==================== mem_arbiter_flat
Figure 1. Sequential cells colored by netlist name (mem_arbiter_flat).
Scale bar: 20 um.
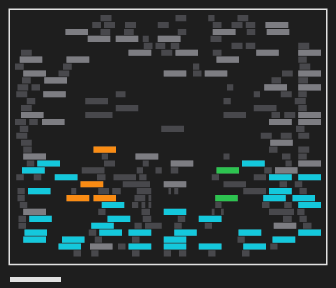

## src/rtl/mem_arbiter_pkg.sv

```systemverilog
// mem_arbiter_pkg: shared state encoding and memory access width codes
package mem_arbiter_pkg;
    typedef enum logic [1:0] {
        IDLE   = 2'd0,
        BUSY_I = 2'd1,
        BUSY_D = 2'd2
    } state_t;
    localparam logic [1:0] WIDTH_B = 2'd0;
    localparam logic [1:0] WIDTH_H = 2'd1;
    localparam logic [1:0] WIDTH_W = 2'd2;
    localparam int STARVE_BITS = 4;
endpackage

```

## src/rtl/mem_arbiter_if.sv

```systemverilog
// mem_arbiter_if: fetch port, data port and memory-side signals of the arbiter
interface mem_arbiter_if;
    logic        i_req;
    logic [31:0] i_addr;
    logic        i_ack;
    logic [31:0] i_data;
    logic        d_req;
    logic [31:0] d_addr;
    logic        d_write;
    logic [31:0] d_wdata;
    logic        d_extend;
    logic [1:0]  d_width;
    logic        d_ack;
    logic [31:0] d_rdata;
    logic        req;
    logic [31:0] addr;
    logic        write;
    logic [31:0] data_out;
    logic        extend;
    logic [1:0]  width;
    logic        ack;
    logic [31:0] data_in;
    modport master (
        input  i_req, i_addr, d_req, d_addr, d_write, d_wdata, d_extend, d_width, ack, data_in,
        output i_ack, i_data, d_ack, d_rdata, req, addr, write, data_out, extend, width
    );
    modport slave (
        output i_req, i_addr, d_req, d_addr, d_write, d_wdata, d_extend, d_width, ack, data_in,
        input  i_ack, i_data, d_ack, d_rdata, req, addr, write, data_out, extend, width
    );
endinterface

```

## src/rtl/mem_arbiter.sv

```systemverilog
// mem_arbiter: shares one memory port between fetch and data requesters,
// one transaction at a time, with starvation protection for fetch.
module mem_arbiter
    import mem_arbiter_pkg::*;
#(
    parameter int STARVE_MAX = 4
) (
    input  logic          clk,
    input  logic          reset_n,
    mem_arbiter_if.master bus
);
    localparam logic [STARVE_BITS-1:0] STARVE_LIM = STARVE_BITS'(STARVE_MAX);
    state_t                 r_state;
    logic [STARVE_BITS-1:0] r_starve;
    logic                   w_d_win;
    assign w_d_win     = bus.d_req & (~bus.i_req | (r_starve < STARVE_LIM));
    assign bus.i_data  = bus.data_in;
    assign bus.d_rdata = bus.data_in;
    assign bus.i_ack   = bus.ack & (r_state == BUSY_I) & bus.i_req;
    assign bus.d_ack   = bus.ack & (r_state == BUSY_D) & bus.d_req;
    always_ff @(posedge clk or negedge reset_n) begin
        if (!reset_n) begin
            r_state      <= IDLE;
            r_starve     <= '0;
            bus.req      <= 1'b0;
            bus.addr     <= '0;
            bus.write    <= 1'b0;
            bus.data_out <= '0;
            bus.extend   <= 1'b0;
            bus.width    <= '0;
        end else if (r_state == IDLE) begin
            if (w_d_win) begin
                r_state      <= BUSY_D;
                bus.req      <= 1'b1;
                bus.addr     <= bus.d_addr;
                bus.write    <= bus.d_write;
                bus.data_out <= bus.d_wdata;
                bus.extend   <= bus.d_extend;
                bus.width    <= bus.d_width;
                // data only beats a waiting fetch below the limit, so this tops out at STARVE_MAX
                r_starve     <= bus.i_req ? r_starve + 1'b1 : '0;
            end else if (bus.i_req) begin
                r_state      <= BUSY_I;
                bus.req      <= 1'b1;
                bus.addr     <= bus.i_addr;
                bus.write    <= 1'b0;
                bus.data_out <= '0;
                bus.extend   <= 1'b0;
                bus.width    <= WIDTH_W;
                r_starve     <= '0;
            end
        end else if (bus.ack) begin
            r_state <= IDLE;
            bus.req <= 1'b0;
        end
    end
endmodule

```

## src/flat_wrapper.sv

```systemverilog
// flat-port wrapper written by rule: the top's interface ports become plain ports
module mem_arbiter_flat import mem_arbiter_pkg::*;
#(
    parameter int STARVE_MAX = 4
)
  (clk, reset_n, bus_i_req, bus_i_addr, bus_d_req, bus_d_addr, bus_d_write, bus_d_wdata, bus_d_extend, bus_d_width, bus_ack, bus_data_in, bus_i_ack, bus_i_data, bus_d_ack, bus_d_rdata, bus_req, bus_addr, bus_write, bus_data_out, bus_extend, bus_width);
  mem_arbiter_if bus_i ();
  input  logic clk;
  input  logic reset_n;
  input wire logic [$bits(bus_i.i_req)-1:0] bus_i_req;
  input wire logic [$bits(bus_i.i_addr)-1:0] bus_i_addr;
  input wire logic [$bits(bus_i.d_req)-1:0] bus_d_req;
  input wire logic [$bits(bus_i.d_addr)-1:0] bus_d_addr;
  input wire logic [$bits(bus_i.d_write)-1:0] bus_d_write;
  input wire logic [$bits(bus_i.d_wdata)-1:0] bus_d_wdata;
  input wire logic [$bits(bus_i.d_extend)-1:0] bus_d_extend;
  input wire logic [$bits(bus_i.d_width)-1:0] bus_d_width;
  input wire logic [$bits(bus_i.ack)-1:0] bus_ack;
  input wire logic [$bits(bus_i.data_in)-1:0] bus_data_in;
  output wire logic [$bits(bus_i.i_ack)-1:0] bus_i_ack;
  output wire logic [$bits(bus_i.i_data)-1:0] bus_i_data;
  output wire logic [$bits(bus_i.d_ack)-1:0] bus_d_ack;
  output wire logic [$bits(bus_i.d_rdata)-1:0] bus_d_rdata;
  output wire logic [$bits(bus_i.req)-1:0] bus_req;
  output wire logic [$bits(bus_i.addr)-1:0] bus_addr;
  output wire logic [$bits(bus_i.write)-1:0] bus_write;
  output wire logic [$bits(bus_i.data_out)-1:0] bus_data_out;
  output wire logic [$bits(bus_i.extend)-1:0] bus_extend;
  output wire logic [$bits(bus_i.width)-1:0] bus_width;
  assign bus_i.i_req = bus_i_req;
  assign bus_i.i_addr = bus_i_addr;
  assign bus_i.d_req = bus_d_req;
  assign bus_i.d_addr = bus_d_addr;
  assign bus_i.d_write = bus_d_write;
  assign bus_i.d_wdata = bus_d_wdata;
  assign bus_i.d_extend = bus_d_extend;
  assign bus_i.d_width = bus_d_width;
  assign bus_i.ack = bus_ack;
  assign bus_i.data_in = bus_data_in;
  assign bus_i_ack = bus_i.i_ack;
  assign bus_i_data = bus_i.i_data;
  assign bus_d_ack = bus_i.d_ack;
  assign bus_d_rdata = bus_i.d_rdata;
  assign bus_req = bus_i.req;
  assign bus_addr = bus_i.addr;
  assign bus_write = bus_i.write;
  assign bus_data_out = bus_i.data_out;
  assign bus_extend = bus_i.extend;
  assign bus_width = bus_i.width;
  mem_arbiter #(.STARVE_MAX(STARVE_MAX)) u_core (.clk(clk), .reset_n(reset_n), .bus(bus_i));
endmodule
```

## config.mk

```make
export PLATFORM = sky130hd
export DESIGN_NAME = mem_arbiter_flat
export DESIGN_NICKNAME = d
export VERILOG_FILES = /design/src/rtl/mem_arbiter_pkg.sv /design/src/rtl/mem_arbiter_if.sv /design/src/rtl/mem_arbiter.sv /design/src/flat_wrapper.sv
export SDC_FILE = /design/constraint.sdc
export NUM_CORES = 1
export LEC_CHECK = 0
export CELL_PAD_IN_SITES_DETAIL_PLACEMENT = 1
export CELL_PAD_IN_SITES_GLOBAL_PLACEMENT = 2
export CORE_ASPECT_RATIO = 0.8
export CORE_UTILIZATION = 31
export DETAILED_ROUTE_END_ITERATION = 6
export DONT_BUFFER_PORTS = 1
export MAX_ROUTING_LAYER = met4
export PLACE_DENSITY_LB_ADDON = 0.2
export SLEW_MARGIN = 20
export SYNTH_ARGS = -nofsm -noshare
export SYNTH_HDL_FRONTEND = slang
export SYNTH_SLANG_ARGS = --single-unit
```

## constraint.sdc

```tcl
create_clock -name clk -period 4.1 [get_ports clk]
set_input_delay 0.41 -clock clk [delete_from_list [all_inputs] [get_ports clk]]
set_output_delay 0.41 -clock clk [all_outputs]
set_load 0.02 [all_outputs]
```

==================== icache_sa
**src/rtl/icache_sa.sv**
```systemverilog
// Set-associative instruction cache with multi-word lines and per-set round-robin replacement.
// Lines refill word 0 upward, one memctrl transaction per word; clear and invalidate act mid-refill.
module icache_sa #(
  parameter int INDEX_WIDTH  = 3,
  parameter int WAY_WIDTH    = 1,
  parameter int OFFSET_WIDTH = 2
) (
  input  logic        clk,
  input  logic        rst,
  input  logic        rdy,
  input  logic        to_icache,
  input  logic [31:0] pc,
  input  logic        clear,
  input  logic        invalidate,
  output logic        have_result,
  output logic [31:0] inst,
  output logic        icache_to_memctrl,
  output logic [31:0] address,
  input  logic        received,
  input  logic        memctrl_to_icache,
  input  logic [31:0] inst_in
);
  localparam int SETS  = 1 << INDEX_WIDTH;
  localparam int WAYS  = 1 << WAY_WIDTH;
  localparam int WORDS = 1 << OFFSET_WIDTH;
  localparam int TAG_W = 30 - INDEX_WIDTH - OFFSET_WIDTH;
  localparam int WW    = (WAY_WIDTH > 0) ? WAY_WIDTH : 1;
  localparam int OW    = (OFFSET_WIDTH > 0) ? OFFSET_WIDTH : 1;
  localparam int MA    = WAY_WIDTH + INDEX_WIDTH + OFFSET_WIDTH;

  typedef enum logic [1:0] {IDLE, REQ, WAIT} state_t;

  state_t                   state_reg;
  logic                     valid_reg [WAYS][SETS];
  logic [TAG_W-1:0]         tag_arr   [WAYS][SETS];
  logic [WW-1:0]            ptr_reg   [SETS];
  logic [31:0]              data_mem  [1 << MA];
  logic [INDEX_WIDTH-1:0]   set_reg;
  logic [TAG_W-1:0]         tag_reg;
  logic [OW-1:0]            off_reg;
  logic [OW-1:0]            k_reg;
  logic [WW-1:0]            victim_reg;
  logic [31:0]              addr_reg;
  logic [31:0]              inst_reg;
  logic [31:0]              crit_reg;
  logic [31:0]              rd_data_reg;
  logic                     req_reg;
  logic                     hr_reg;
  logic                     src_ram_reg;
  logic                     cancelled_reg;
  logic                     discard_reg;

  logic [29:0]              pc_word;
  logic                     unused_pc_bits;
  logic [OW-1:0]            off_in;
  logic [INDEX_WIDTH-1:0]   set_in;
  logic [TAG_W-1:0]         tag_in;
  logic [31:0]              line_base;
  logic [WAYS-1:0]          hit_vec;
  logic [WW-1:0]            hit_way;
  logic                     hit;
  logic                     accept;
  logic                     data_event;
  logic                     last_word;
  logic [WW-1:0]            ptr_next;

  function automatic logic [MA-1:0] mem_addr(input logic [WW-1:0] way,
                                             input logic [INDEX_WIDTH-1:0] set,
                                             input logic [OW-1:0] word);
    return (MA'(way) << (INDEX_WIDTH + OFFSET_WIDTH)) | (MA'(set) << OFFSET_WIDTH) | MA'(word);
  endfunction

  assign pc_word        = pc[31:2];
  assign unused_pc_bits = ^pc[1:0];
  assign off_in         = OW'(pc_word & 30'(WORDS - 1));
  assign set_in         = INDEX_WIDTH'(pc_word >> OFFSET_WIDTH);
  assign tag_in         = TAG_W'(pc_word >> (OFFSET_WIDTH + INDEX_WIDTH));
  assign line_base      = {pc_word & ~30'(WORDS - 1), 2'b00};

  generate
    for (genvar gi = 0; gi < WAYS; gi++) begin : g_way
      assign hit_vec[gi] = valid_reg[gi][set_in] && (tag_arr[gi][set_in] == tag_in);
    end
  endgenerate

  always_comb begin
    hit_way = '0;
    for (int w = WAYS - 1; w >= 0; w--) begin
      if (hit_vec[w]) hit_way = WW'(w);
    end
  end

  assign hit        = |hit_vec;
  // A delivery cycle never overlaps a new lookup, so the pulse stays one cycle wide.
  assign accept     = rdy && (state_reg == IDLE) && to_icache && !clear && !invalidate && !hr_reg;
  assign data_event = rdy && memctrl_to_icache &&
                      ((state_reg == WAIT) || ((state_reg == REQ) && received));
  assign last_word  = (k_reg == OW'(WORDS - 1));
  assign ptr_next   = (WAYS == 1) ? '0 : ptr_reg[set_reg] + WW'(1);

  always_ff @(posedge clk) begin
    if (rst) begin
      state_reg     <= IDLE;
      set_reg       <= '0;
      tag_reg       <= '0;
      off_reg       <= '0;
      k_reg         <= '0;
      victim_reg    <= '0;
      addr_reg      <= '0;
      inst_reg      <= '0;
      crit_reg      <= '0;
      req_reg       <= 1'b0;
      hr_reg        <= 1'b0;
      src_ram_reg   <= 1'b0;
      cancelled_reg <= 1'b0;
      discard_reg   <= 1'b0;
      for (int s = 0; s < SETS; s++) begin
        ptr_reg[s] <= '0;
        for (int w = 0; w < WAYS; w++) valid_reg[w][s] <= 1'b0;
      end
    end else if (rdy) begin
      hr_reg <= 1'b0;
      if (invalidate) begin
        for (int s = 0; s < SETS; s++)
          for (int w = 0; w < WAYS; w++) valid_reg[w][s] <= 1'b0;
      end
      if (state_reg != IDLE) begin
        if (clear) cancelled_reg <= 1'b1;
        if (invalidate) discard_reg <= 1'b1;
      end
      if (accept && hit) begin
        hr_reg      <= 1'b1;
        src_ram_reg <= 1'b1;
      end else if (accept) begin
        set_reg    <= set_in;
        tag_reg    <= tag_in;
        off_reg    <= off_in;
        victim_reg <= ptr_reg[set_in];
        k_reg      <= '0;
        addr_reg   <= line_base;
        req_reg    <= 1'b1;
        state_reg  <= REQ;
      end else if (data_event) begin
        if (k_reg == off_reg) crit_reg <= inst_in;
        if (last_word) begin
          // The line is installed even when cancelled; only a pending invalidate discards it.
          if (!(discard_reg || invalidate)) valid_reg[victim_reg][set_reg] <= 1'b1;
          ptr_reg[set_reg] <= ptr_next;
          if (!(cancelled_reg || clear)) begin
            inst_reg    <= (k_reg == off_reg) ? inst_in : crit_reg;
            src_ram_reg <= 1'b0;
            hr_reg      <= 1'b1;
          end
          req_reg       <= 1'b0;
          cancelled_reg <= 1'b0;
          discard_reg   <= 1'b0;
          state_reg     <= IDLE;
        end else begin
          k_reg     <= k_reg + OW'(1);
          addr_reg  <= addr_reg + 32'd4;
          req_reg   <= 1'b1;
          state_reg <= REQ;
        end
      end else if ((state_reg == REQ) && received) begin
        req_reg   <= 1'b0;
        state_reg <= WAIT;
      end
    end
  end

  always_ff @(posedge clk) begin
    if (rdy && !rst) begin
      if (data_event) begin
        data_mem[mem_addr(victim_reg, set_reg, k_reg)] <= inst_in;
        if (last_word) tag_arr[victim_reg][set_reg] <= tag_reg;
      end
      if (accept) rd_data_reg <= data_mem[mem_addr(hit_way, set_in, off_in)];
    end
  end

  assign have_result       = hr_reg;
  assign inst              = src_ram_reg ? rd_data_reg : inst_reg;
  assign icache_to_memctrl = req_reg;
  assign address           = addr_reg;
endmodule

```
**config.mk**
```make
export PLATFORM = sky130hd
export DESIGN_NAME = icache_sa
export DESIGN_NICKNAME = d
export VERILOG_FILES = /design/src/rtl/icache_sa.sv
export SDC_FILE = /design/constraint.sdc
export NUM_CORES = 2
export LEC_CHECK = 0
export CORE_UTILIZATION = 59
export CTS_BUF_LIST = sky130_fd_sc_hd__clkbuf_8
export DETAILED_ROUTE_END_ITERATION = 6
export PLACE_DENSITY = 0.76
export SYNTH_ARGS = -nofsm -noshare
export SYNTH_HDL_FRONTEND = slang
export SYNTH_SLANG_ARGS = --single-unit
export TNS_END_PERCENT = 1
```
**constraint.sdc**
```tcl
create_clock -name clk -period 3.5 [get_ports clk]
set_input_delay 0.7 -clock clk [delete_from_list [all_inputs] [get_ports clk]]
set_output_delay 0.7 -clock clk [all_outputs]
set_load 0.05 [all_outputs]
```
==================== cmp_seq_ctrl
File: src/rtl/dla_pkg.sv
// Shared definitions for the DLA controller slice: FSM encoding and default widths.
package dla_pkg;

  localparam int unsigned ACC_WID_DEF = 48;
  localparam int unsigned CNT_WID     = 8;

  typedef enum logic [1:0] {
    ACC  = 2'd0,
    LOAD = 2'd1,
    MAC  = 2'd2,
    OUT  = 2'd3
  } state_e;

  // True when a counter value has reached the configured vector length.
  function automatic logic cnt_done(input logic [CNT_WID-1:0] cnt,
                                    input int unsigned         vec_len);
    return cnt == CNT_WID'(vec_len);
  endfunction

endpackage

File: src/rtl/cmp_seq_ctrl.sv
// Sequencing controller for a zero-skipping MAC compute unit: accepts operand
// pairs, skips any pair with a zero operand, feeds nonzero pairs to the external
// compute unit and accumulates returned products into one psum per vector.
module cmp_seq_ctrl
  import dla_pkg::*;
#(
  parameter int unsigned DATA_WID = 16,
  parameter int unsigned VEC_LEN  = 9,
  parameter int unsigned ACC_WID  = ACC_WID_DEF
) (
  input  logic                clock,
  input  logic                rst,
  input  logic                in_valid,
  output logic                in_ready,
  input  logic [DATA_WID-1:0] in_weight,
  input  logic [DATA_WID-1:0] in_pixel,
  output logic [DATA_WID-1:0] cu_weight,
  output logic [DATA_WID-1:0] cu_pixel,
  output logic                cu_wgt_state,
  output logic                cu_ifm_state,
  input  logic [ACC_WID-1:0]  cu_psum,
  output logic                out_valid,
  input  logic                out_ready,
  output logic [ACC_WID-1:0]  out_psum,
  output logic [CNT_WID-1:0]  out_skips,
  output logic                busy
);

  state_e               state;
  logic [ACC_WID-1:0]   acc;
  logic [CNT_WID-1:0]   elem_cnt;
  logic [CNT_WID-1:0]   skip_cnt;

  logic                 accept;
  logic                 zero_pair;
  logic [CNT_WID-1:0]   elem_nxt;
  logic [CNT_WID-1:0]   skip_nxt;
  logic                 last_elem;
  logic [ACC_WID-1:0]   acc_sum;

  // Handshake, skip detection and next-count arithmetic shared by the FSM.
  assign accept    = in_valid && in_ready;
  assign zero_pair = (in_weight == '0) || (in_pixel == '0);
  assign elem_nxt  = elem_cnt + CNT_WID'(1);
  assign skip_nxt  = skip_cnt + CNT_WID'(1);
  assign last_elem = cnt_done(elem_nxt, VEC_LEN);
  assign acc_sum   = acc + cu_psum;

  // Controller FSM; every output is a register updated alongside the state.
  always_ff @(posedge clock or posedge rst) begin
    if (rst) begin
      state        <= ACC;
      acc          <= '0;
      elem_cnt     <= '0;
      skip_cnt     <= '0;
      in_ready     <= 1'b1;
      cu_weight    <= '0;
      cu_pixel     <= '0;
      cu_wgt_state <= 1'b0;
      cu_ifm_state <= 1'b0;
      out_valid    <= 1'b0;
      out_psum     <= '0;
      out_skips    <= '0;
      busy         <= 1'b0;
    end else begin
      case (state)
        ACC: begin
          if (accept) begin
            busy <= 1'b1;
            if (zero_pair) begin
              elem_cnt <= elem_nxt;
              skip_cnt <= skip_nxt;
              if (last_elem) begin
                state     <= OUT;
                in_ready  <= 1'b0;
                out_valid <= 1'b1;
                out_psum  <= acc;
                out_skips <= skip_nxt;
              end
            end else begin
              state        <= LOAD;
              in_ready     <= 1'b0;
              cu_weight    <= in_weight;
              cu_pixel     <= in_pixel;
              cu_wgt_state <= 1'b1;
              cu_ifm_state <= 1'b1;
            end
          end
        end
        LOAD: begin
          state <= MAC;
        end
        MAC: begin
          acc          <= acc_sum;
          elem_cnt     <= elem_nxt;
          cu_wgt_state <= 1'b0;
          cu_ifm_state <= 1'b0;
          if (last_elem) begin
            state     <= OUT;
            out_valid <= 1'b1;
            out_psum  <= acc_sum;
            out_skips <= skip_cnt;
          end else begin
            state    <= ACC;
            in_ready <= 1'b1;
          end
        end
        OUT: begin
          if (out_ready) begin
            state     <= ACC;
            acc       <= '0;
            elem_cnt  <= '0;
            skip_cnt  <= '0;
            out_valid <= 1'b0;
            in_ready  <= 1'b1;
            busy      <= 1'b0;
          end
        end
        default: begin
          state <= ACC;
        end
      endcase
    end
  end

endmodule

File: config.mk
export PLATFORM = sky130hd
export DESIGN_NAME = cmp_seq_ctrl
export DESIGN_NICKNAME = d
export VERILOG_FILES = /design/src/rtl/dla_pkg.sv /design/src/rtl/cmp_seq_ctrl.sv
export SDC_FILE = /design/constraint.sdc
export NUM_CORES = 1
export LEC_CHECK = 0
export ABC_AREA = 1
export CORE_MARGIN = 8
export CORE_UTILIZATION = 55
export DETAILED_ROUTE_END_ITERATION = 8
export HOLD_SLACK_MARGIN = 0.1
export PLACE_DENSITY_LB_ADDON = 0.05
export SETUP_SLACK_MARGIN = 0.02
export SLEW_MARGIN = 20
export SYNTH_ARGS = -nofsm -noshare
export SYNTH_HDL_FRONTEND = slang
export SYNTH_SLANG_ARGS = --single-unit
File: constraint.sdc
create_clock -name clock -period 6.18 [get_ports clock]
set_input_delay 0.927 -clock clock [delete_from_list [all_inputs] [get_ports clock]]
set_output_delay 0.927 -clock clock [all_outputs]
set_load 0.02 [all_outputs]
==================== booth_seq_accumulator
### src/rtl/booth_seq_accumulator.sv
// booth_seq_accumulator
//   Sequential radix-4 Booth multiplier back end. Captures a signed 16x16
//   operand pair and drives one Booth digit select per cycle to a shared
//   combinational partial-product stage. It accumulates each returned
//   partial product, with its +1 negate correction, at weight 4^j. The
//   signed 32-bit product is presented on a valid/ready output.
//   Optional build macro: BOOTH_ACC_EARLY_EXIT_EN. When it is defined, the
//   multiply finishes as soon as all remaining multiplier digits are zero.
module booth_seq_accumulator #(
  parameter int unsigned A_W    = 16,
  parameter int unsigned NDIG   = A_W / 2,
  parameter int unsigned PROD_W = 2 * A_W
) (
  input  logic              clk,
  input  logic              rst_n,
  input  logic              in_valid,
  output logic              in_ready,
  input  logic [A_W-1:0]    in_a,
  input  logic [A_W-1:0]    in_b,
  output logic              booth_b2,
  output logic              booth_b1,
  output logic              booth_b0,
  output logic [A_W-1:0]    booth_a,
  input  logic [A_W:0]      booth_p,
  input  logic              booth_neg,
  output logic              out_valid,
  input  logic              out_ready,
  output logic [PROD_W-1:0] out_prod
);

  localparam int unsigned J_W = $clog2(NDIG);

  typedef enum logic [1:0] {
    IDLE = 2'd0,
    RUN  = 2'd1,
    DONE = 2'd2
  } state_t;

  state_t              state_q, state_d;
  logic [A_W-1:0]      a_q, a_d;
  logic [A_W-1:0]      b_q, b_d;
  logic [PROD_W-1:0]   acc_q, acc_d;
  logic [PROD_W-1:0]   prod_q, prod_d;
  logic [J_W-1:0]      j_q, j_d;

  logic [A_W:0]        b_ext;
  logic [4:0]          shamt;
  logic [PROD_W-1:0]   pp_ext;
  logic [PROD_W-1:0]   acc_next;
  logic                last_digit;
  logic                finish;
`ifdef BOOTH_ACC_EARLY_EXIT_EN
  logic [A_W-1:0]      b_upper;
  logic                tail_zero;
`endif

  // Digit selection and weighted accumulation of the current partial product
  always_comb begin
    // A zero appended below b supplies b[-1] = 0 for the first digit
    b_ext      = {b_q, 1'b0};
    shamt      = {1'b0, j_q, 1'b0};
    booth_b2   = 1'b0;
    booth_b1   = 1'b0;
    booth_b0   = 1'b0;
    if (state_q == RUN) begin
      booth_b2 = b_ext[shamt + 5'd2];
      booth_b1 = b_ext[shamt + 5'd1];
      booth_b0 = b_ext[shamt];
    end
    pp_ext     = {{(PROD_W-A_W-1){booth_p[A_W]}}, booth_p};
    acc_next   = acc_q + (pp_ext << shamt) + (PROD_W'(booth_neg) << shamt);
    last_digit = (j_q == J_W'(NDIG - 1));
`ifdef BOOTH_ACC_EARLY_EXIT_EN
    // Remaining digits are all zero when b[15:2j+1] is pure sign extension
    b_upper    = A_W'($signed(b_q) >>> (shamt + 5'd1));
    tail_zero  = (b_upper == '0) || (b_upper == '1);
    finish     = last_digit || tail_zero;
`else
    finish     = last_digit;
`endif
  end

  // Control FSM: next state and datapath register updates
  always_comb begin
    state_d = state_q;
    a_d     = a_q;
    b_d     = b_q;
    acc_d   = acc_q;
    prod_d  = prod_q;
    j_d     = j_q;
    unique case (state_q)
      IDLE: begin
        if (in_valid) begin
          a_d     = in_a;
          b_d     = in_b;
          acc_d   = '0;
          j_d     = '0;
          state_d = RUN;
        end
      end
      RUN: begin
        acc_d = acc_next;
        j_d   = j_q + J_W'(1);
        if (finish) begin
          prod_d  = acc_next;
          state_d = DONE;
        end
      end
      DONE: begin
        if (out_ready) state_d = IDLE;
      end
      default: state_d = IDLE;
    endcase
  end

  // State and datapath registers, cleared asynchronously
  always_ff @(posedge clk or negedge rst_n) begin
    if (!rst_n) begin
      state_q <= IDLE;
      a_q     <= '0;
      b_q     <= '0;
      acc_q   <= '0;
      prod_q  <= '0;
      j_q     <= '0;
    end else begin
      state_q <= state_d;
      a_q     <= a_d;
      b_q     <= b_d;
      acc_q   <= acc_d;
      prod_q  <= prod_d;
      j_q     <= j_d;
    end
  end

  assign in_ready  = (state_q == IDLE);
  assign out_valid = (state_q == DONE);
  assign out_prod  = prod_q;
  assign booth_a   = a_q;

endmodule

### config.mk
export PLATFORM = sky130hd
export DESIGN_NAME = booth_seq_accumulator
export DESIGN_NICKNAME = d
export VERILOG_FILES = /design/src/rtl/booth_seq_accumulator.sv
export SDC_FILE = /design/constraint.sdc
export NUM_CORES = 1
export LEC_CHECK = 0
export CORE_MARGIN = 4
export CORE_UTILIZATION = 56
export CTS_BUF_LIST = sky130_fd_sc_hd__clkbuf_4 sky130_fd_sc_hd__clkbuf_8
export DETAILED_ROUTE_END_ITERATION = 7
export PLACE_DENSITY = 0.83
export RECOVER_POWER = 25
export SLEW_MARGIN = 25
export SYNTH_ARGS = -nofsm -noshare
export SYNTH_HDL_FRONTEND = slang
export SYNTH_SLANG_ARGS = --single-unit
### constraint.sdc
create_clock -name clk -period 5.2 [get_ports clk]
set_clock_uncertainty 0.15 [all_clocks]
set_input_delay 1.04 -clock clk [delete_from_list [all_inputs] [get_ports clk]]
set_output_delay 1.04 -clock clk [all_outputs]
set_load 0.02 [all_outputs]
Figure 2. Cell sizes after repair (cmp_seq_ctrl).
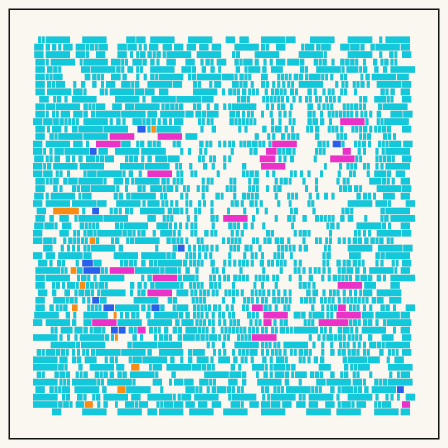
- magenta: _6 and larger (cells 26; share 1.4%; most used clkbuf_16)
- cyan: _0 and _1 cells (cells 1804; share 97%; most used nand2_1)
- blue: _3 and _4 cells (cells 13; share 0.70%; most used buf_4)
- orange: _2 cells (cells 11; share 0.59%; most used o21ai_2)
final worst slack: 2.975 ns
synthesis-to-finish area growth: 23.31%

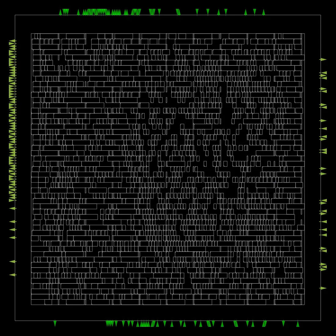
Figure 3: cmp_seq_ctrl, cell outlines without signal wires.
count of filler cells inserted in the layout: 1795
number of cell rows: 51
final cell count without fillers: 2119
fraction of area in registers: 29.59%

==> impl_results.html, cmp_seq_ctrl <==
<h2>Implementation results</h2>
<table>
<tr><th>Metric</th><th>Value</th></tr>
<tr><th colspan="2">Timing</th></tr>
<tr><td>Clock Skew</td><td>between 0.01 and 0.015 ns</td></tr>
<tr><th colspan="2">Setup path</th></tr>
<tr><td>Data required time at the worst endpoint</td><td>6.53 ns</td></tr>
<tr><td>Kind of start point of the critical path</td><td>input port</td></tr>
<tr><td>Critical path, cell by cell</td><td>clkdlybuf4s50_1, inv_1, nand4_1, nor2_1, nand2_1, nand2_1, nand2_1, nand2_1, nand2_2, nor2_4, buf_4, nor2_1, a21oi_1</td></tr>
<tr><th colspan="2">Floorplanning</th></tr>
<tr><td>Chip Height</td><td>156.4 um</td></tr>
<tr><th colspan="2">Synthesis</th></tr>
<tr><td>Basic-gate share of the synthesized area counting and, or, nand and nor cells</td><td>a little under a third</td></tr>
<tr><td>Cell with the most instances after synthesis</td><td>sky130_fd_sc_hd__nand2_1</td></tr>
<tr><th colspan="2">Global route</th></tr>
<tr><td>Remaining global-route overflow</td><td>0</td></tr>
<tr><th colspan="2">Finish</th></tr>
<tr><td>Non-clock buffer count</td><td>between 150 and 200</td></tr>
<tr><th colspan="2">Run status</th></tr>
<tr><td>Outcome</td><td>complete, no violations</td></tr>
<tr><th colspan="2">Hold path</th></tr>
<tr><td>Worst hold endpoint</td><td>out_psum[7]</td></tr>
<tr><th colspan="2">Clock network</th></tr>
<tr><td>CTS sink cnt</td><td>158</td></tr>
<tr><td>Cts repair resizes</td><td>0</td></tr>
</table>
## cmp_seq_ctrl: cells by family (layout without fill, tap and decap cells)
kind of cell,after synthesis,after routing
buf+inv,374,548
compound gates,239,239
fa+ha+maj,51,51
xor+xnor,14,14
flops,158,158
simple gates,844,844
## cmp_seq_ctrl: metal layers
layer | part of all wire [%] | routed length (um) | up-vias | global-route usage [%]
li1 | - | - | 5518 | -
met1 | 44 | 14000 | 4938 | 33.96
met2 | 47 | 14850 | 326 | 43.87
met3 | 7.3 | 2316 | 56 | 6.619
met4 | 2.3 | 729 | 0 | 7.506
met5 | 0 | 0 | - | 0
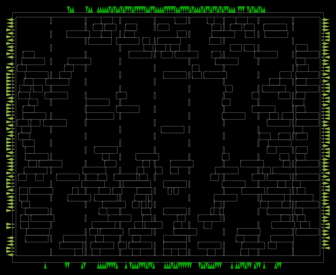
Figure 4: mem_arbiter_flat, cell outlines without signal wires.
fraction of area in registers: 51.18%
final cell count without fillers: 366

Notes on Figure 1 above:
- cyan: `u_core.bus.data_out` (flops 32)
- orange: `u_core.r_starve` (flops 4)
- green: `u_core.bus.width` (flops 2)
- not colored: 37
sequential standard cell area: 0.001877 mm2

==> impl_results.html, mem_arbiter_flat <==
<h2>Implementation results</h2>
<table>
<tr><th>Metric</th><th>Value</th></tr>
<tr><th colspan="2">Finish</th></tr>
<tr><td>Most frequent standard cell in the layout excluding fill and tap cells</td><td>sky130_fd_sc_hd__dfrtp_1</td></tr>
<tr><td>Post-layout nets</td><td>351</td></tr>
<tr><td>Count of filler cells inserted in the layout</td><td>1217</td></tr>
<tr><td>Comb area share</td><td>between 30% and 40%</td></tr>
<tr><th colspan="2">Global route</th></tr>
<tr><td>Number of global-route vias before repair</td><td>2196</td></tr>
<tr><th colspan="2">Setup path</th></tr>
<tr><td>Buf+Inv Stages, Crit Path</td><td>1</td></tr>
<tr><td>Worst R2R End</td><td>u_core.bus.addr[9]</td></tr>
<tr><th colspan="2">Floorplanning</th></tr>
<tr><td>Number of top-level design ports</td><td>around 270</td></tr>
<tr><td>Chip Height</td><td>99.76 um</td></tr>
<tr><th colspan="2">Synthesis</th></tr>
<tr><td>Flip-flop and latch count after synthesis</td><td>75</td></tr>
<tr><th colspan="2">Timing</th></tr>
<tr><td>Final worst slack</td><td>2.217 ns</td></tr>
<tr><td>Final setup violation count</td><td>0</td></tr>
<tr><td>Clock Skew</td><td>0.005795 ns</td></tr>
<tr><th colspan="2">Place</th></tr>
<tr><td>Quantity of I/O buffers inserted on ports</td><td>0</td></tr>
<tr><td>Final GP Congestion</td><td>about 0.67</td></tr>
<tr><th colspan="2">Run status</th></tr>
<tr><td>Outcome</td><td>complete, no violations</td></tr>
<tr><th colspan="2">Detailed routing</th></tr>
<tr><td>Routed via count divided by cell count</td><td>between 5 and 6</td></tr>
<tr><th colspan="2">Clock network</th></tr>
<tr><td>Clock input transition at the sequential cells of the worst setup and hold paths</td><td>0.06 ns</td></tr>
</table>
mem_arbiter_flat: flip-flops by register name, summed over array words and instances, names as in the netlist:
| register | count |
|---|---|
| u_core.r_starve | 4 |
| u_core.bus.write | 1 |
| u_core.r_state | 2 |
| u_core.bus.data_out | 32 |
| u_core.bus.addr | 32 |
| u_core.bus.width | 2 |
| u_core.bus.extend | 1 |
| u_core.bus.req | 1 |
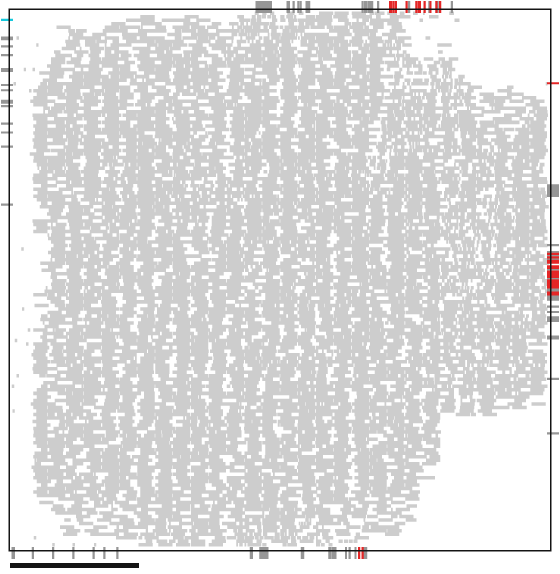
Figure 5: icache_sa, ports around the boundary.
Scale bar: 100 um. Pins as bars across the die edge, other pins in gray.
- cyan: `clk` (pins 1; direction input; edge left)
- red: `address` (pins 32; direction output; edge 18 right, 12 top, 2 bottom)
width of the die: 417.3 um
Chip Height: 417.3 um

==> impl_results.html, icache_sa <==
<h2>Implementation results</h2>
<table>
<tr><th>Metric</th><th>Value</th></tr>
<tr><th colspan="2">Timing</th></tr>
<tr><td>Final worst slack</td><td>-0.03361 ns</td></tr>
<tr><td>Final setup violation count</td><td>12</td></tr>
<tr><td>Max-slew headroom at the worst pin</td><td>19.17%</td></tr>
<tr><th colspan="2">Run status</th></tr>
<tr><td>Outcome</td><td>complete, but fails checks</td></tr>
<tr><td>Failing checks</td><td>negative setup slack</td></tr>
<tr><th colspan="2">Finish</th></tr>
<tr><td>Non-clock buffer count</td><td>roughly 550</td></tr>
<tr><td>Post-route cell area</td><td>around 0.12 mm2</td></tr>
<tr><td>Flip-flop count of the largest register after layout</td><td>around 2000</td></tr>
<tr><td>Largest registers in the final layout</td><td>data_mem (2048), tag_arr (400)</td></tr>
<tr><th colspan="2">Setup path</th></tr>
<tr><td>Master of the slowest instance on the critical path</td><td>sky130_fd_sc_hd__mux4_2</td></tr>
<tr><td>Total stage count of the critical path</td><td>12</td></tr>
<tr><td>Critical path startpoint</td><td>tag_arr[1][148]</td></tr>
<tr><th colspan="2">Detailed routing</th></tr>
<tr><td>Post-route ant nets</td><td>0</td></tr>
<tr><th colspan="2">Place</th></tr>
<tr><td>Quantity of I/O buffers inserted on ports</td><td>133</td></tr>
<tr><td>Half-perimeter wire length after placement</td><td>roughly 150 mm</td></tr>
<tr><th colspan="2">Clock network</th></tr>
<tr><td>CTS buffer count</td><td>413</td></tr>
</table>
[icache_sa: logic make-up (layout without fill, tap and decap cells)]
kind of cell | count (synthesis) | count (layout) | synth area share (%)
AND-OR/OR-AND | 255 | 255 | 1.588
XOR/XNOR | 34 | 34 | 0.2926
adder cells (fa/ha/maj) | 2 | 2 | 0.02458
buffers and inverters | 260 | 1283 | 1.146
flip-flops | 2640 | 2640 | 76.40
multiplexers | 947 | 947 | 18.43
other | 1 | 9 | 0.003685
AND/OR/NAND/NOR | 480 | 480 | 2.123
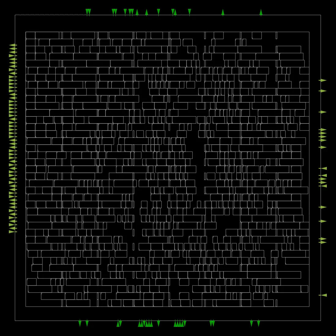
Figure 6: booth_seq_accumulator, cell outlines without signal wires.
count of filler cells inserted in the layout: 907
utilization after layout: 70.43%
fraction of area in registers: 30.92%
number of cell rows: 39

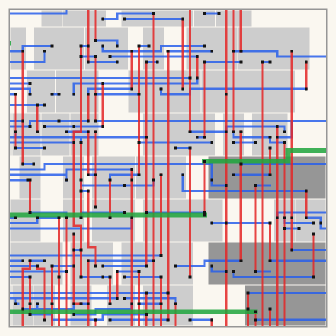
Figure 7: booth_seq_accumulator, a small window of the routed layout.
Window x 79 to 99, y 79 to 99 um. Cells in gray, sequential cells in the stronger gray; small squares are vias.
- blue: metal 1
- red: metal 2
- green: metal 3
- netlist names of flops here include: `acc_q` (3)
- sequential cells in the window: 3
- cells with their middle in the window: 37
- most frequent: nand2_1 (6), ha_1 (5)

==> impl_results.html, booth_seq_accumulator <==
<h2>Implementation results</h2>
<table>
<tr><th>Metric</th><th>Value</th></tr>
<tr><th colspan="2">Clock network</th></tr>
<tr><td>Cts repair resizes</td><td>0</td></tr>
<tr><td>H-tree Lvls</td><td>3</td></tr>
<tr><th colspan="2">Floorplanning</th></tr>
<tr><td>Floorplan Utilization</td><td>between 50 and 60%</td></tr>
<tr><th colspan="2">Finish</th></tr>
<tr><td>Multi-input comb cells</td><td>approximately 560</td></tr>
<tr><th colspan="2">Detailed routing</th></tr>
<tr><td>Number of DRC markers in iteration 0</td><td>374</td></tr>
<tr><td>Post-route ant nets</td><td>0</td></tr>
<tr><th colspan="2">Place</th></tr>
<tr><td>Cell count after placement</td><td>around 960</td></tr>
<tr><th colspan="2">Run status</th></tr>
<tr><td>Outcome</td><td>complete, no violations</td></tr>
<tr><th colspan="2">Synthesis</th></tr>
<tr><td>Post-synthesis area per instance</td><td>approximately 9.2 um2</td></tr>
<tr><td>Library cell with the largest summed area after synthesis</td><td>sky130_fd_sc_hd__dfrtp_1</td></tr>
<tr><td>Yosys Chip Area</td><td>0.006783 mm2</td></tr>
<tr><td>Top area cell types</td><td>sky130_fd_sc_hd__dfrtp_1 37%, sky130_fd_sc_hd__ha_1 10%, sky130_fd_sc_hd__mux2_2 7.0%</td></tr>
<tr><th colspan="2">Global route</th></tr>
<tr><td>Number of global-route vias before repair</td><td>just under 6000</td></tr>
</table>
booth_seq_accumulator: cell families after synthesis:
family          Yosys count  share of synthesized area [%]
simple gates            216                          13.87
compound gates          188                          17.05
flops                   101                          37.26
buf+inv                  71                          3.966
mux                      69                          11.70
fa+ha+maj                64                          12.80
xor+xnor                 26                          3.357

==================== keypad_scan_queue
Figure 8. Cell density map (keypad_scan_queue).
The die is cut into 8 by 8 equal tiles; white is low, dark blue is high, 0 to 100% covered.
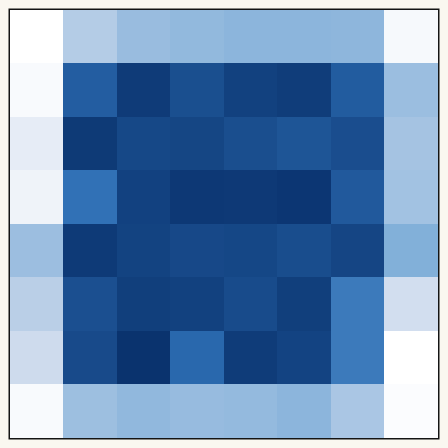

<file path="src/rtl/keypad_scan_queue.sv">
// Keypad matrix front end: one-hot column scan, per-frame lowest-code candidate,
// debounce/auto-repeat FSM and a key-code FIFO with valid/ready and sticky overflow.
module keypad_scan_queue #(
    parameter int unsigned ROWS          = 4,
    parameter int unsigned COLS          = 4,
    parameter int unsigned SCAN_DIV      = 8,
    parameter int unsigned DEBOUNCE      = 3,
    parameter int unsigned FIFO_DEPTH    = 4,
    parameter int unsigned REPEAT_FRAMES = 0
) (
    input  logic                          clk,
    input  logic                          nRST,
    input  logic [ROWS-1:0]               RowIn,
    output logic [COLS-1:0]               ColOut,
    output logic [$clog2(ROWS*COLS)-1:0]  key_code,
    output logic                          key_valid,
    input  logic                          key_ready,
    output logic                          key_held,
    output logic [$clog2(FIFO_DEPTH):0]   fifo_count,
    output logic                          overflow,
    input  logic                          clr_overflow
);
    localparam int unsigned CODE_W = $clog2(ROWS * COLS);
    localparam int unsigned COL_W  = $clog2(COLS);
    localparam int unsigned DW_W   = $clog2(SCAN_DIV);
    localparam int unsigned CNT_W  = $clog2(DEBOUNCE + 1);
    localparam int unsigned REP_W  = (REPEAT_FRAMES < 1) ? 1 : $clog2(REPEAT_FRAMES + 1);
    localparam int unsigned PTR_W  = $clog2(FIFO_DEPTH);
    localparam int unsigned FCNT_W = PTR_W + 1;

    typedef enum logic [1:0] {S_IDLE, S_PRESS_WAIT, S_HELD, S_REL_WAIT} state_t;

    logic [ROWS-1:0]   row_s1_q, row_s2_q;
    logic [DW_W-1:0]   dwell_q, dwell_d;
    logic [COL_W-1:0]  col_idx_q, col_idx_d;
    logic [COLS-1:0]   col_q, col_d;
    logic              acc_found_q, acc_found_d;
    logic [CODE_W-1:0] acc_code_q, acc_code_d;
    logic              sample_c, frame_end_c, samp_found_c, cand_found_c;
    logic [CODE_W-1:0] samp_code_c, cand_code_c;

    state_t            state_q, state_d;
    logic [CODE_W-1:0] cand_q, cand_d;
    logic [CNT_W-1:0]  cnt_q, cnt_d;
    logic [REP_W-1:0]  rep_q, rep_d;
    logic              key_held_q, key_held_d;
    logic              push_c;
    logic [CODE_W-1:0] push_code_c;

    logic [CODE_W-1:0] mem_q [FIFO_DEPTH];
    logic [CODE_W-1:0] mem_d [FIFO_DEPTH];
    logic [PTR_W-1:0]  wr_ptr_q, wr_ptr_d, rd_ptr_q, rd_ptr_d;
    logic [FCNT_W-1:0] count_q, count_d;
    logic              overflow_q, overflow_d, key_valid_q, key_valid_d;
    logic [CODE_W-1:0] key_code_q, key_code_d;
    logic              pop_c, full_c, wr_en_c;

    // Column dwell counter and one-hot column rotation.
    always_comb begin
        sample_c    = (dwell_q == DW_W'(SCAN_DIV - 1));
        frame_end_c = sample_c && (col_idx_q == COL_W'(COLS - 1));
        dwell_d     = sample_c ? '0 : dwell_q + DW_W'(1);
        col_idx_d   = col_idx_q;
        col_d       = col_q;
        if (sample_c) begin
            col_idx_d = frame_end_c ? '0 : col_idx_q + COL_W'(1);
            col_d     = {col_q[COLS-2:0], col_q[COLS-1]};
        end
    end

    // Lowest code seen so far this frame, merged with the current column sample.
    always_comb begin
        samp_found_c = 1'b0;
        samp_code_c  = '0;
        for (int r = int'(ROWS) - 1; r >= 0; r--) begin
            if (row_s2_q[r]) begin
                samp_found_c = 1'b1;
                samp_code_c  = CODE_W'(r * int'(COLS) + int'(col_idx_q));
            end
        end
        cand_found_c = acc_found_q | samp_found_c;
        cand_code_c  = (acc_found_q && (!samp_found_c || acc_code_q < samp_code_c))
                       ? acc_code_q : samp_code_c;
        acc_found_d  = acc_found_q;
        acc_code_d   = acc_code_q;
        if (frame_end_c) begin
            acc_found_d = 1'b0;
            acc_code_d  = '0;
        end else if (sample_c) begin
            acc_found_d = cand_found_c;
            acc_code_d  = cand_code_c;
        end
    end

    // Debounce / auto-repeat FSM, evaluated once per frame.
    always_comb begin
        state_d     = state_q;
        cand_d      = cand_q;
        cnt_d       = cnt_q;
        rep_d       = rep_q;
        push_c      = 1'b0;
        push_code_c = cand_q;
        if (frame_end_c) begin
            case (state_q)
                S_IDLE: begin
                    if (cand_found_c) begin
                        cand_d = cand_code_c;
                        cnt_d  = CNT_W'(1);
                        rep_d  = '0;
                        if (DEBOUNCE == 1) begin
                            state_d     = S_HELD;
                            push_c      = 1'b1;
                            push_code_c = cand_code_c;
                        end else begin
                            state_d = S_PRESS_WAIT;
                        end
                    end
                end
                S_PRESS_WAIT: begin
                    if (!cand_found_c) begin
                        state_d = S_IDLE;
                    end else if (cand_code_c != cand_q) begin
                        cand_d = cand_code_c;
                        cnt_d  = CNT_W'(1);
                    end else if (32'(cnt_q) + 32'd1 >= DEBOUNCE) begin
                        state_d = S_HELD;
                        push_c  = 1'b1;
                        rep_d   = '0;
                    end else begin
                        cnt_d = cnt_q + CNT_W'(1);
                    end
                end
                S_HELD: begin
                    if (cand_found_c && cand_code_c == cand_q) begin
                        if (REPEAT_FRAMES != 0) begin
                            if (32'(rep_q) + 32'd1 == REPEAT_FRAMES) begin
                                push_c = 1'b1;
                                rep_d  = '0;
                            end else begin
                                rep_d = rep_q + REP_W'(1);
                            end
                        end
                    end else if (DEBOUNCE == 1 && !cand_found_c) begin
                        state_d = S_IDLE;
                    end else begin
                        state_d = S_REL_WAIT;
                        cnt_d   = CNT_W'(1);
                    end
                end
                S_REL_WAIT: begin
                    if (!cand_found_c) begin
                        if (32'(cnt_q) + 32'd1 >= DEBOUNCE) state_d = S_IDLE;
                        else cnt_d = cnt_q + CNT_W'(1);
                    end else if (cand_code_c == cand_q) begin
                        state_d = S_HELD;
                    end else begin
                        state_d = S_IDLE;
                    end
                end
                default: state_d = S_IDLE;
            endcase
        end
        key_held_d = (state_d == S_HELD) || (state_d == S_REL_WAIT);
    end

    // FIFO: a push into a full queue is only dropped when no pop frees a slot.
    always_comb begin
        pop_c    = key_valid_q & key_ready;
        full_c   = (count_q == FCNT_W'(FIFO_DEPTH));
        wr_en_c  = push_c & (!full_c | pop_c);
        mem_d    = mem_q;
        wr_ptr_d = wr_ptr_q;
        rd_ptr_d = rd_ptr_q;
        count_d  = count_q;
        if (wr_en_c) begin
            mem_d[wr_ptr_q] = push_code_c;
            wr_ptr_d        = wr_ptr_q + PTR_W'(1);
        end
        if (pop_c) rd_ptr_d = rd_ptr_q + PTR_W'(1);
        if (wr_en_c && !pop_c)      count_d = count_q + FCNT_W'(1);
        else if (!wr_en_c && pop_c) count_d = count_q - FCNT_W'(1);
        overflow_d = overflow_q;
        if (push_c && full_c && !pop_c) overflow_d = 1'b1;
        else if (clr_overflow)          overflow_d = 1'b0;
        key_valid_d = (count_d != '0);
        key_code_d  = key_valid_d ? mem_d[rd_ptr_d] : key_code_q;
    end

    always_ff @(posedge clk or negedge nRST) begin
        if (!nRST) begin
            row_s1_q    <= '0;
            row_s2_q    <= '0;
            dwell_q     <= '0;
            col_idx_q   <= '0;
            col_q       <= COLS'(1);
            acc_found_q <= 1'b0;
            acc_code_q  <= '0;
            state_q     <= S_IDLE;
            cand_q      <= '0;
            cnt_q       <= '0;
            rep_q       <= '0;
            key_held_q  <= 1'b0;
            for (int i = 0; i < int'(FIFO_DEPTH); i++) mem_q[i] <= '0;
            wr_ptr_q    <= '0;
            rd_ptr_q    <= '0;
            count_q     <= '0;
            overflow_q  <= 1'b0;
            key_valid_q <= 1'b0;
            key_code_q  <= '0;
        end else begin
            row_s1_q    <= RowIn;
            row_s2_q    <= row_s1_q;
            dwell_q     <= dwell_d;
            col_idx_q   <= col_idx_d;
            col_q       <= col_d;
            acc_found_q <= acc_found_d;
            acc_code_q  <= acc_code_d;
            state_q     <= state_d;
            cand_q      <= cand_d;
            cnt_q       <= cnt_d;
            rep_q       <= rep_d;
            key_held_q  <= key_held_d;
            mem_q       <= mem_d;
            wr_ptr_q    <= wr_ptr_d;
            rd_ptr_q    <= rd_ptr_d;
            count_q     <= count_d;
            overflow_q  <= overflow_d;
            key_valid_q <= key_valid_d;
            key_code_q  <= key_code_d;
        end
    end

    assign ColOut     = col_q;
    assign key_code   = key_code_q;
    assign key_valid  = key_valid_q;
    assign key_held   = key_held_q;
    assign fifo_count = count_q;
    assign overflow   = overflow_q;

endmodule

</file>
<file path="config.mk">
export PLATFORM = sky130hd
export DESIGN_NAME = keypad_scan_queue
export DESIGN_NICKNAME = d
export VERILOG_FILES = /design/src/rtl/keypad_scan_queue.sv
export SDC_FILE = /design/constraint.sdc
export NUM_CORES = 1
export LEC_CHECK = 0
export ABC_AREA = 1
export CORE_MARGIN = 4
export CORE_UTILIZATION = 63
export CTS_BUF_LIST = sky130_fd_sc_hd__clkbuf_16
export CTS_CLUSTER_SIZE = 24
export DETAILED_ROUTE_END_ITERATION = 12
export DONT_BUFFER_PORTS = 1
export HOLD_SLACK_MARGIN = 0.15
export PLACE_DENSITY = 0.89
export SYNTH_ARGS = -nofsm -noshare
export SYNTH_HDL_FRONTEND = slang
export SYNTH_SLANG_ARGS = --single-unit
</file>
<file path="constraint.sdc">
create_clock -name clk -period 3.05 [get_ports clk]
set_input_delay 0.915 -clock clk [delete_from_list [all_inputs] [get_ports clk]]
set_output_delay 0.915 -clock clk [all_outputs]
set_load 0.1 [all_outputs]
</file>
==================== multdiv_unit_flat
$ cat src/rtl/multdiv_unit_if.sv
// Bus interface for multdiv_unit.
//   data_operandA/B  : signed operands, sampled on the start edge
//   ctrl_MULT/DIV    : one-cycle start pulses (MULT wins when both are high)
//   data_result      : product low word or quotient, held until next completion
//   data_exception   : overflow / divide-by-zero flag, valid with data_resultRDY
//   data_resultRDY   : one-cycle completion pulse
//   busy             : high while an operation is in flight (pipeline stall)
//   dbg_state        : current FSM state, for checkers and waveform debug
// Handshake: a start pulse is accepted only when busy is low; exactly one
// data_resultRDY pulse follows each accepted start unless reset intervenes.
// The master modport is the requesting side, the slave modport is the unit.
interface multdiv_unit_if #(
  parameter int WIDTH = 32
);
  logic [WIDTH-1:0] data_operandA;
  logic [WIDTH-1:0] data_operandB;
  logic             ctrl_MULT;
  logic             ctrl_DIV;
  logic [WIDTH-1:0] data_result;
  logic             data_exception;
  logic             data_resultRDY;
  logic             busy;
  logic [1:0]       dbg_state;

  modport master (
    output data_operandA, data_operandB, ctrl_MULT, ctrl_DIV,
    input  data_result, data_exception, data_resultRDY, busy, dbg_state
  );

  modport slave (
    input  data_operandA, data_operandB, ctrl_MULT, ctrl_DIV,
    output data_result, data_exception, data_resultRDY, busy, dbg_state
  );
endinterface

$ cat src/rtl/multdiv_unit.sv
// Iterative signed multiply / divide unit.
// Multiply: shift-add on operand magnitudes, sign applied at completion;
// result is the low WIDTH bits of the signed product, exception on overflow.
// Divide: restoring division on magnitudes, quotient truncated toward zero;
// exception (result 0) on divide-by-zero or most-negative / -1.
// One iteration per cycle for WIDTH cycles, then one finalize cycle, so the
// completion pulse arrives WIDTH+1 edges after the start edge.
// Ports:
//   clock : rising-edge clock
//   reset : asynchronous active-low reset
//   bus   : multdiv_unit_if slave modport (operands, starts, results, busy)
// Optional feature: define MULTDIV_EARLY_DIV0_EN to finish a divide by zero
// one edge after the start edge instead of running all iterations.
module multdiv_unit #(
  parameter int WIDTH = 32
) (
  input  logic         clock,
  input  logic         reset,
  multdiv_unit_if.slave bus
);

  localparam int CW = $clog2(WIDTH + 1);

  typedef enum logic [1:0] {
    IDLE = 2'd0,
    MULT = 2'd1,
    DIV  = 2'd2,
    DONE = 2'd3
  } state_t;

  state_t state_q, state_d;

  // The counter runs 0..WIDTH-1 across the iterations; once it reaches WIDTH
  // the next edge is the finalize edge (sign fix-up, exception, RDY pulse).
  logic [CW-1:0]      cnt_q;
  // Multiply: {partial product high, multiplier shifting out at bit 0}.
  // Divide:   {remainder, dividend shifting in quotient bits at bit 0}.
  logic [2*WIDTH-1:0] acc_q;
  // Multiplicand magnitude for multiply, divisor magnitude for divide.
  logic [WIDTH-1:0]   opnd_q;
  logic               neg_q;
  logic [WIDTH-1:0]   result_q;
  logic               exc_q;
  logic               rdy_q;

  logic               iter_done;
  logic               div0;
  logic               finish;
  logic               a_neg, b_neg;
  logic [WIDTH-1:0]   a_mag, b_mag;
  logic [WIDTH:0]     add_sum;
  logic [2*WIDTH-1:0] mult_next;
  logic [WIDTH-1:0]   shifted_rem;
  logic [WIDTH:0]     diff;
  logic [2*WIDTH-1:0] div_next;
  logic [2*WIDTH-1:0] prod_signed;
  logic [WIDTH:0]     prod_top;
  logic               mult_exc;
  logic [WIDTH-1:0]   quo_mag;
  logic [WIDTH-1:0]   quo_signed;
  logic               div_exc;

  assign a_neg = bus.data_operandA[WIDTH-1];
  assign b_neg = bus.data_operandB[WIDTH-1];
  // The most negative value maps to 2^(WIDTH-1), which still fits unsigned.
  assign a_mag = a_neg ? -bus.data_operandA : bus.data_operandA;
  assign b_mag = b_neg ? -bus.data_operandB : bus.data_operandB;

  assign iter_done = (cnt_q == CW'(WIDTH));
  assign div0      = (opnd_q == '0);

  // Multiply step: conditionally add the multiplicand into the high half,
  // then shift the whole accumulator right by one.
  assign add_sum   = {1'b0, acc_q[2*WIDTH-1:WIDTH]} + {1'b0, opnd_q};
  assign mult_next = acc_q[0] ? {add_sum, acc_q[WIDTH-1:1]}
                              : {1'b0, acc_q[2*WIDTH-1:1]};

  // Divide step: the remainder is always below the divisor (<= 2^(WIDTH-1)),
  // so its top bit is zero and the left shift fits in WIDTH bits.
  assign shifted_rem = acc_q[2*WIDTH-2:WIDTH-1];
  assign diff        = {1'b0, shifted_rem} - {1'b0, opnd_q};
  assign div_next    = diff[WIDTH] ? {shifted_rem, acc_q[WIDTH-2:0], 1'b0}
                                   : {diff[WIDTH-1:0], acc_q[WIDTH-2:0], 1'b1};

  // Finalize: apply sign and detect results that do not fit WIDTH signed bits.
  assign prod_signed = neg_q ? -acc_q : acc_q;
  assign prod_top    = prod_signed[2*WIDTH-1:WIDTH-1];
  assign mult_exc    = ~((&prod_top) | ~(|prod_top));
  assign quo_mag     = acc_q[WIDTH-1:0];
  assign quo_signed  = neg_q ? -quo_mag : quo_mag;
  // A positive quotient of 2^(WIDTH-1) only arises from most-negative / -1.
  assign div_exc     = div0 | (~neg_q & quo_mag[WIDTH-1]);

  always_comb begin
    finish = 1'b0;
    case (state_q)
      MULT:    finish = iter_done;
`ifdef MULTDIV_EARLY_DIV0_EN
      DIV:     finish = iter_done | div0;
`else
      DIV:     finish = iter_done;
`endif
      default: finish = 1'b0;
    endcase
  end

  // Next-state logic.
  always_comb begin
    state_d = state_q;
    case (state_q)
      IDLE, DONE: begin
        if (bus.ctrl_MULT)     state_d = MULT;
        else if (bus.ctrl_DIV) state_d = DIV;
      end
      MULT, DIV: begin
        if (finish) state_d = DONE;
      end
      default: state_d = IDLE;
    endcase
  end

  always_ff @(posedge clock or negedge reset) begin
    if (!reset) state_q <= IDLE;
    else        state_q <= state_d;
  end

  // Datapath registers.
  always_ff @(posedge clock or negedge reset) begin
    if (!reset) begin
      cnt_q    <= '0;
      acc_q    <= '0;
      opnd_q   <= '0;
      neg_q    <= 1'b0;
      result_q <= '0;
      exc_q    <= 1'b0;
      rdy_q    <= 1'b0;
    end else begin
      rdy_q <= 1'b0;
      case (state_q)
        IDLE, DONE: begin
          if (bus.ctrl_MULT) begin
            opnd_q <= a_mag;
            acc_q  <= {{WIDTH{1'b0}}, b_mag};
            neg_q  <= a_neg ^ b_neg;
            cnt_q  <= '0;
          end else if (bus.ctrl_DIV) begin
            opnd_q <= b_mag;
            acc_q  <= {{WIDTH{1'b0}}, a_mag};
            neg_q  <= a_neg ^ b_neg;
            cnt_q  <= '0;
          end
        end
        MULT: begin
          if (finish) begin
            result_q <= prod_signed[WIDTH-1:0];
            exc_q    <= mult_exc;
            rdy_q    <= 1'b1;
          end else begin
            acc_q <= mult_next;
            cnt_q <= cnt_q + CW'(1);
          end
        end
        DIV: begin
          if (finish) begin
            result_q <= div_exc ? '0 : quo_signed;
            exc_q    <= div_exc;
            rdy_q    <= 1'b1;
          end else begin
            acc_q <= div_next;
            cnt_q <= cnt_q + CW'(1);
          end
        end
        default: rdy_q <= 1'b0;
      endcase
    end
  end

  assign bus.data_result    = result_q;
  assign bus.data_exception = exc_q;
  assign bus.data_resultRDY = rdy_q;
  assign bus.busy           = (state_q == MULT) || (state_q == DIV);
  assign bus.dbg_state      = state_q;

endmodule

$ cat src/flat_wrapper.sv
// flat-port wrapper written by rule: the top's interface ports become plain ports
module multdiv_unit_flat 
#(
  parameter int WIDTH = 32
)
  (clock, reset, bus_data_operandA, bus_data_operandB, bus_ctrl_MULT, bus_ctrl_DIV, bus_data_result, bus_data_exception, bus_data_resultRDY, bus_busy, bus_dbg_state);
  multdiv_unit_if #(.WIDTH(WIDTH)) bus_i ();
  input  logic clock;
  input  logic reset;
  input wire logic [$bits(bus_i.data_operandA)-1:0] bus_data_operandA;
  input wire logic [$bits(bus_i.data_operandB)-1:0] bus_data_operandB;
  input wire logic [$bits(bus_i.ctrl_MULT)-1:0] bus_ctrl_MULT;
  input wire logic [$bits(bus_i.ctrl_DIV)-1:0] bus_ctrl_DIV;
  output wire logic [$bits(bus_i.data_result)-1:0] bus_data_result;
  output wire logic [$bits(bus_i.data_exception)-1:0] bus_data_exception;
  output wire logic [$bits(bus_i.data_resultRDY)-1:0] bus_data_resultRDY;
  output wire logic [$bits(bus_i.busy)-1:0] bus_busy;
  output wire logic [$bits(bus_i.dbg_state)-1:0] bus_dbg_state;
  assign bus_i.data_operandA = bus_data_operandA;
  assign bus_i.data_operandB = bus_data_operandB;
  assign bus_i.ctrl_MULT = bus_ctrl_MULT;
  assign bus_i.ctrl_DIV = bus_ctrl_DIV;
  assign bus_data_result = bus_i.data_result;
  assign bus_data_exception = bus_i.data_exception;
  assign bus_data_resultRDY = bus_i.data_resultRDY;
  assign bus_busy = bus_i.busy;
  assign bus_dbg_state = bus_i.dbg_state;
  multdiv_unit #(.WIDTH(WIDTH)) u_core (.clock(clock), .reset(reset), .bus(bus_i));
endmodule
$ cat config.mk
export PLATFORM = sky130hd
export DESIGN_NAME = multdiv_unit_flat
export DESIGN_NICKNAME = d
export VERILOG_FILES = /design/src/rtl/multdiv_unit_if.sv /design/src/rtl/multdiv_unit.sv /design/src/flat_wrapper.sv
export SDC_FILE = /design/constraint.sdc
export NUM_CORES = 1
export LEC_CHECK = 0
export CORE_ASPECT_RATIO = 1.1
export CORE_MARGIN = 1.5
export CORE_UTILIZATION = 40
export CTS_BUF_LIST = sky130_fd_sc_hd__clkbuf_8
export CTS_CLUSTER_SIZE = 10
export DETAILED_ROUTE_END_ITERATION = 10
export SLEW_MARGIN = 40
export SYNTH_ARGS = -nofsm -noshare
export SYNTH_HDL_FRONTEND = slang
export SYNTH_SLANG_ARGS = --single-unit
$ cat constraint.sdc
create_clock -name clock -period 3.6 [get_ports clock]
set_input_delay 0.72 -clock clock [delete_from_list [all_inputs] [get_ports clock]]
set_output_delay 0.72 -clock clock [all_outputs]
set_load 0.02 [all_outputs]
==================== key_search_engine
### src/rtl/kse_pkg.sv
// Shared FSM state type, test-pattern table and golden adder model for key_search_engine.
package kse_pkg;

    typedef enum logic [2:0] {
        IDLE,
        APPLY,
        SAMPLE,
        NEXT,
        FIN
    } kse_state_t;

    // Widest operand the golden model handles; callers zero-extend into it
    localparam int KSE_MAXW         = 16;
    localparam int KSE_NUM_PATTERNS = 8;

    // Each entry is {a[3:0], b[3:0]}; the ROM truncates or zero-extends to W
    localparam logic [7:0] KSE_PATTERNS [KSE_NUM_PATTERNS] = '{
        8'h35, 8'hF1, 8'hA6, 8'h00, 8'h79, 8'hCC, 8'h1E, 8'h88
    };

    function automatic logic [KSE_MAXW:0] golden_sum(input logic [KSE_MAXW-1:0] a,
                                                     input logic [KSE_MAXW-1:0] b);
        return {1'b0, a} + {1'b0, b};
    endfunction

endpackage

### src/rtl/kse_pattern_rom.sv
// Combinational lookup of one operand pair from the shared test-pattern table.
module kse_pattern_rom
    import kse_pkg::*;
#(
    parameter int W = 4
) (
    input  logic [2:0]   pat,
    output logic [W-1:0] a,
    output logic [W-1:0] b
);

    logic [7:0] entry;

    always_comb begin
        entry = KSE_PATTERNS[pat];
        a     = W'(entry[7:4]);
        b     = W'(entry[3:0]);
    end

endmodule

### src/rtl/key_search_engine.sv
// Oracle-guided key sweep against an external key-locked adder.
// Optional KSE_MATCH_COUNT_EN: sweep all keys and count passing ones on match_cnt.
module key_search_engine
    import kse_pkg::*;
#(
    parameter int W    = 4,
    parameter int KW   = 4,
    parameter int NPAT = 4
) (
    input  logic          clk,
    input  logic          rst,
    input  logic          start,
    output logic [W-1:0]  dut_a,
    output logic [W-1:0]  dut_b,
    output logic [KW-1:0] dut_key,
    input  logic [W:0]    dut_sum,
    output logic          busy,
    output logic          done,
    output logic          found,
    output logic [KW-1:0] key_out,
    output logic [KW:0]   tries
`ifdef KSE_MATCH_COUNT_EN
    ,
    output logic [KW:0]   match_cnt
`endif
);

    kse_state_t    state_q, state_d;
    logic [KW-1:0] cand;
    logic [2:0]    pat;
    logic          hit;
    logic [W-1:0]  rom_a, rom_b;
    logic          sum_ok, last_pat, last_cand;

    kse_pattern_rom #(.W(W)) u_rom (
        .pat (pat),
        .a   (rom_a),
        .b   (rom_b)
    );

    // The adder's inputs were registered in APPLY, so dut_sum is settled during SAMPLE
    assign sum_ok    = ((KSE_MAXW+1)'(dut_sum) == golden_sum(KSE_MAXW'(dut_a), KSE_MAXW'(dut_b)));
    assign last_pat  = (pat == 3'(NPAT - 1));
    assign last_cand = (cand == {KW{1'b1}});

    always_ff @(posedge clk) begin
        if (rst) state_q <= IDLE;
        else     state_q <= state_d;
    end

    always_comb begin
        state_d = state_q;
        case (state_q)
            IDLE:   if (start) state_d = APPLY;
            APPLY:  state_d = SAMPLE;
            SAMPLE: begin
                if (!sum_ok)        state_d = NEXT;
                else if (!last_pat) state_d = APPLY;
`ifdef KSE_MATCH_COUNT_EN
                else                state_d = NEXT;
`else
                else                state_d = FIN;
`endif
            end
            NEXT:   state_d = last_cand ? FIN : APPLY;
            FIN:    state_d = IDLE;
            default: state_d = IDLE;
        endcase
    end

    // Datapath; hit carries the pass result so done and found rise together in FIN
    always_ff @(posedge clk) begin
        if (rst) begin
            dut_a   <= '0;
            dut_b   <= '0;
            dut_key <= '0;
            busy    <= 1'b0;
            done    <= 1'b0;
            found   <= 1'b0;
            key_out <= '0;
            tries   <= '0;
            cand    <= '0;
            pat     <= '0;
            hit     <= 1'b0;
`ifdef KSE_MATCH_COUNT_EN
            match_cnt <= '0;
`endif
        end else begin
            case (state_q)
                IDLE: begin
                    if (start) begin
                        busy    <= 1'b1;
                        done    <= 1'b0;
                        found   <= 1'b0;
                        key_out <= '0;
                        tries   <= '0;
                        cand    <= '0;
                        pat     <= '0;
                        hit     <= 1'b0;
`ifdef KSE_MATCH_COUNT_EN
                        match_cnt <= '0;
`endif
                    end
                end
                APPLY: begin
                    dut_a   <= rom_a;
                    dut_b   <= rom_b;
                    dut_key <= cand;
                end
                SAMPLE: begin
                    if (sum_ok) begin
                        if (!last_pat) begin
                            pat <= pat + 3'd1;
                        end else begin
`ifdef KSE_MATCH_COUNT_EN
                            if (!hit) key_out <= cand;
                            match_cnt <= match_cnt + 1'b1;
`else
                            key_out <= cand;
                            tries   <= tries + 1'b1;
`endif
                            hit <= 1'b1;
                        end
                    end
                end
                NEXT: begin
                    tries <= tries + 1'b1;
                    if (!last_cand) begin
                        cand <= cand + 1'b1;
                        pat  <= '0;
                    end
                end
                FIN: begin
                    done  <= 1'b1;
                    busy  <= 1'b0;
                    found <= hit;
                end
                default: ;
            endcase
        end
    end

endmodule

### config.mk
export PLATFORM = sky130hd
export DESIGN_NAME = key_search_engine
export DESIGN_NICKNAME = d
export VERILOG_FILES = /design/src/rtl/kse_pkg.sv /design/src/rtl/kse_pattern_rom.sv /design/src/rtl/key_search_engine.sv
export SDC_FILE = /design/constraint.sdc
export NUM_CORES = 1
export LEC_CHECK = 0
export CAP_MARGIN = 40
export CORE_ASPECT_RATIO = 0.8
export CORE_UTILIZATION = 50
export DETAILED_ROUTE_END_ITERATION = 10
export PLACE_DENSITY = 0.86
export SYNTH_ARGS = -nofsm -noshare
export SYNTH_HDL_FRONTEND = slang
export SYNTH_SLANG_ARGS = --single-unit
### constraint.sdc
create_clock -name clk -period 6 [get_ports clk]
set_input_delay 1.8 -clock clk [delete_from_list [all_inputs] [get_ports clk]]
set_output_delay 1.8 -clock clk [all_outputs]
set_load 0.01 [all_outputs]
==================== apb_arbiter_2m
**config.mk**
```make
export PLATFORM = sky130hd
export DESIGN_NAME = apb_arbiter_2m
export DESIGN_NICKNAME = d
export VERILOG_FILES = /design/src/rtl/apb_arbiter_2m.sv
export SDC_FILE = /design/constraint.sdc
export NUM_CORES = 1
export LEC_CHECK = 0
export ABC_AREA = 1
export ABC_CLOCK_PERIOD_IN_PS = 2200
export CAP_MARGIN = 20
export CORE_ASPECT_RATIO = 0.5
export CORE_MARGIN = 8
export CORE_UTILIZATION = 29
export CTS_CLUSTER_DIAMETER = 50
export DETAILED_ROUTE_END_ITERATION = 7
export PLACE_DENSITY = 0.9
export SYNTH_ARGS = -nofsm -noshare
export SYNTH_HDL_FRONTEND = slang
export SYNTH_SLANG_ARGS = --single-unit
```
**constraint.sdc**
```tcl
create_clock -name pclk_i -period 2.2 [get_ports pclk_i]
set_input_delay 0.44 -clock pclk_i [delete_from_list [all_inputs] [get_ports pclk_i]]
set_output_delay 0.44 -clock pclk_i [all_outputs]
set_load 0.02 [all_outputs]
```
**src/rtl/apb_arbiter_2m.sv**
```systemverilog
// Two-master / one-slave APB arbiter with round-robin tie-break and an
// ACCESS-phase timeout that completes a hung transfer with an error.
module apb_arbiter_2m #(
    parameter int unsigned ADDR_W  = 8,
    parameter int unsigned DATA_W  = 32,
    parameter int unsigned TIMEOUT = 16
) (
    input  logic              pclk_i,
    input  logic              presetn_i,

    input  logic              m0_psel_i,
    input  logic              m0_penable_i,
    input  logic [ADDR_W-1:0] m0_paddr_i,
    input  logic [DATA_W-1:0] m0_pwdata_i,
    input  logic              m0_pwrite_i,
    output logic [DATA_W-1:0] m0_prdata_o,
    output logic              m0_pready_o,
    output logic              m0_pslverr_o,

    input  logic              m1_psel_i,
    input  logic              m1_penable_i,
    input  logic [ADDR_W-1:0] m1_paddr_i,
    input  logic [DATA_W-1:0] m1_pwdata_i,
    input  logic              m1_pwrite_i,
    output logic [DATA_W-1:0] m1_prdata_o,
    output logic              m1_pready_o,
    output logic              m1_pslverr_o,

    output logic              s_psel_o,
    output logic              s_penable_o,
    output logic [ADDR_W-1:0] s_paddr_o,
    output logic [DATA_W-1:0] s_pwdata_o,
    output logic              s_pwrite_o,
    input  logic [DATA_W-1:0] s_prdata_i,
    input  logic              s_pready_i,
    input  logic              s_pslverr_i,

    output logic [1:0]        grant_o,
    output logic [7:0]        timeout_cnt_o
);

    typedef enum logic [1:0] {
        IDLE   = 2'd0,
        SETUP  = 2'd1,
        ACCESS = 2'd2
    } state_t;

    localparam logic [7:0] TIMEOUT_K = 8'(TIMEOUT);

    state_t     r_state;
    logic [1:0] r_grant;
    logic       r_last_m1;
    logic [7:0] r_k;
    logic [7:0] r_tcnt;
    logic       r_psel;
    logic       r_penable;

    logic [7:0] w_k_next;
    logic       w_access;
    logic       w_done;
    logic       w_tout;
    logic       w_fin;
    logic [1:0] w_pick;
    logic       w_unused;

    // Master-side enables are not part of arbitration.
    assign w_unused = ^{m0_penable_i, m1_penable_i};

    assign w_k_next = r_k + 8'd1;
    // Gating with presetn_i abandons the in-flight transfer during the reset cycle.
    assign w_access = presetn_i && (r_state == ACCESS);
    assign w_done   = w_access && s_pready_i;
    assign w_tout   = w_access && !s_pready_i && (w_k_next == TIMEOUT_K);
    assign w_fin    = w_done || w_tout;

    always_comb begin
        w_pick = 2'b00;
        if (m0_psel_i && m1_psel_i) begin
            w_pick = r_last_m1 ? 2'b01 : 2'b10;
        end else if (m0_psel_i) begin
            w_pick = 2'b01;
        end else if (m1_psel_i) begin
            w_pick = 2'b10;
        end
    end

    always_ff @(posedge pclk_i) begin
        if (!presetn_i) begin
            r_state   <= IDLE;
            r_grant   <= 2'b00;
            r_last_m1 <= 1'b1;
            r_k       <= '0;
            r_tcnt    <= '0;
            r_psel    <= 1'b0;
            r_penable <= 1'b0;
        end else begin
            case (r_state)
                IDLE: begin
                    if (w_pick != 2'b00) begin
                        r_grant <= w_pick;
                        r_psel  <= 1'b1;
                        r_state <= SETUP;
                    end
                end
                SETUP: begin
                    r_k       <= '0;
                    r_penable <= 1'b1;
                    r_state   <= ACCESS;
                end
                ACCESS: begin
                    r_k <= w_k_next;
                    if (w_fin) begin
                        r_last_m1 <= r_grant[1];
                        r_grant   <= 2'b00;
                        r_psel    <= 1'b0;
                        r_penable <= 1'b0;
                        r_state   <= IDLE;
                        if (w_tout && (r_tcnt != 8'hFF)) begin
                            r_tcnt <= r_tcnt + 8'd1;
                        end
                    end
                end
                default: begin
                    r_grant   <= 2'b00;
                    r_psel    <= 1'b0;
                    r_penable <= 1'b0;
                    r_state   <= IDLE;
                end
            endcase
        end
    end

    assign s_psel_o      = r_psel;
    assign s_penable_o   = r_penable;
    assign grant_o       = r_grant;
    assign timeout_cnt_o = r_tcnt;

    always_comb begin
        s_paddr_o  = '0;
        s_pwdata_o = '0;
        s_pwrite_o = 1'b0;
        if (r_grant[0]) begin
            s_paddr_o  = m0_paddr_i;
            s_pwdata_o = m0_pwdata_i;
            s_pwrite_o = m0_pwrite_i;
        end else if (r_grant[1]) begin
            s_paddr_o  = m1_paddr_i;
            s_pwdata_o = m1_pwdata_i;
            s_pwrite_o = m1_pwrite_i;
        end
    end

    always_comb begin
        m0_pready_o  = w_fin && r_grant[0];
        m0_pslverr_o = r_grant[0] && (w_tout || (w_done && s_pslverr_i));
        m0_prdata_o  = (r_grant[0] && w_done) ? s_prdata_i : '0;
        m1_pready_o  = w_fin && r_grant[1];
        m1_pslverr_o = r_grant[1] && (w_tout || (w_done && s_pslverr_i));
        m1_prdata_o  = (r_grant[1] && w_done) ? s_prdata_i : '0;
    end

endmodule

```

==> layout pictures side by side <==
Cell sizes after repair.
shot_01.png
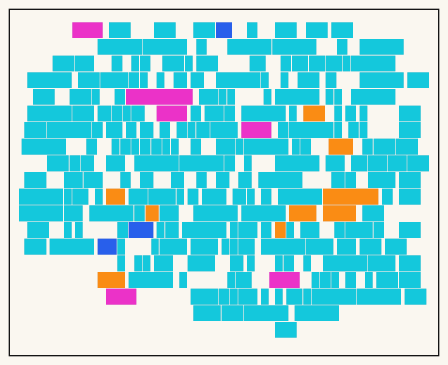
shot_02.png
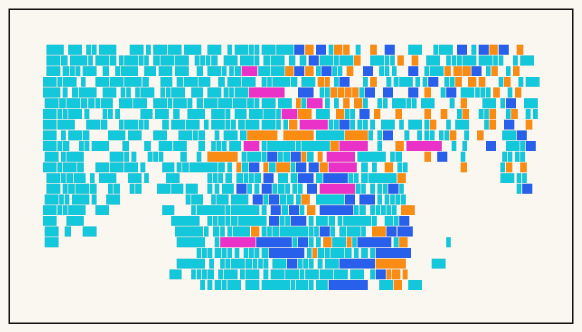
shot_03.png
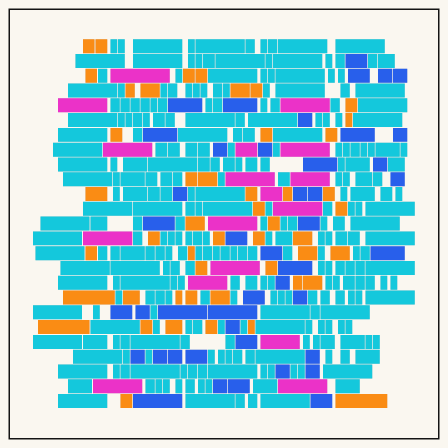
shot_04.png
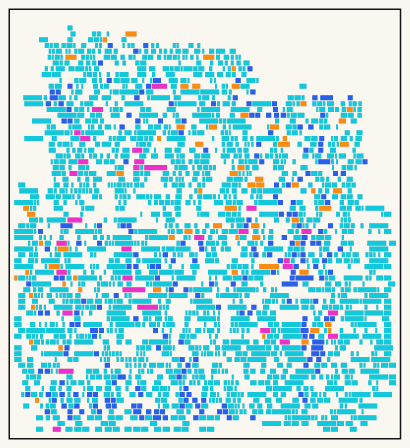
Of these, most cells: shot_04.png
Of these, fewest cells: shot_01.png
| picture | from |
|---|---|
| shot_04.png | multdiv_unit_flat |
| shot_02.png | apb_arbiter_2m |
| shot_03.png | keypad_scan_queue |
| shot_01.png | key_search_engine |

Figure 9. A small window of the routed layout (apb_arbiter_2m).
Window x 97 to 117, y 50 to 70 um. Cells in gray, sequential cells in the stronger gray; small squares are vias.
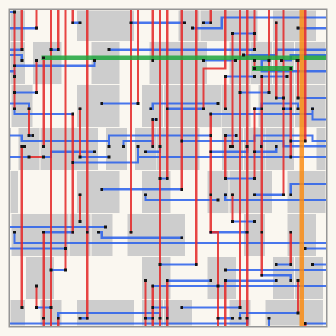
- green: metal 3
- orange: metal 4
- red: metal 2
- blue: metal 1
- cells with their middle in the window: 49
- most frequent: nor2_1 (13), clkdlybuf4s50_1 (11), buf_2 (9)
- sequential cells in the window: 0

==> impl_results.html, apb_arbiter_2m <==
<h2>Implementation results</h2>
<table>
<tr><th>Metric</th><th>Value</th></tr>
<tr><th colspan="2">Timing</th></tr>
<tr><td>Final setup violation count</td><td>5</td></tr>
<tr><td>Pins Over Slew Limit</td><td>0</td></tr>
<tr><td>Setup tns final</td><td>-0.3047 ns</td></tr>
<tr><td>Final worst slack</td><td>-0.1464 ns</td></tr>
<tr><td>RSZ-0062 raised after global routing</td><td>true</td></tr>
<tr><th colspan="2">Finish</th></tr>
<tr><td>Dominant kind of cell</td><td>buffers</td></tr>
<tr><td>Post-route cell area</td><td>0.005071 mm2</td></tr>
<tr><td>Most common logic cells in the final layout</td><td>144 x sky130_fd_sc_hd__nand2_1, 132 x sky130_fd_sc_hd__clkdlybuf4s50_1, 81 x sky130_fd_sc_hd__nor2_1</td></tr>
<tr><td>Utilization after layout</td><td>64.08%</td></tr>
<tr><td>Fraction of area in registers</td><td>9.326%</td></tr>
<tr><th colspan="2">Synthesis</th></tr>
<tr><td>Dominant combinational cell family by area after synthesis</td><td>simple AND/OR/NAND/NOR gates</td></tr>
<tr><td>Dominant Register Cell</td><td>sky130_fd_sc_hd__dfxtp_1</td></tr>
<tr><th colspan="2">Clock network</th></tr>
<tr><td>Number of hold buffers added after cts</td><td>0</td></tr>
<tr><th colspan="2">Detailed routing</th></tr>
<tr><td>Number of DRC violations after detailed routing</td><td>0</td></tr>
<tr><th colspan="2">Run status</th></tr>
<tr><td>Failing checks</td><td>negative setup slack</td></tr>
<tr><td>Outcome</td><td>complete, but fails checks</td></tr>
<tr><th colspan="2">Setup path</th></tr>
<tr><td>Buf+Inv Stages, Crit Path</td><td>2</td></tr>
<tr><td>Kind of start point of the critical path</td><td>flip-flop</td></tr>
<tr><th colspan="2">Place</th></tr>
<tr><td>Final GP Congestion</td><td>0.9412</td></tr>
<tr><td>Pre-CTS setup slack</td><td>-0.6678 ns</td></tr>
<tr><th colspan="2">Power</th></tr>
<tr><td>Net switching power</td><td>approximately 1700 uW</td></tr>
<tr><th colspan="2">Floorplanning</th></tr>
<tr><td>Number of cell rows</td><td>23</td></tr>
<tr><td>Number of top-level design ports</td><td>~240</td></tr>
<tr><td>Floorplan Utilization</td><td>around 30%</td></tr>
<tr><th colspan="2">Hold path</th></tr>
<tr><td>Type of the most critical hold path</td><td>flip-flop to flip-flop</td></tr>
</table>
apb_arbiter_2m: path summary, 6_finish.rpt:
| path | from | endpoint | slack, ns | cells past startpoint |
|---|---|---|---|---|
| setup / recovery | r_k[0] | m0_pslverr_o | -0.15 | 9 |
| hold / removal | r_k[7] | r_k[7] | 0.48 | 2 |
| setup reg to reg | r_state[0] | grant_o[0] | 0.08 | 16 |
| hold reg to reg | r_k[7] | r_k[7] | 0.48 | 2 |
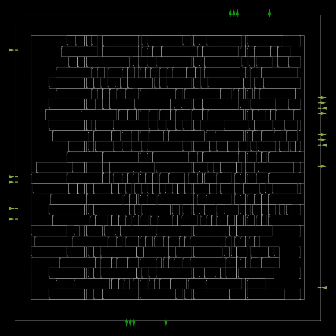
Figure 10: keypad_scan_queue, cell outlines without signal wires.
placeable core area: 0.004786 mm2
utilization after layout: 82.67%
fraction of area in registers: 38.05%

Notes on Figure 8 above:
- nearly empty tiles: 4.7%
- fullest tile: 99%
- densest ninth of the die: middle
- tiles over 75% full: 52%
- mean over tiles: 63%
Floorplan Utilization: 65.86%

==> impl_results.html, keypad_scan_queue <==
<h2>Implementation results</h2>
<table>
<tr><th>Metric</th><th>Value</th></tr>
<tr><th colspan="2">Run status</th></tr>
<tr><td>Outcome</td><td>complete, but fails checks</td></tr>
<tr><td>Failing checks</td><td>negative setup slack</td></tr>
<tr><th colspan="2">Power</th></tr>
<tr><td>Seq pwr</td><td>around 870 uW</td></tr>
<tr><th colspan="2">Clock network</th></tr>
<tr><td>Clock latency reported for the late side of the worst-skew pair</td><td>about 0.33 ns</td></tr>
<tr><td>CTS buffer count</td><td>9</td></tr>
<tr><th colspan="2">Finish</th></tr>
<tr><td>Number of flip-flops and latches</td><td>approximately 60</td></tr>
<tr><td>Non-clock buffer count</td><td>26</td></tr>
<tr><th colspan="2">Setup path</th></tr>
<tr><td>Kind of start point of the critical path</td><td>flip-flop</td></tr>
<tr><th colspan="2">Synthesis</th></tr>
<tr><td>Flip-flops with a built-in enable</td><td>0</td></tr>
<tr><td>Yosys warning tally</td><td>0</td></tr>
<tr><th colspan="2">Timing</th></tr>
<tr><td>Final worst slack</td><td>-0.2500 ns</td></tr>
<tr><td>Setup tns final</td><td>-1.174 ns</td></tr>
<tr><td>Final setup violation count</td><td>8</td></tr>
<tr><th colspan="2">Global route</th></tr>
<tr><td>Number of global-route vias before repair</td><td>2539</td></tr>
<tr><th colspan="2">Place</th></tr>
<tr><td>Half-perimeter wire length after placement</td><td>4.654 mm</td></tr>
<tr><th colspan="2">Floorplanning</th></tr>
<tr><td>Tap Count</td><td>approximately 67</td></tr>
<tr><th colspan="2">Detailed routing</th></tr>
<tr><td>Post-route ant nets</td><td>0</td></tr>
<tr><th colspan="2">Flow run</th></tr>
<tr><td>Number of OpenROAD warnings</td><td>34</td></tr>
</table>
==> keypad_scan_queue: kinds of logic after synthesis <==
logic type	count (synthesis)	synth area share, %
simple gates	207	33.50
flops	60	47.68
buf+inv	48	6.113
compound gates	29	4.883
fa+ha+maj	16	6.352
xor+xnor	4	1.112
mux	1	0.3573
==> keypad_scan_queue: metal layers <==
layer  up-vias  routed length [um]  global-route usage, %
li1       1280                   -                      -
met1      1421                3327                  31.67
met2       208                4243                  37.78
met3        47                 817                  6.236
met4         0                 398                  9.615
met5         -                   0                      0
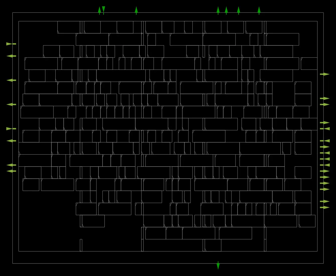
Figure 11: key_search_engine, cell outlines without signal wires.
fraction of area in registers: 30.65%
final cell count without fillers: 287

==> impl_results.html, key_search_engine <==
<h2>Implementation results</h2>
<table>
<tr><th>Metric</th><th>Value</th></tr>
<tr><th colspan="2">Run status</th></tr>
<tr><td>Outcome</td><td>complete, no violations</td></tr>
<tr><th colspan="2">Setup path</th></tr>
<tr><td>Maximum fanout count along the critical path</td><td>7</td></tr>
<tr><td>R2r setup slk</td><td>3.34 ns</td></tr>
<tr><td>Worst R2R End</td><td>tries[1]</td></tr>
<tr><td>Beginning of the worst register-to-register path</td><td>dut_a[0]</td></tr>
<tr><th colspan="2">Floorplanning</th></tr>
<tr><td>Area enclosed by the die boundary</td><td>0.003940 mm2</td></tr>
<tr><th colspan="2">Timing</th></tr>
<tr><td>Setup tns final</td><td>0 ns</td></tr>
<tr><th colspan="2">Synthesis</th></tr>
<tr><td>Flip-flop and latch count after synthesis</td><td>35</td></tr>
<tr><td>AND-OR/OR-AND Cells, Area Fraction</td><td>18.92%</td></tr>
<tr><td>Post-synth ARST share</td><td>0%</td></tr>
<tr><th colspan="2">Detailed routing</th></tr>
<tr><td>Post-route ant nets</td><td>0</td></tr>
<tr><td>Routed metal-1 wirelength</td><td>1.949 mm</td></tr>
<tr><th colspan="2">Power</th></tr>
<tr><td>P_int</td><td>409.5 uW</td></tr>
<tr><td>Power of the clock network</td><td>around 210 uW</td></tr>
<tr><th colspan="2">Place</th></tr>
<tr><td>Placed instance area</td><td>0.002173 mm2</td></tr>
<tr><th colspan="2">Clock network</th></tr>
<tr><td>CTS root buffer</td><td>sky130_fd_sc_hd__clkbuf_8</td></tr>
</table>
==> key_search_engine: sequential cells by signal, summed over array words and instances (netlist names) <==
| register | count |
|---|---|
| tries | 5 |
| cand | 4 |
| dut_a | 4 |
| dut_b | 4 |
| dut_key | 4 |
| key_out | 4 |
| pat | 3 |
| state_q | 3 |
| busy | 1 |
| done | 1 |
| found | 1 |
| hit | 1 |
==> key_search_engine: cell type report <==
cell class	count	share of cell area, %
Clock buffer	5	3.010
Timing Repair Buffer	32	13.90
Sequential cell	35	30.65
Clock inverter	3	1.916
Tap cell	42	2.299
Multi-Input combinational cell	163	47.07
Inverter	7	1.149
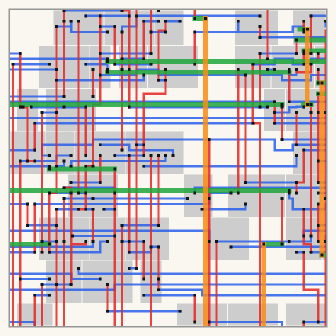
Figure 12: multdiv_unit_flat, a small window of the routed layout.
Window x 127 to 147, y 140 to 160 um. Cells in gray, sequential cells in the stronger gray; small squares are vias.
- green: metal 3
- orange: metal 4
- red: metal 2
- blue: metal 1
- sequential cells in the window: 0
- cells with their middle in the window: 36
- most frequent: buf_4 (6), nor2_1 (3), a41oi_1 (3)

==> impl_results.html, multdiv_unit_flat <==
<h2>Implementation results</h2>
<table>
<tr><th>Metric</th><th>Value</th></tr>
<tr><th colspan="2">Run status</th></tr>
<tr><td>Outcome</td><td>complete, no violations</td></tr>
<tr><th colspan="2">Timing</th></tr>
<tr><td>Number of hold-slack violations in the final timing report</td><td>0</td></tr>
<tr><td>Worst hold slack across all endpoints</td><td>0.06946 ns</td></tr>
<tr><td>Transition at the pin with the smallest max-transition slack</td><td>~0.76 ns</td></tr>
<tr><th colspan="2">Global route</th></tr>
<tr><td>Met2 routing resource usage after global routing</td><td>approximately 47%</td></tr>
<tr><td>First-pass GRT wire length</td><td>83.72 mm</td></tr>
<tr><th colspan="2">Finish</th></tr>
<tr><td>Most common logic cells in the final layout</td><td>221 x sky130_fd_sc_hd__nand2_1, 213 x sky130_fd_sc_hd__buf_4, 194 x sky130_fd_sc_hd__o21ai_0</td></tr>
<tr><td>Utilization after layout</td><td>49.69%</td></tr>
<tr><td>Layout buffering overhead excluding clock cells</td><td>between 15 and 20%</td></tr>
<tr><td>Post-route cell area</td><td>0.01741 mm2</td></tr>
<tr><th colspan="2">Floorplanning</th></tr>
<tr><td>Number of cell rows</td><td>72</td></tr>
<tr><td>Area enclosed by the die boundary</td><td>0.03650 mm2</td></tr>
<tr><th colspan="2">Synthesis</th></tr>
<tr><td>Adder Share, Synth</td><td>6.653%</td></tr>
<tr><th colspan="2">Detailed routing</th></tr>
<tr><td>Wire length per cell</td><td>21.76 um</td></tr>
<tr><td>Total via count in the routed design</td><td>between 15000 and 20000</td></tr>
<tr><th colspan="2">Power</th></tr>
<tr><td>Maximum VDD drop</td><td>0.0007081 V</td></tr>
<tr><th colspan="2">Setup path</th></tr>
<tr><td>Maximum fanout count along the critical path</td><td>6</td></tr>
</table>
## multdiv_unit_flat: cells in the mapped netlist (all sizes together), types with 21 or more instances
| library cell | n |
|---|---|
| mux2i | 29 |
| or3 | 22 |
| a21o | 61 |
| xnor2 | 69 |
| buf | 29 |
| a221oi | 30 |
| a31oi | 21 |
| dfrtp | 139 |
| a211oi | 33 |
| nor3 | 36 |
| nor4 | 31 |
| inv | 68 |
| clkbuf | 101 |
| nand2 | 221 |
| o31ai | 30 |
| nor2 | 103 |
| nand3 | 40 |
| a21oi | 99 |
| xor2 | 84 |
| o41ai | 31 |
| o21ai | 198 |
| ha | 72 |


## Gallery

Cell outlines without signal wires.
image #1
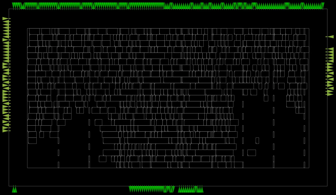
image #2
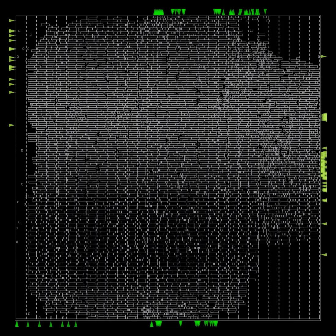
image #3
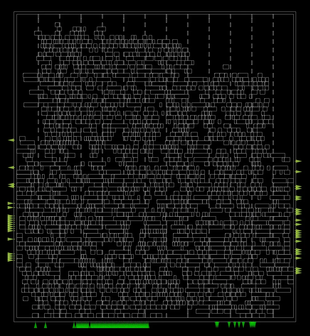
For icache_sa, see image #2.
For multdiv_unit_flat, see image #3.
For apb_arbiter_2m, see image #1.


==> gallery <==
Cell density map.
panel A
The die is cut into 12 by 12 equal tiles; white is low, dark blue is high, 0 to 100% covered.
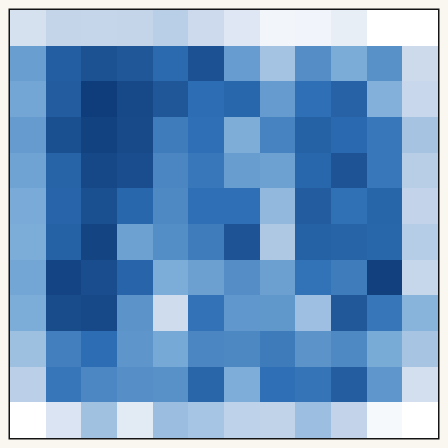
panel B
The die is cut into 7 by 6 equal tiles; white is low, dark blue is high, 0 to 100% covered.
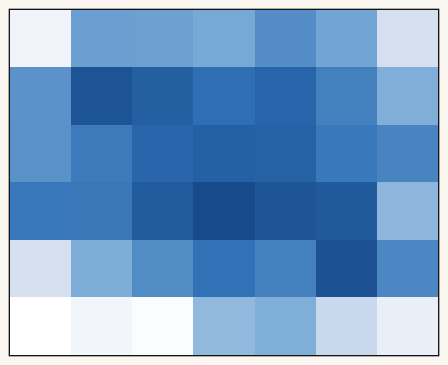
panel C
The die is cut into 12 by 10 equal tiles; white is low, dark blue is high, 0 to 100% covered.
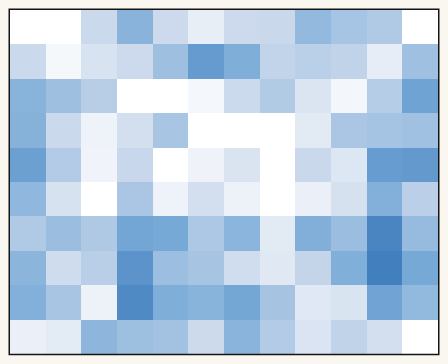
panel D
The die is cut into 18 by 20 equal tiles; white is low, dark blue is high, 0 to 100% covered.
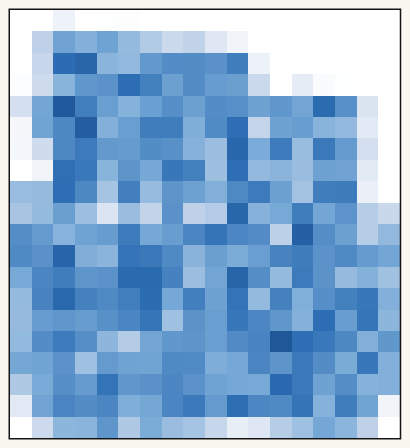
panel E
The die is cut into 16 by 16 equal tiles; white is low, dark blue is high, 0 to 100% covered.
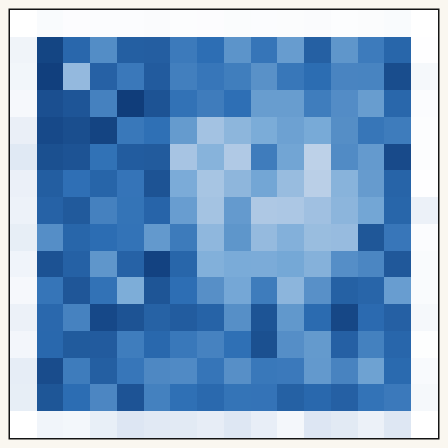
panel F
The die is cut into 21 by 21 equal tiles; white is low, dark blue is high, 0 to 100% covered.
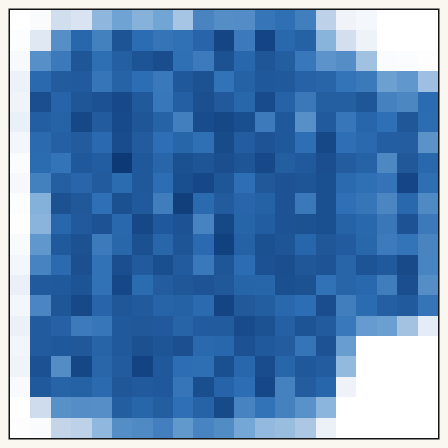
For multdiv_unit_flat, see panel D.
For key_search_engine, see panel B.
For mem_arbiter_flat, see panel C.
For icache_sa, see panel F.
For cmp_seq_ctrl, see panel E.
For booth_seq_accumulator, see panel A.

No activity file was given, so power comes from the tool's default toggle rates.
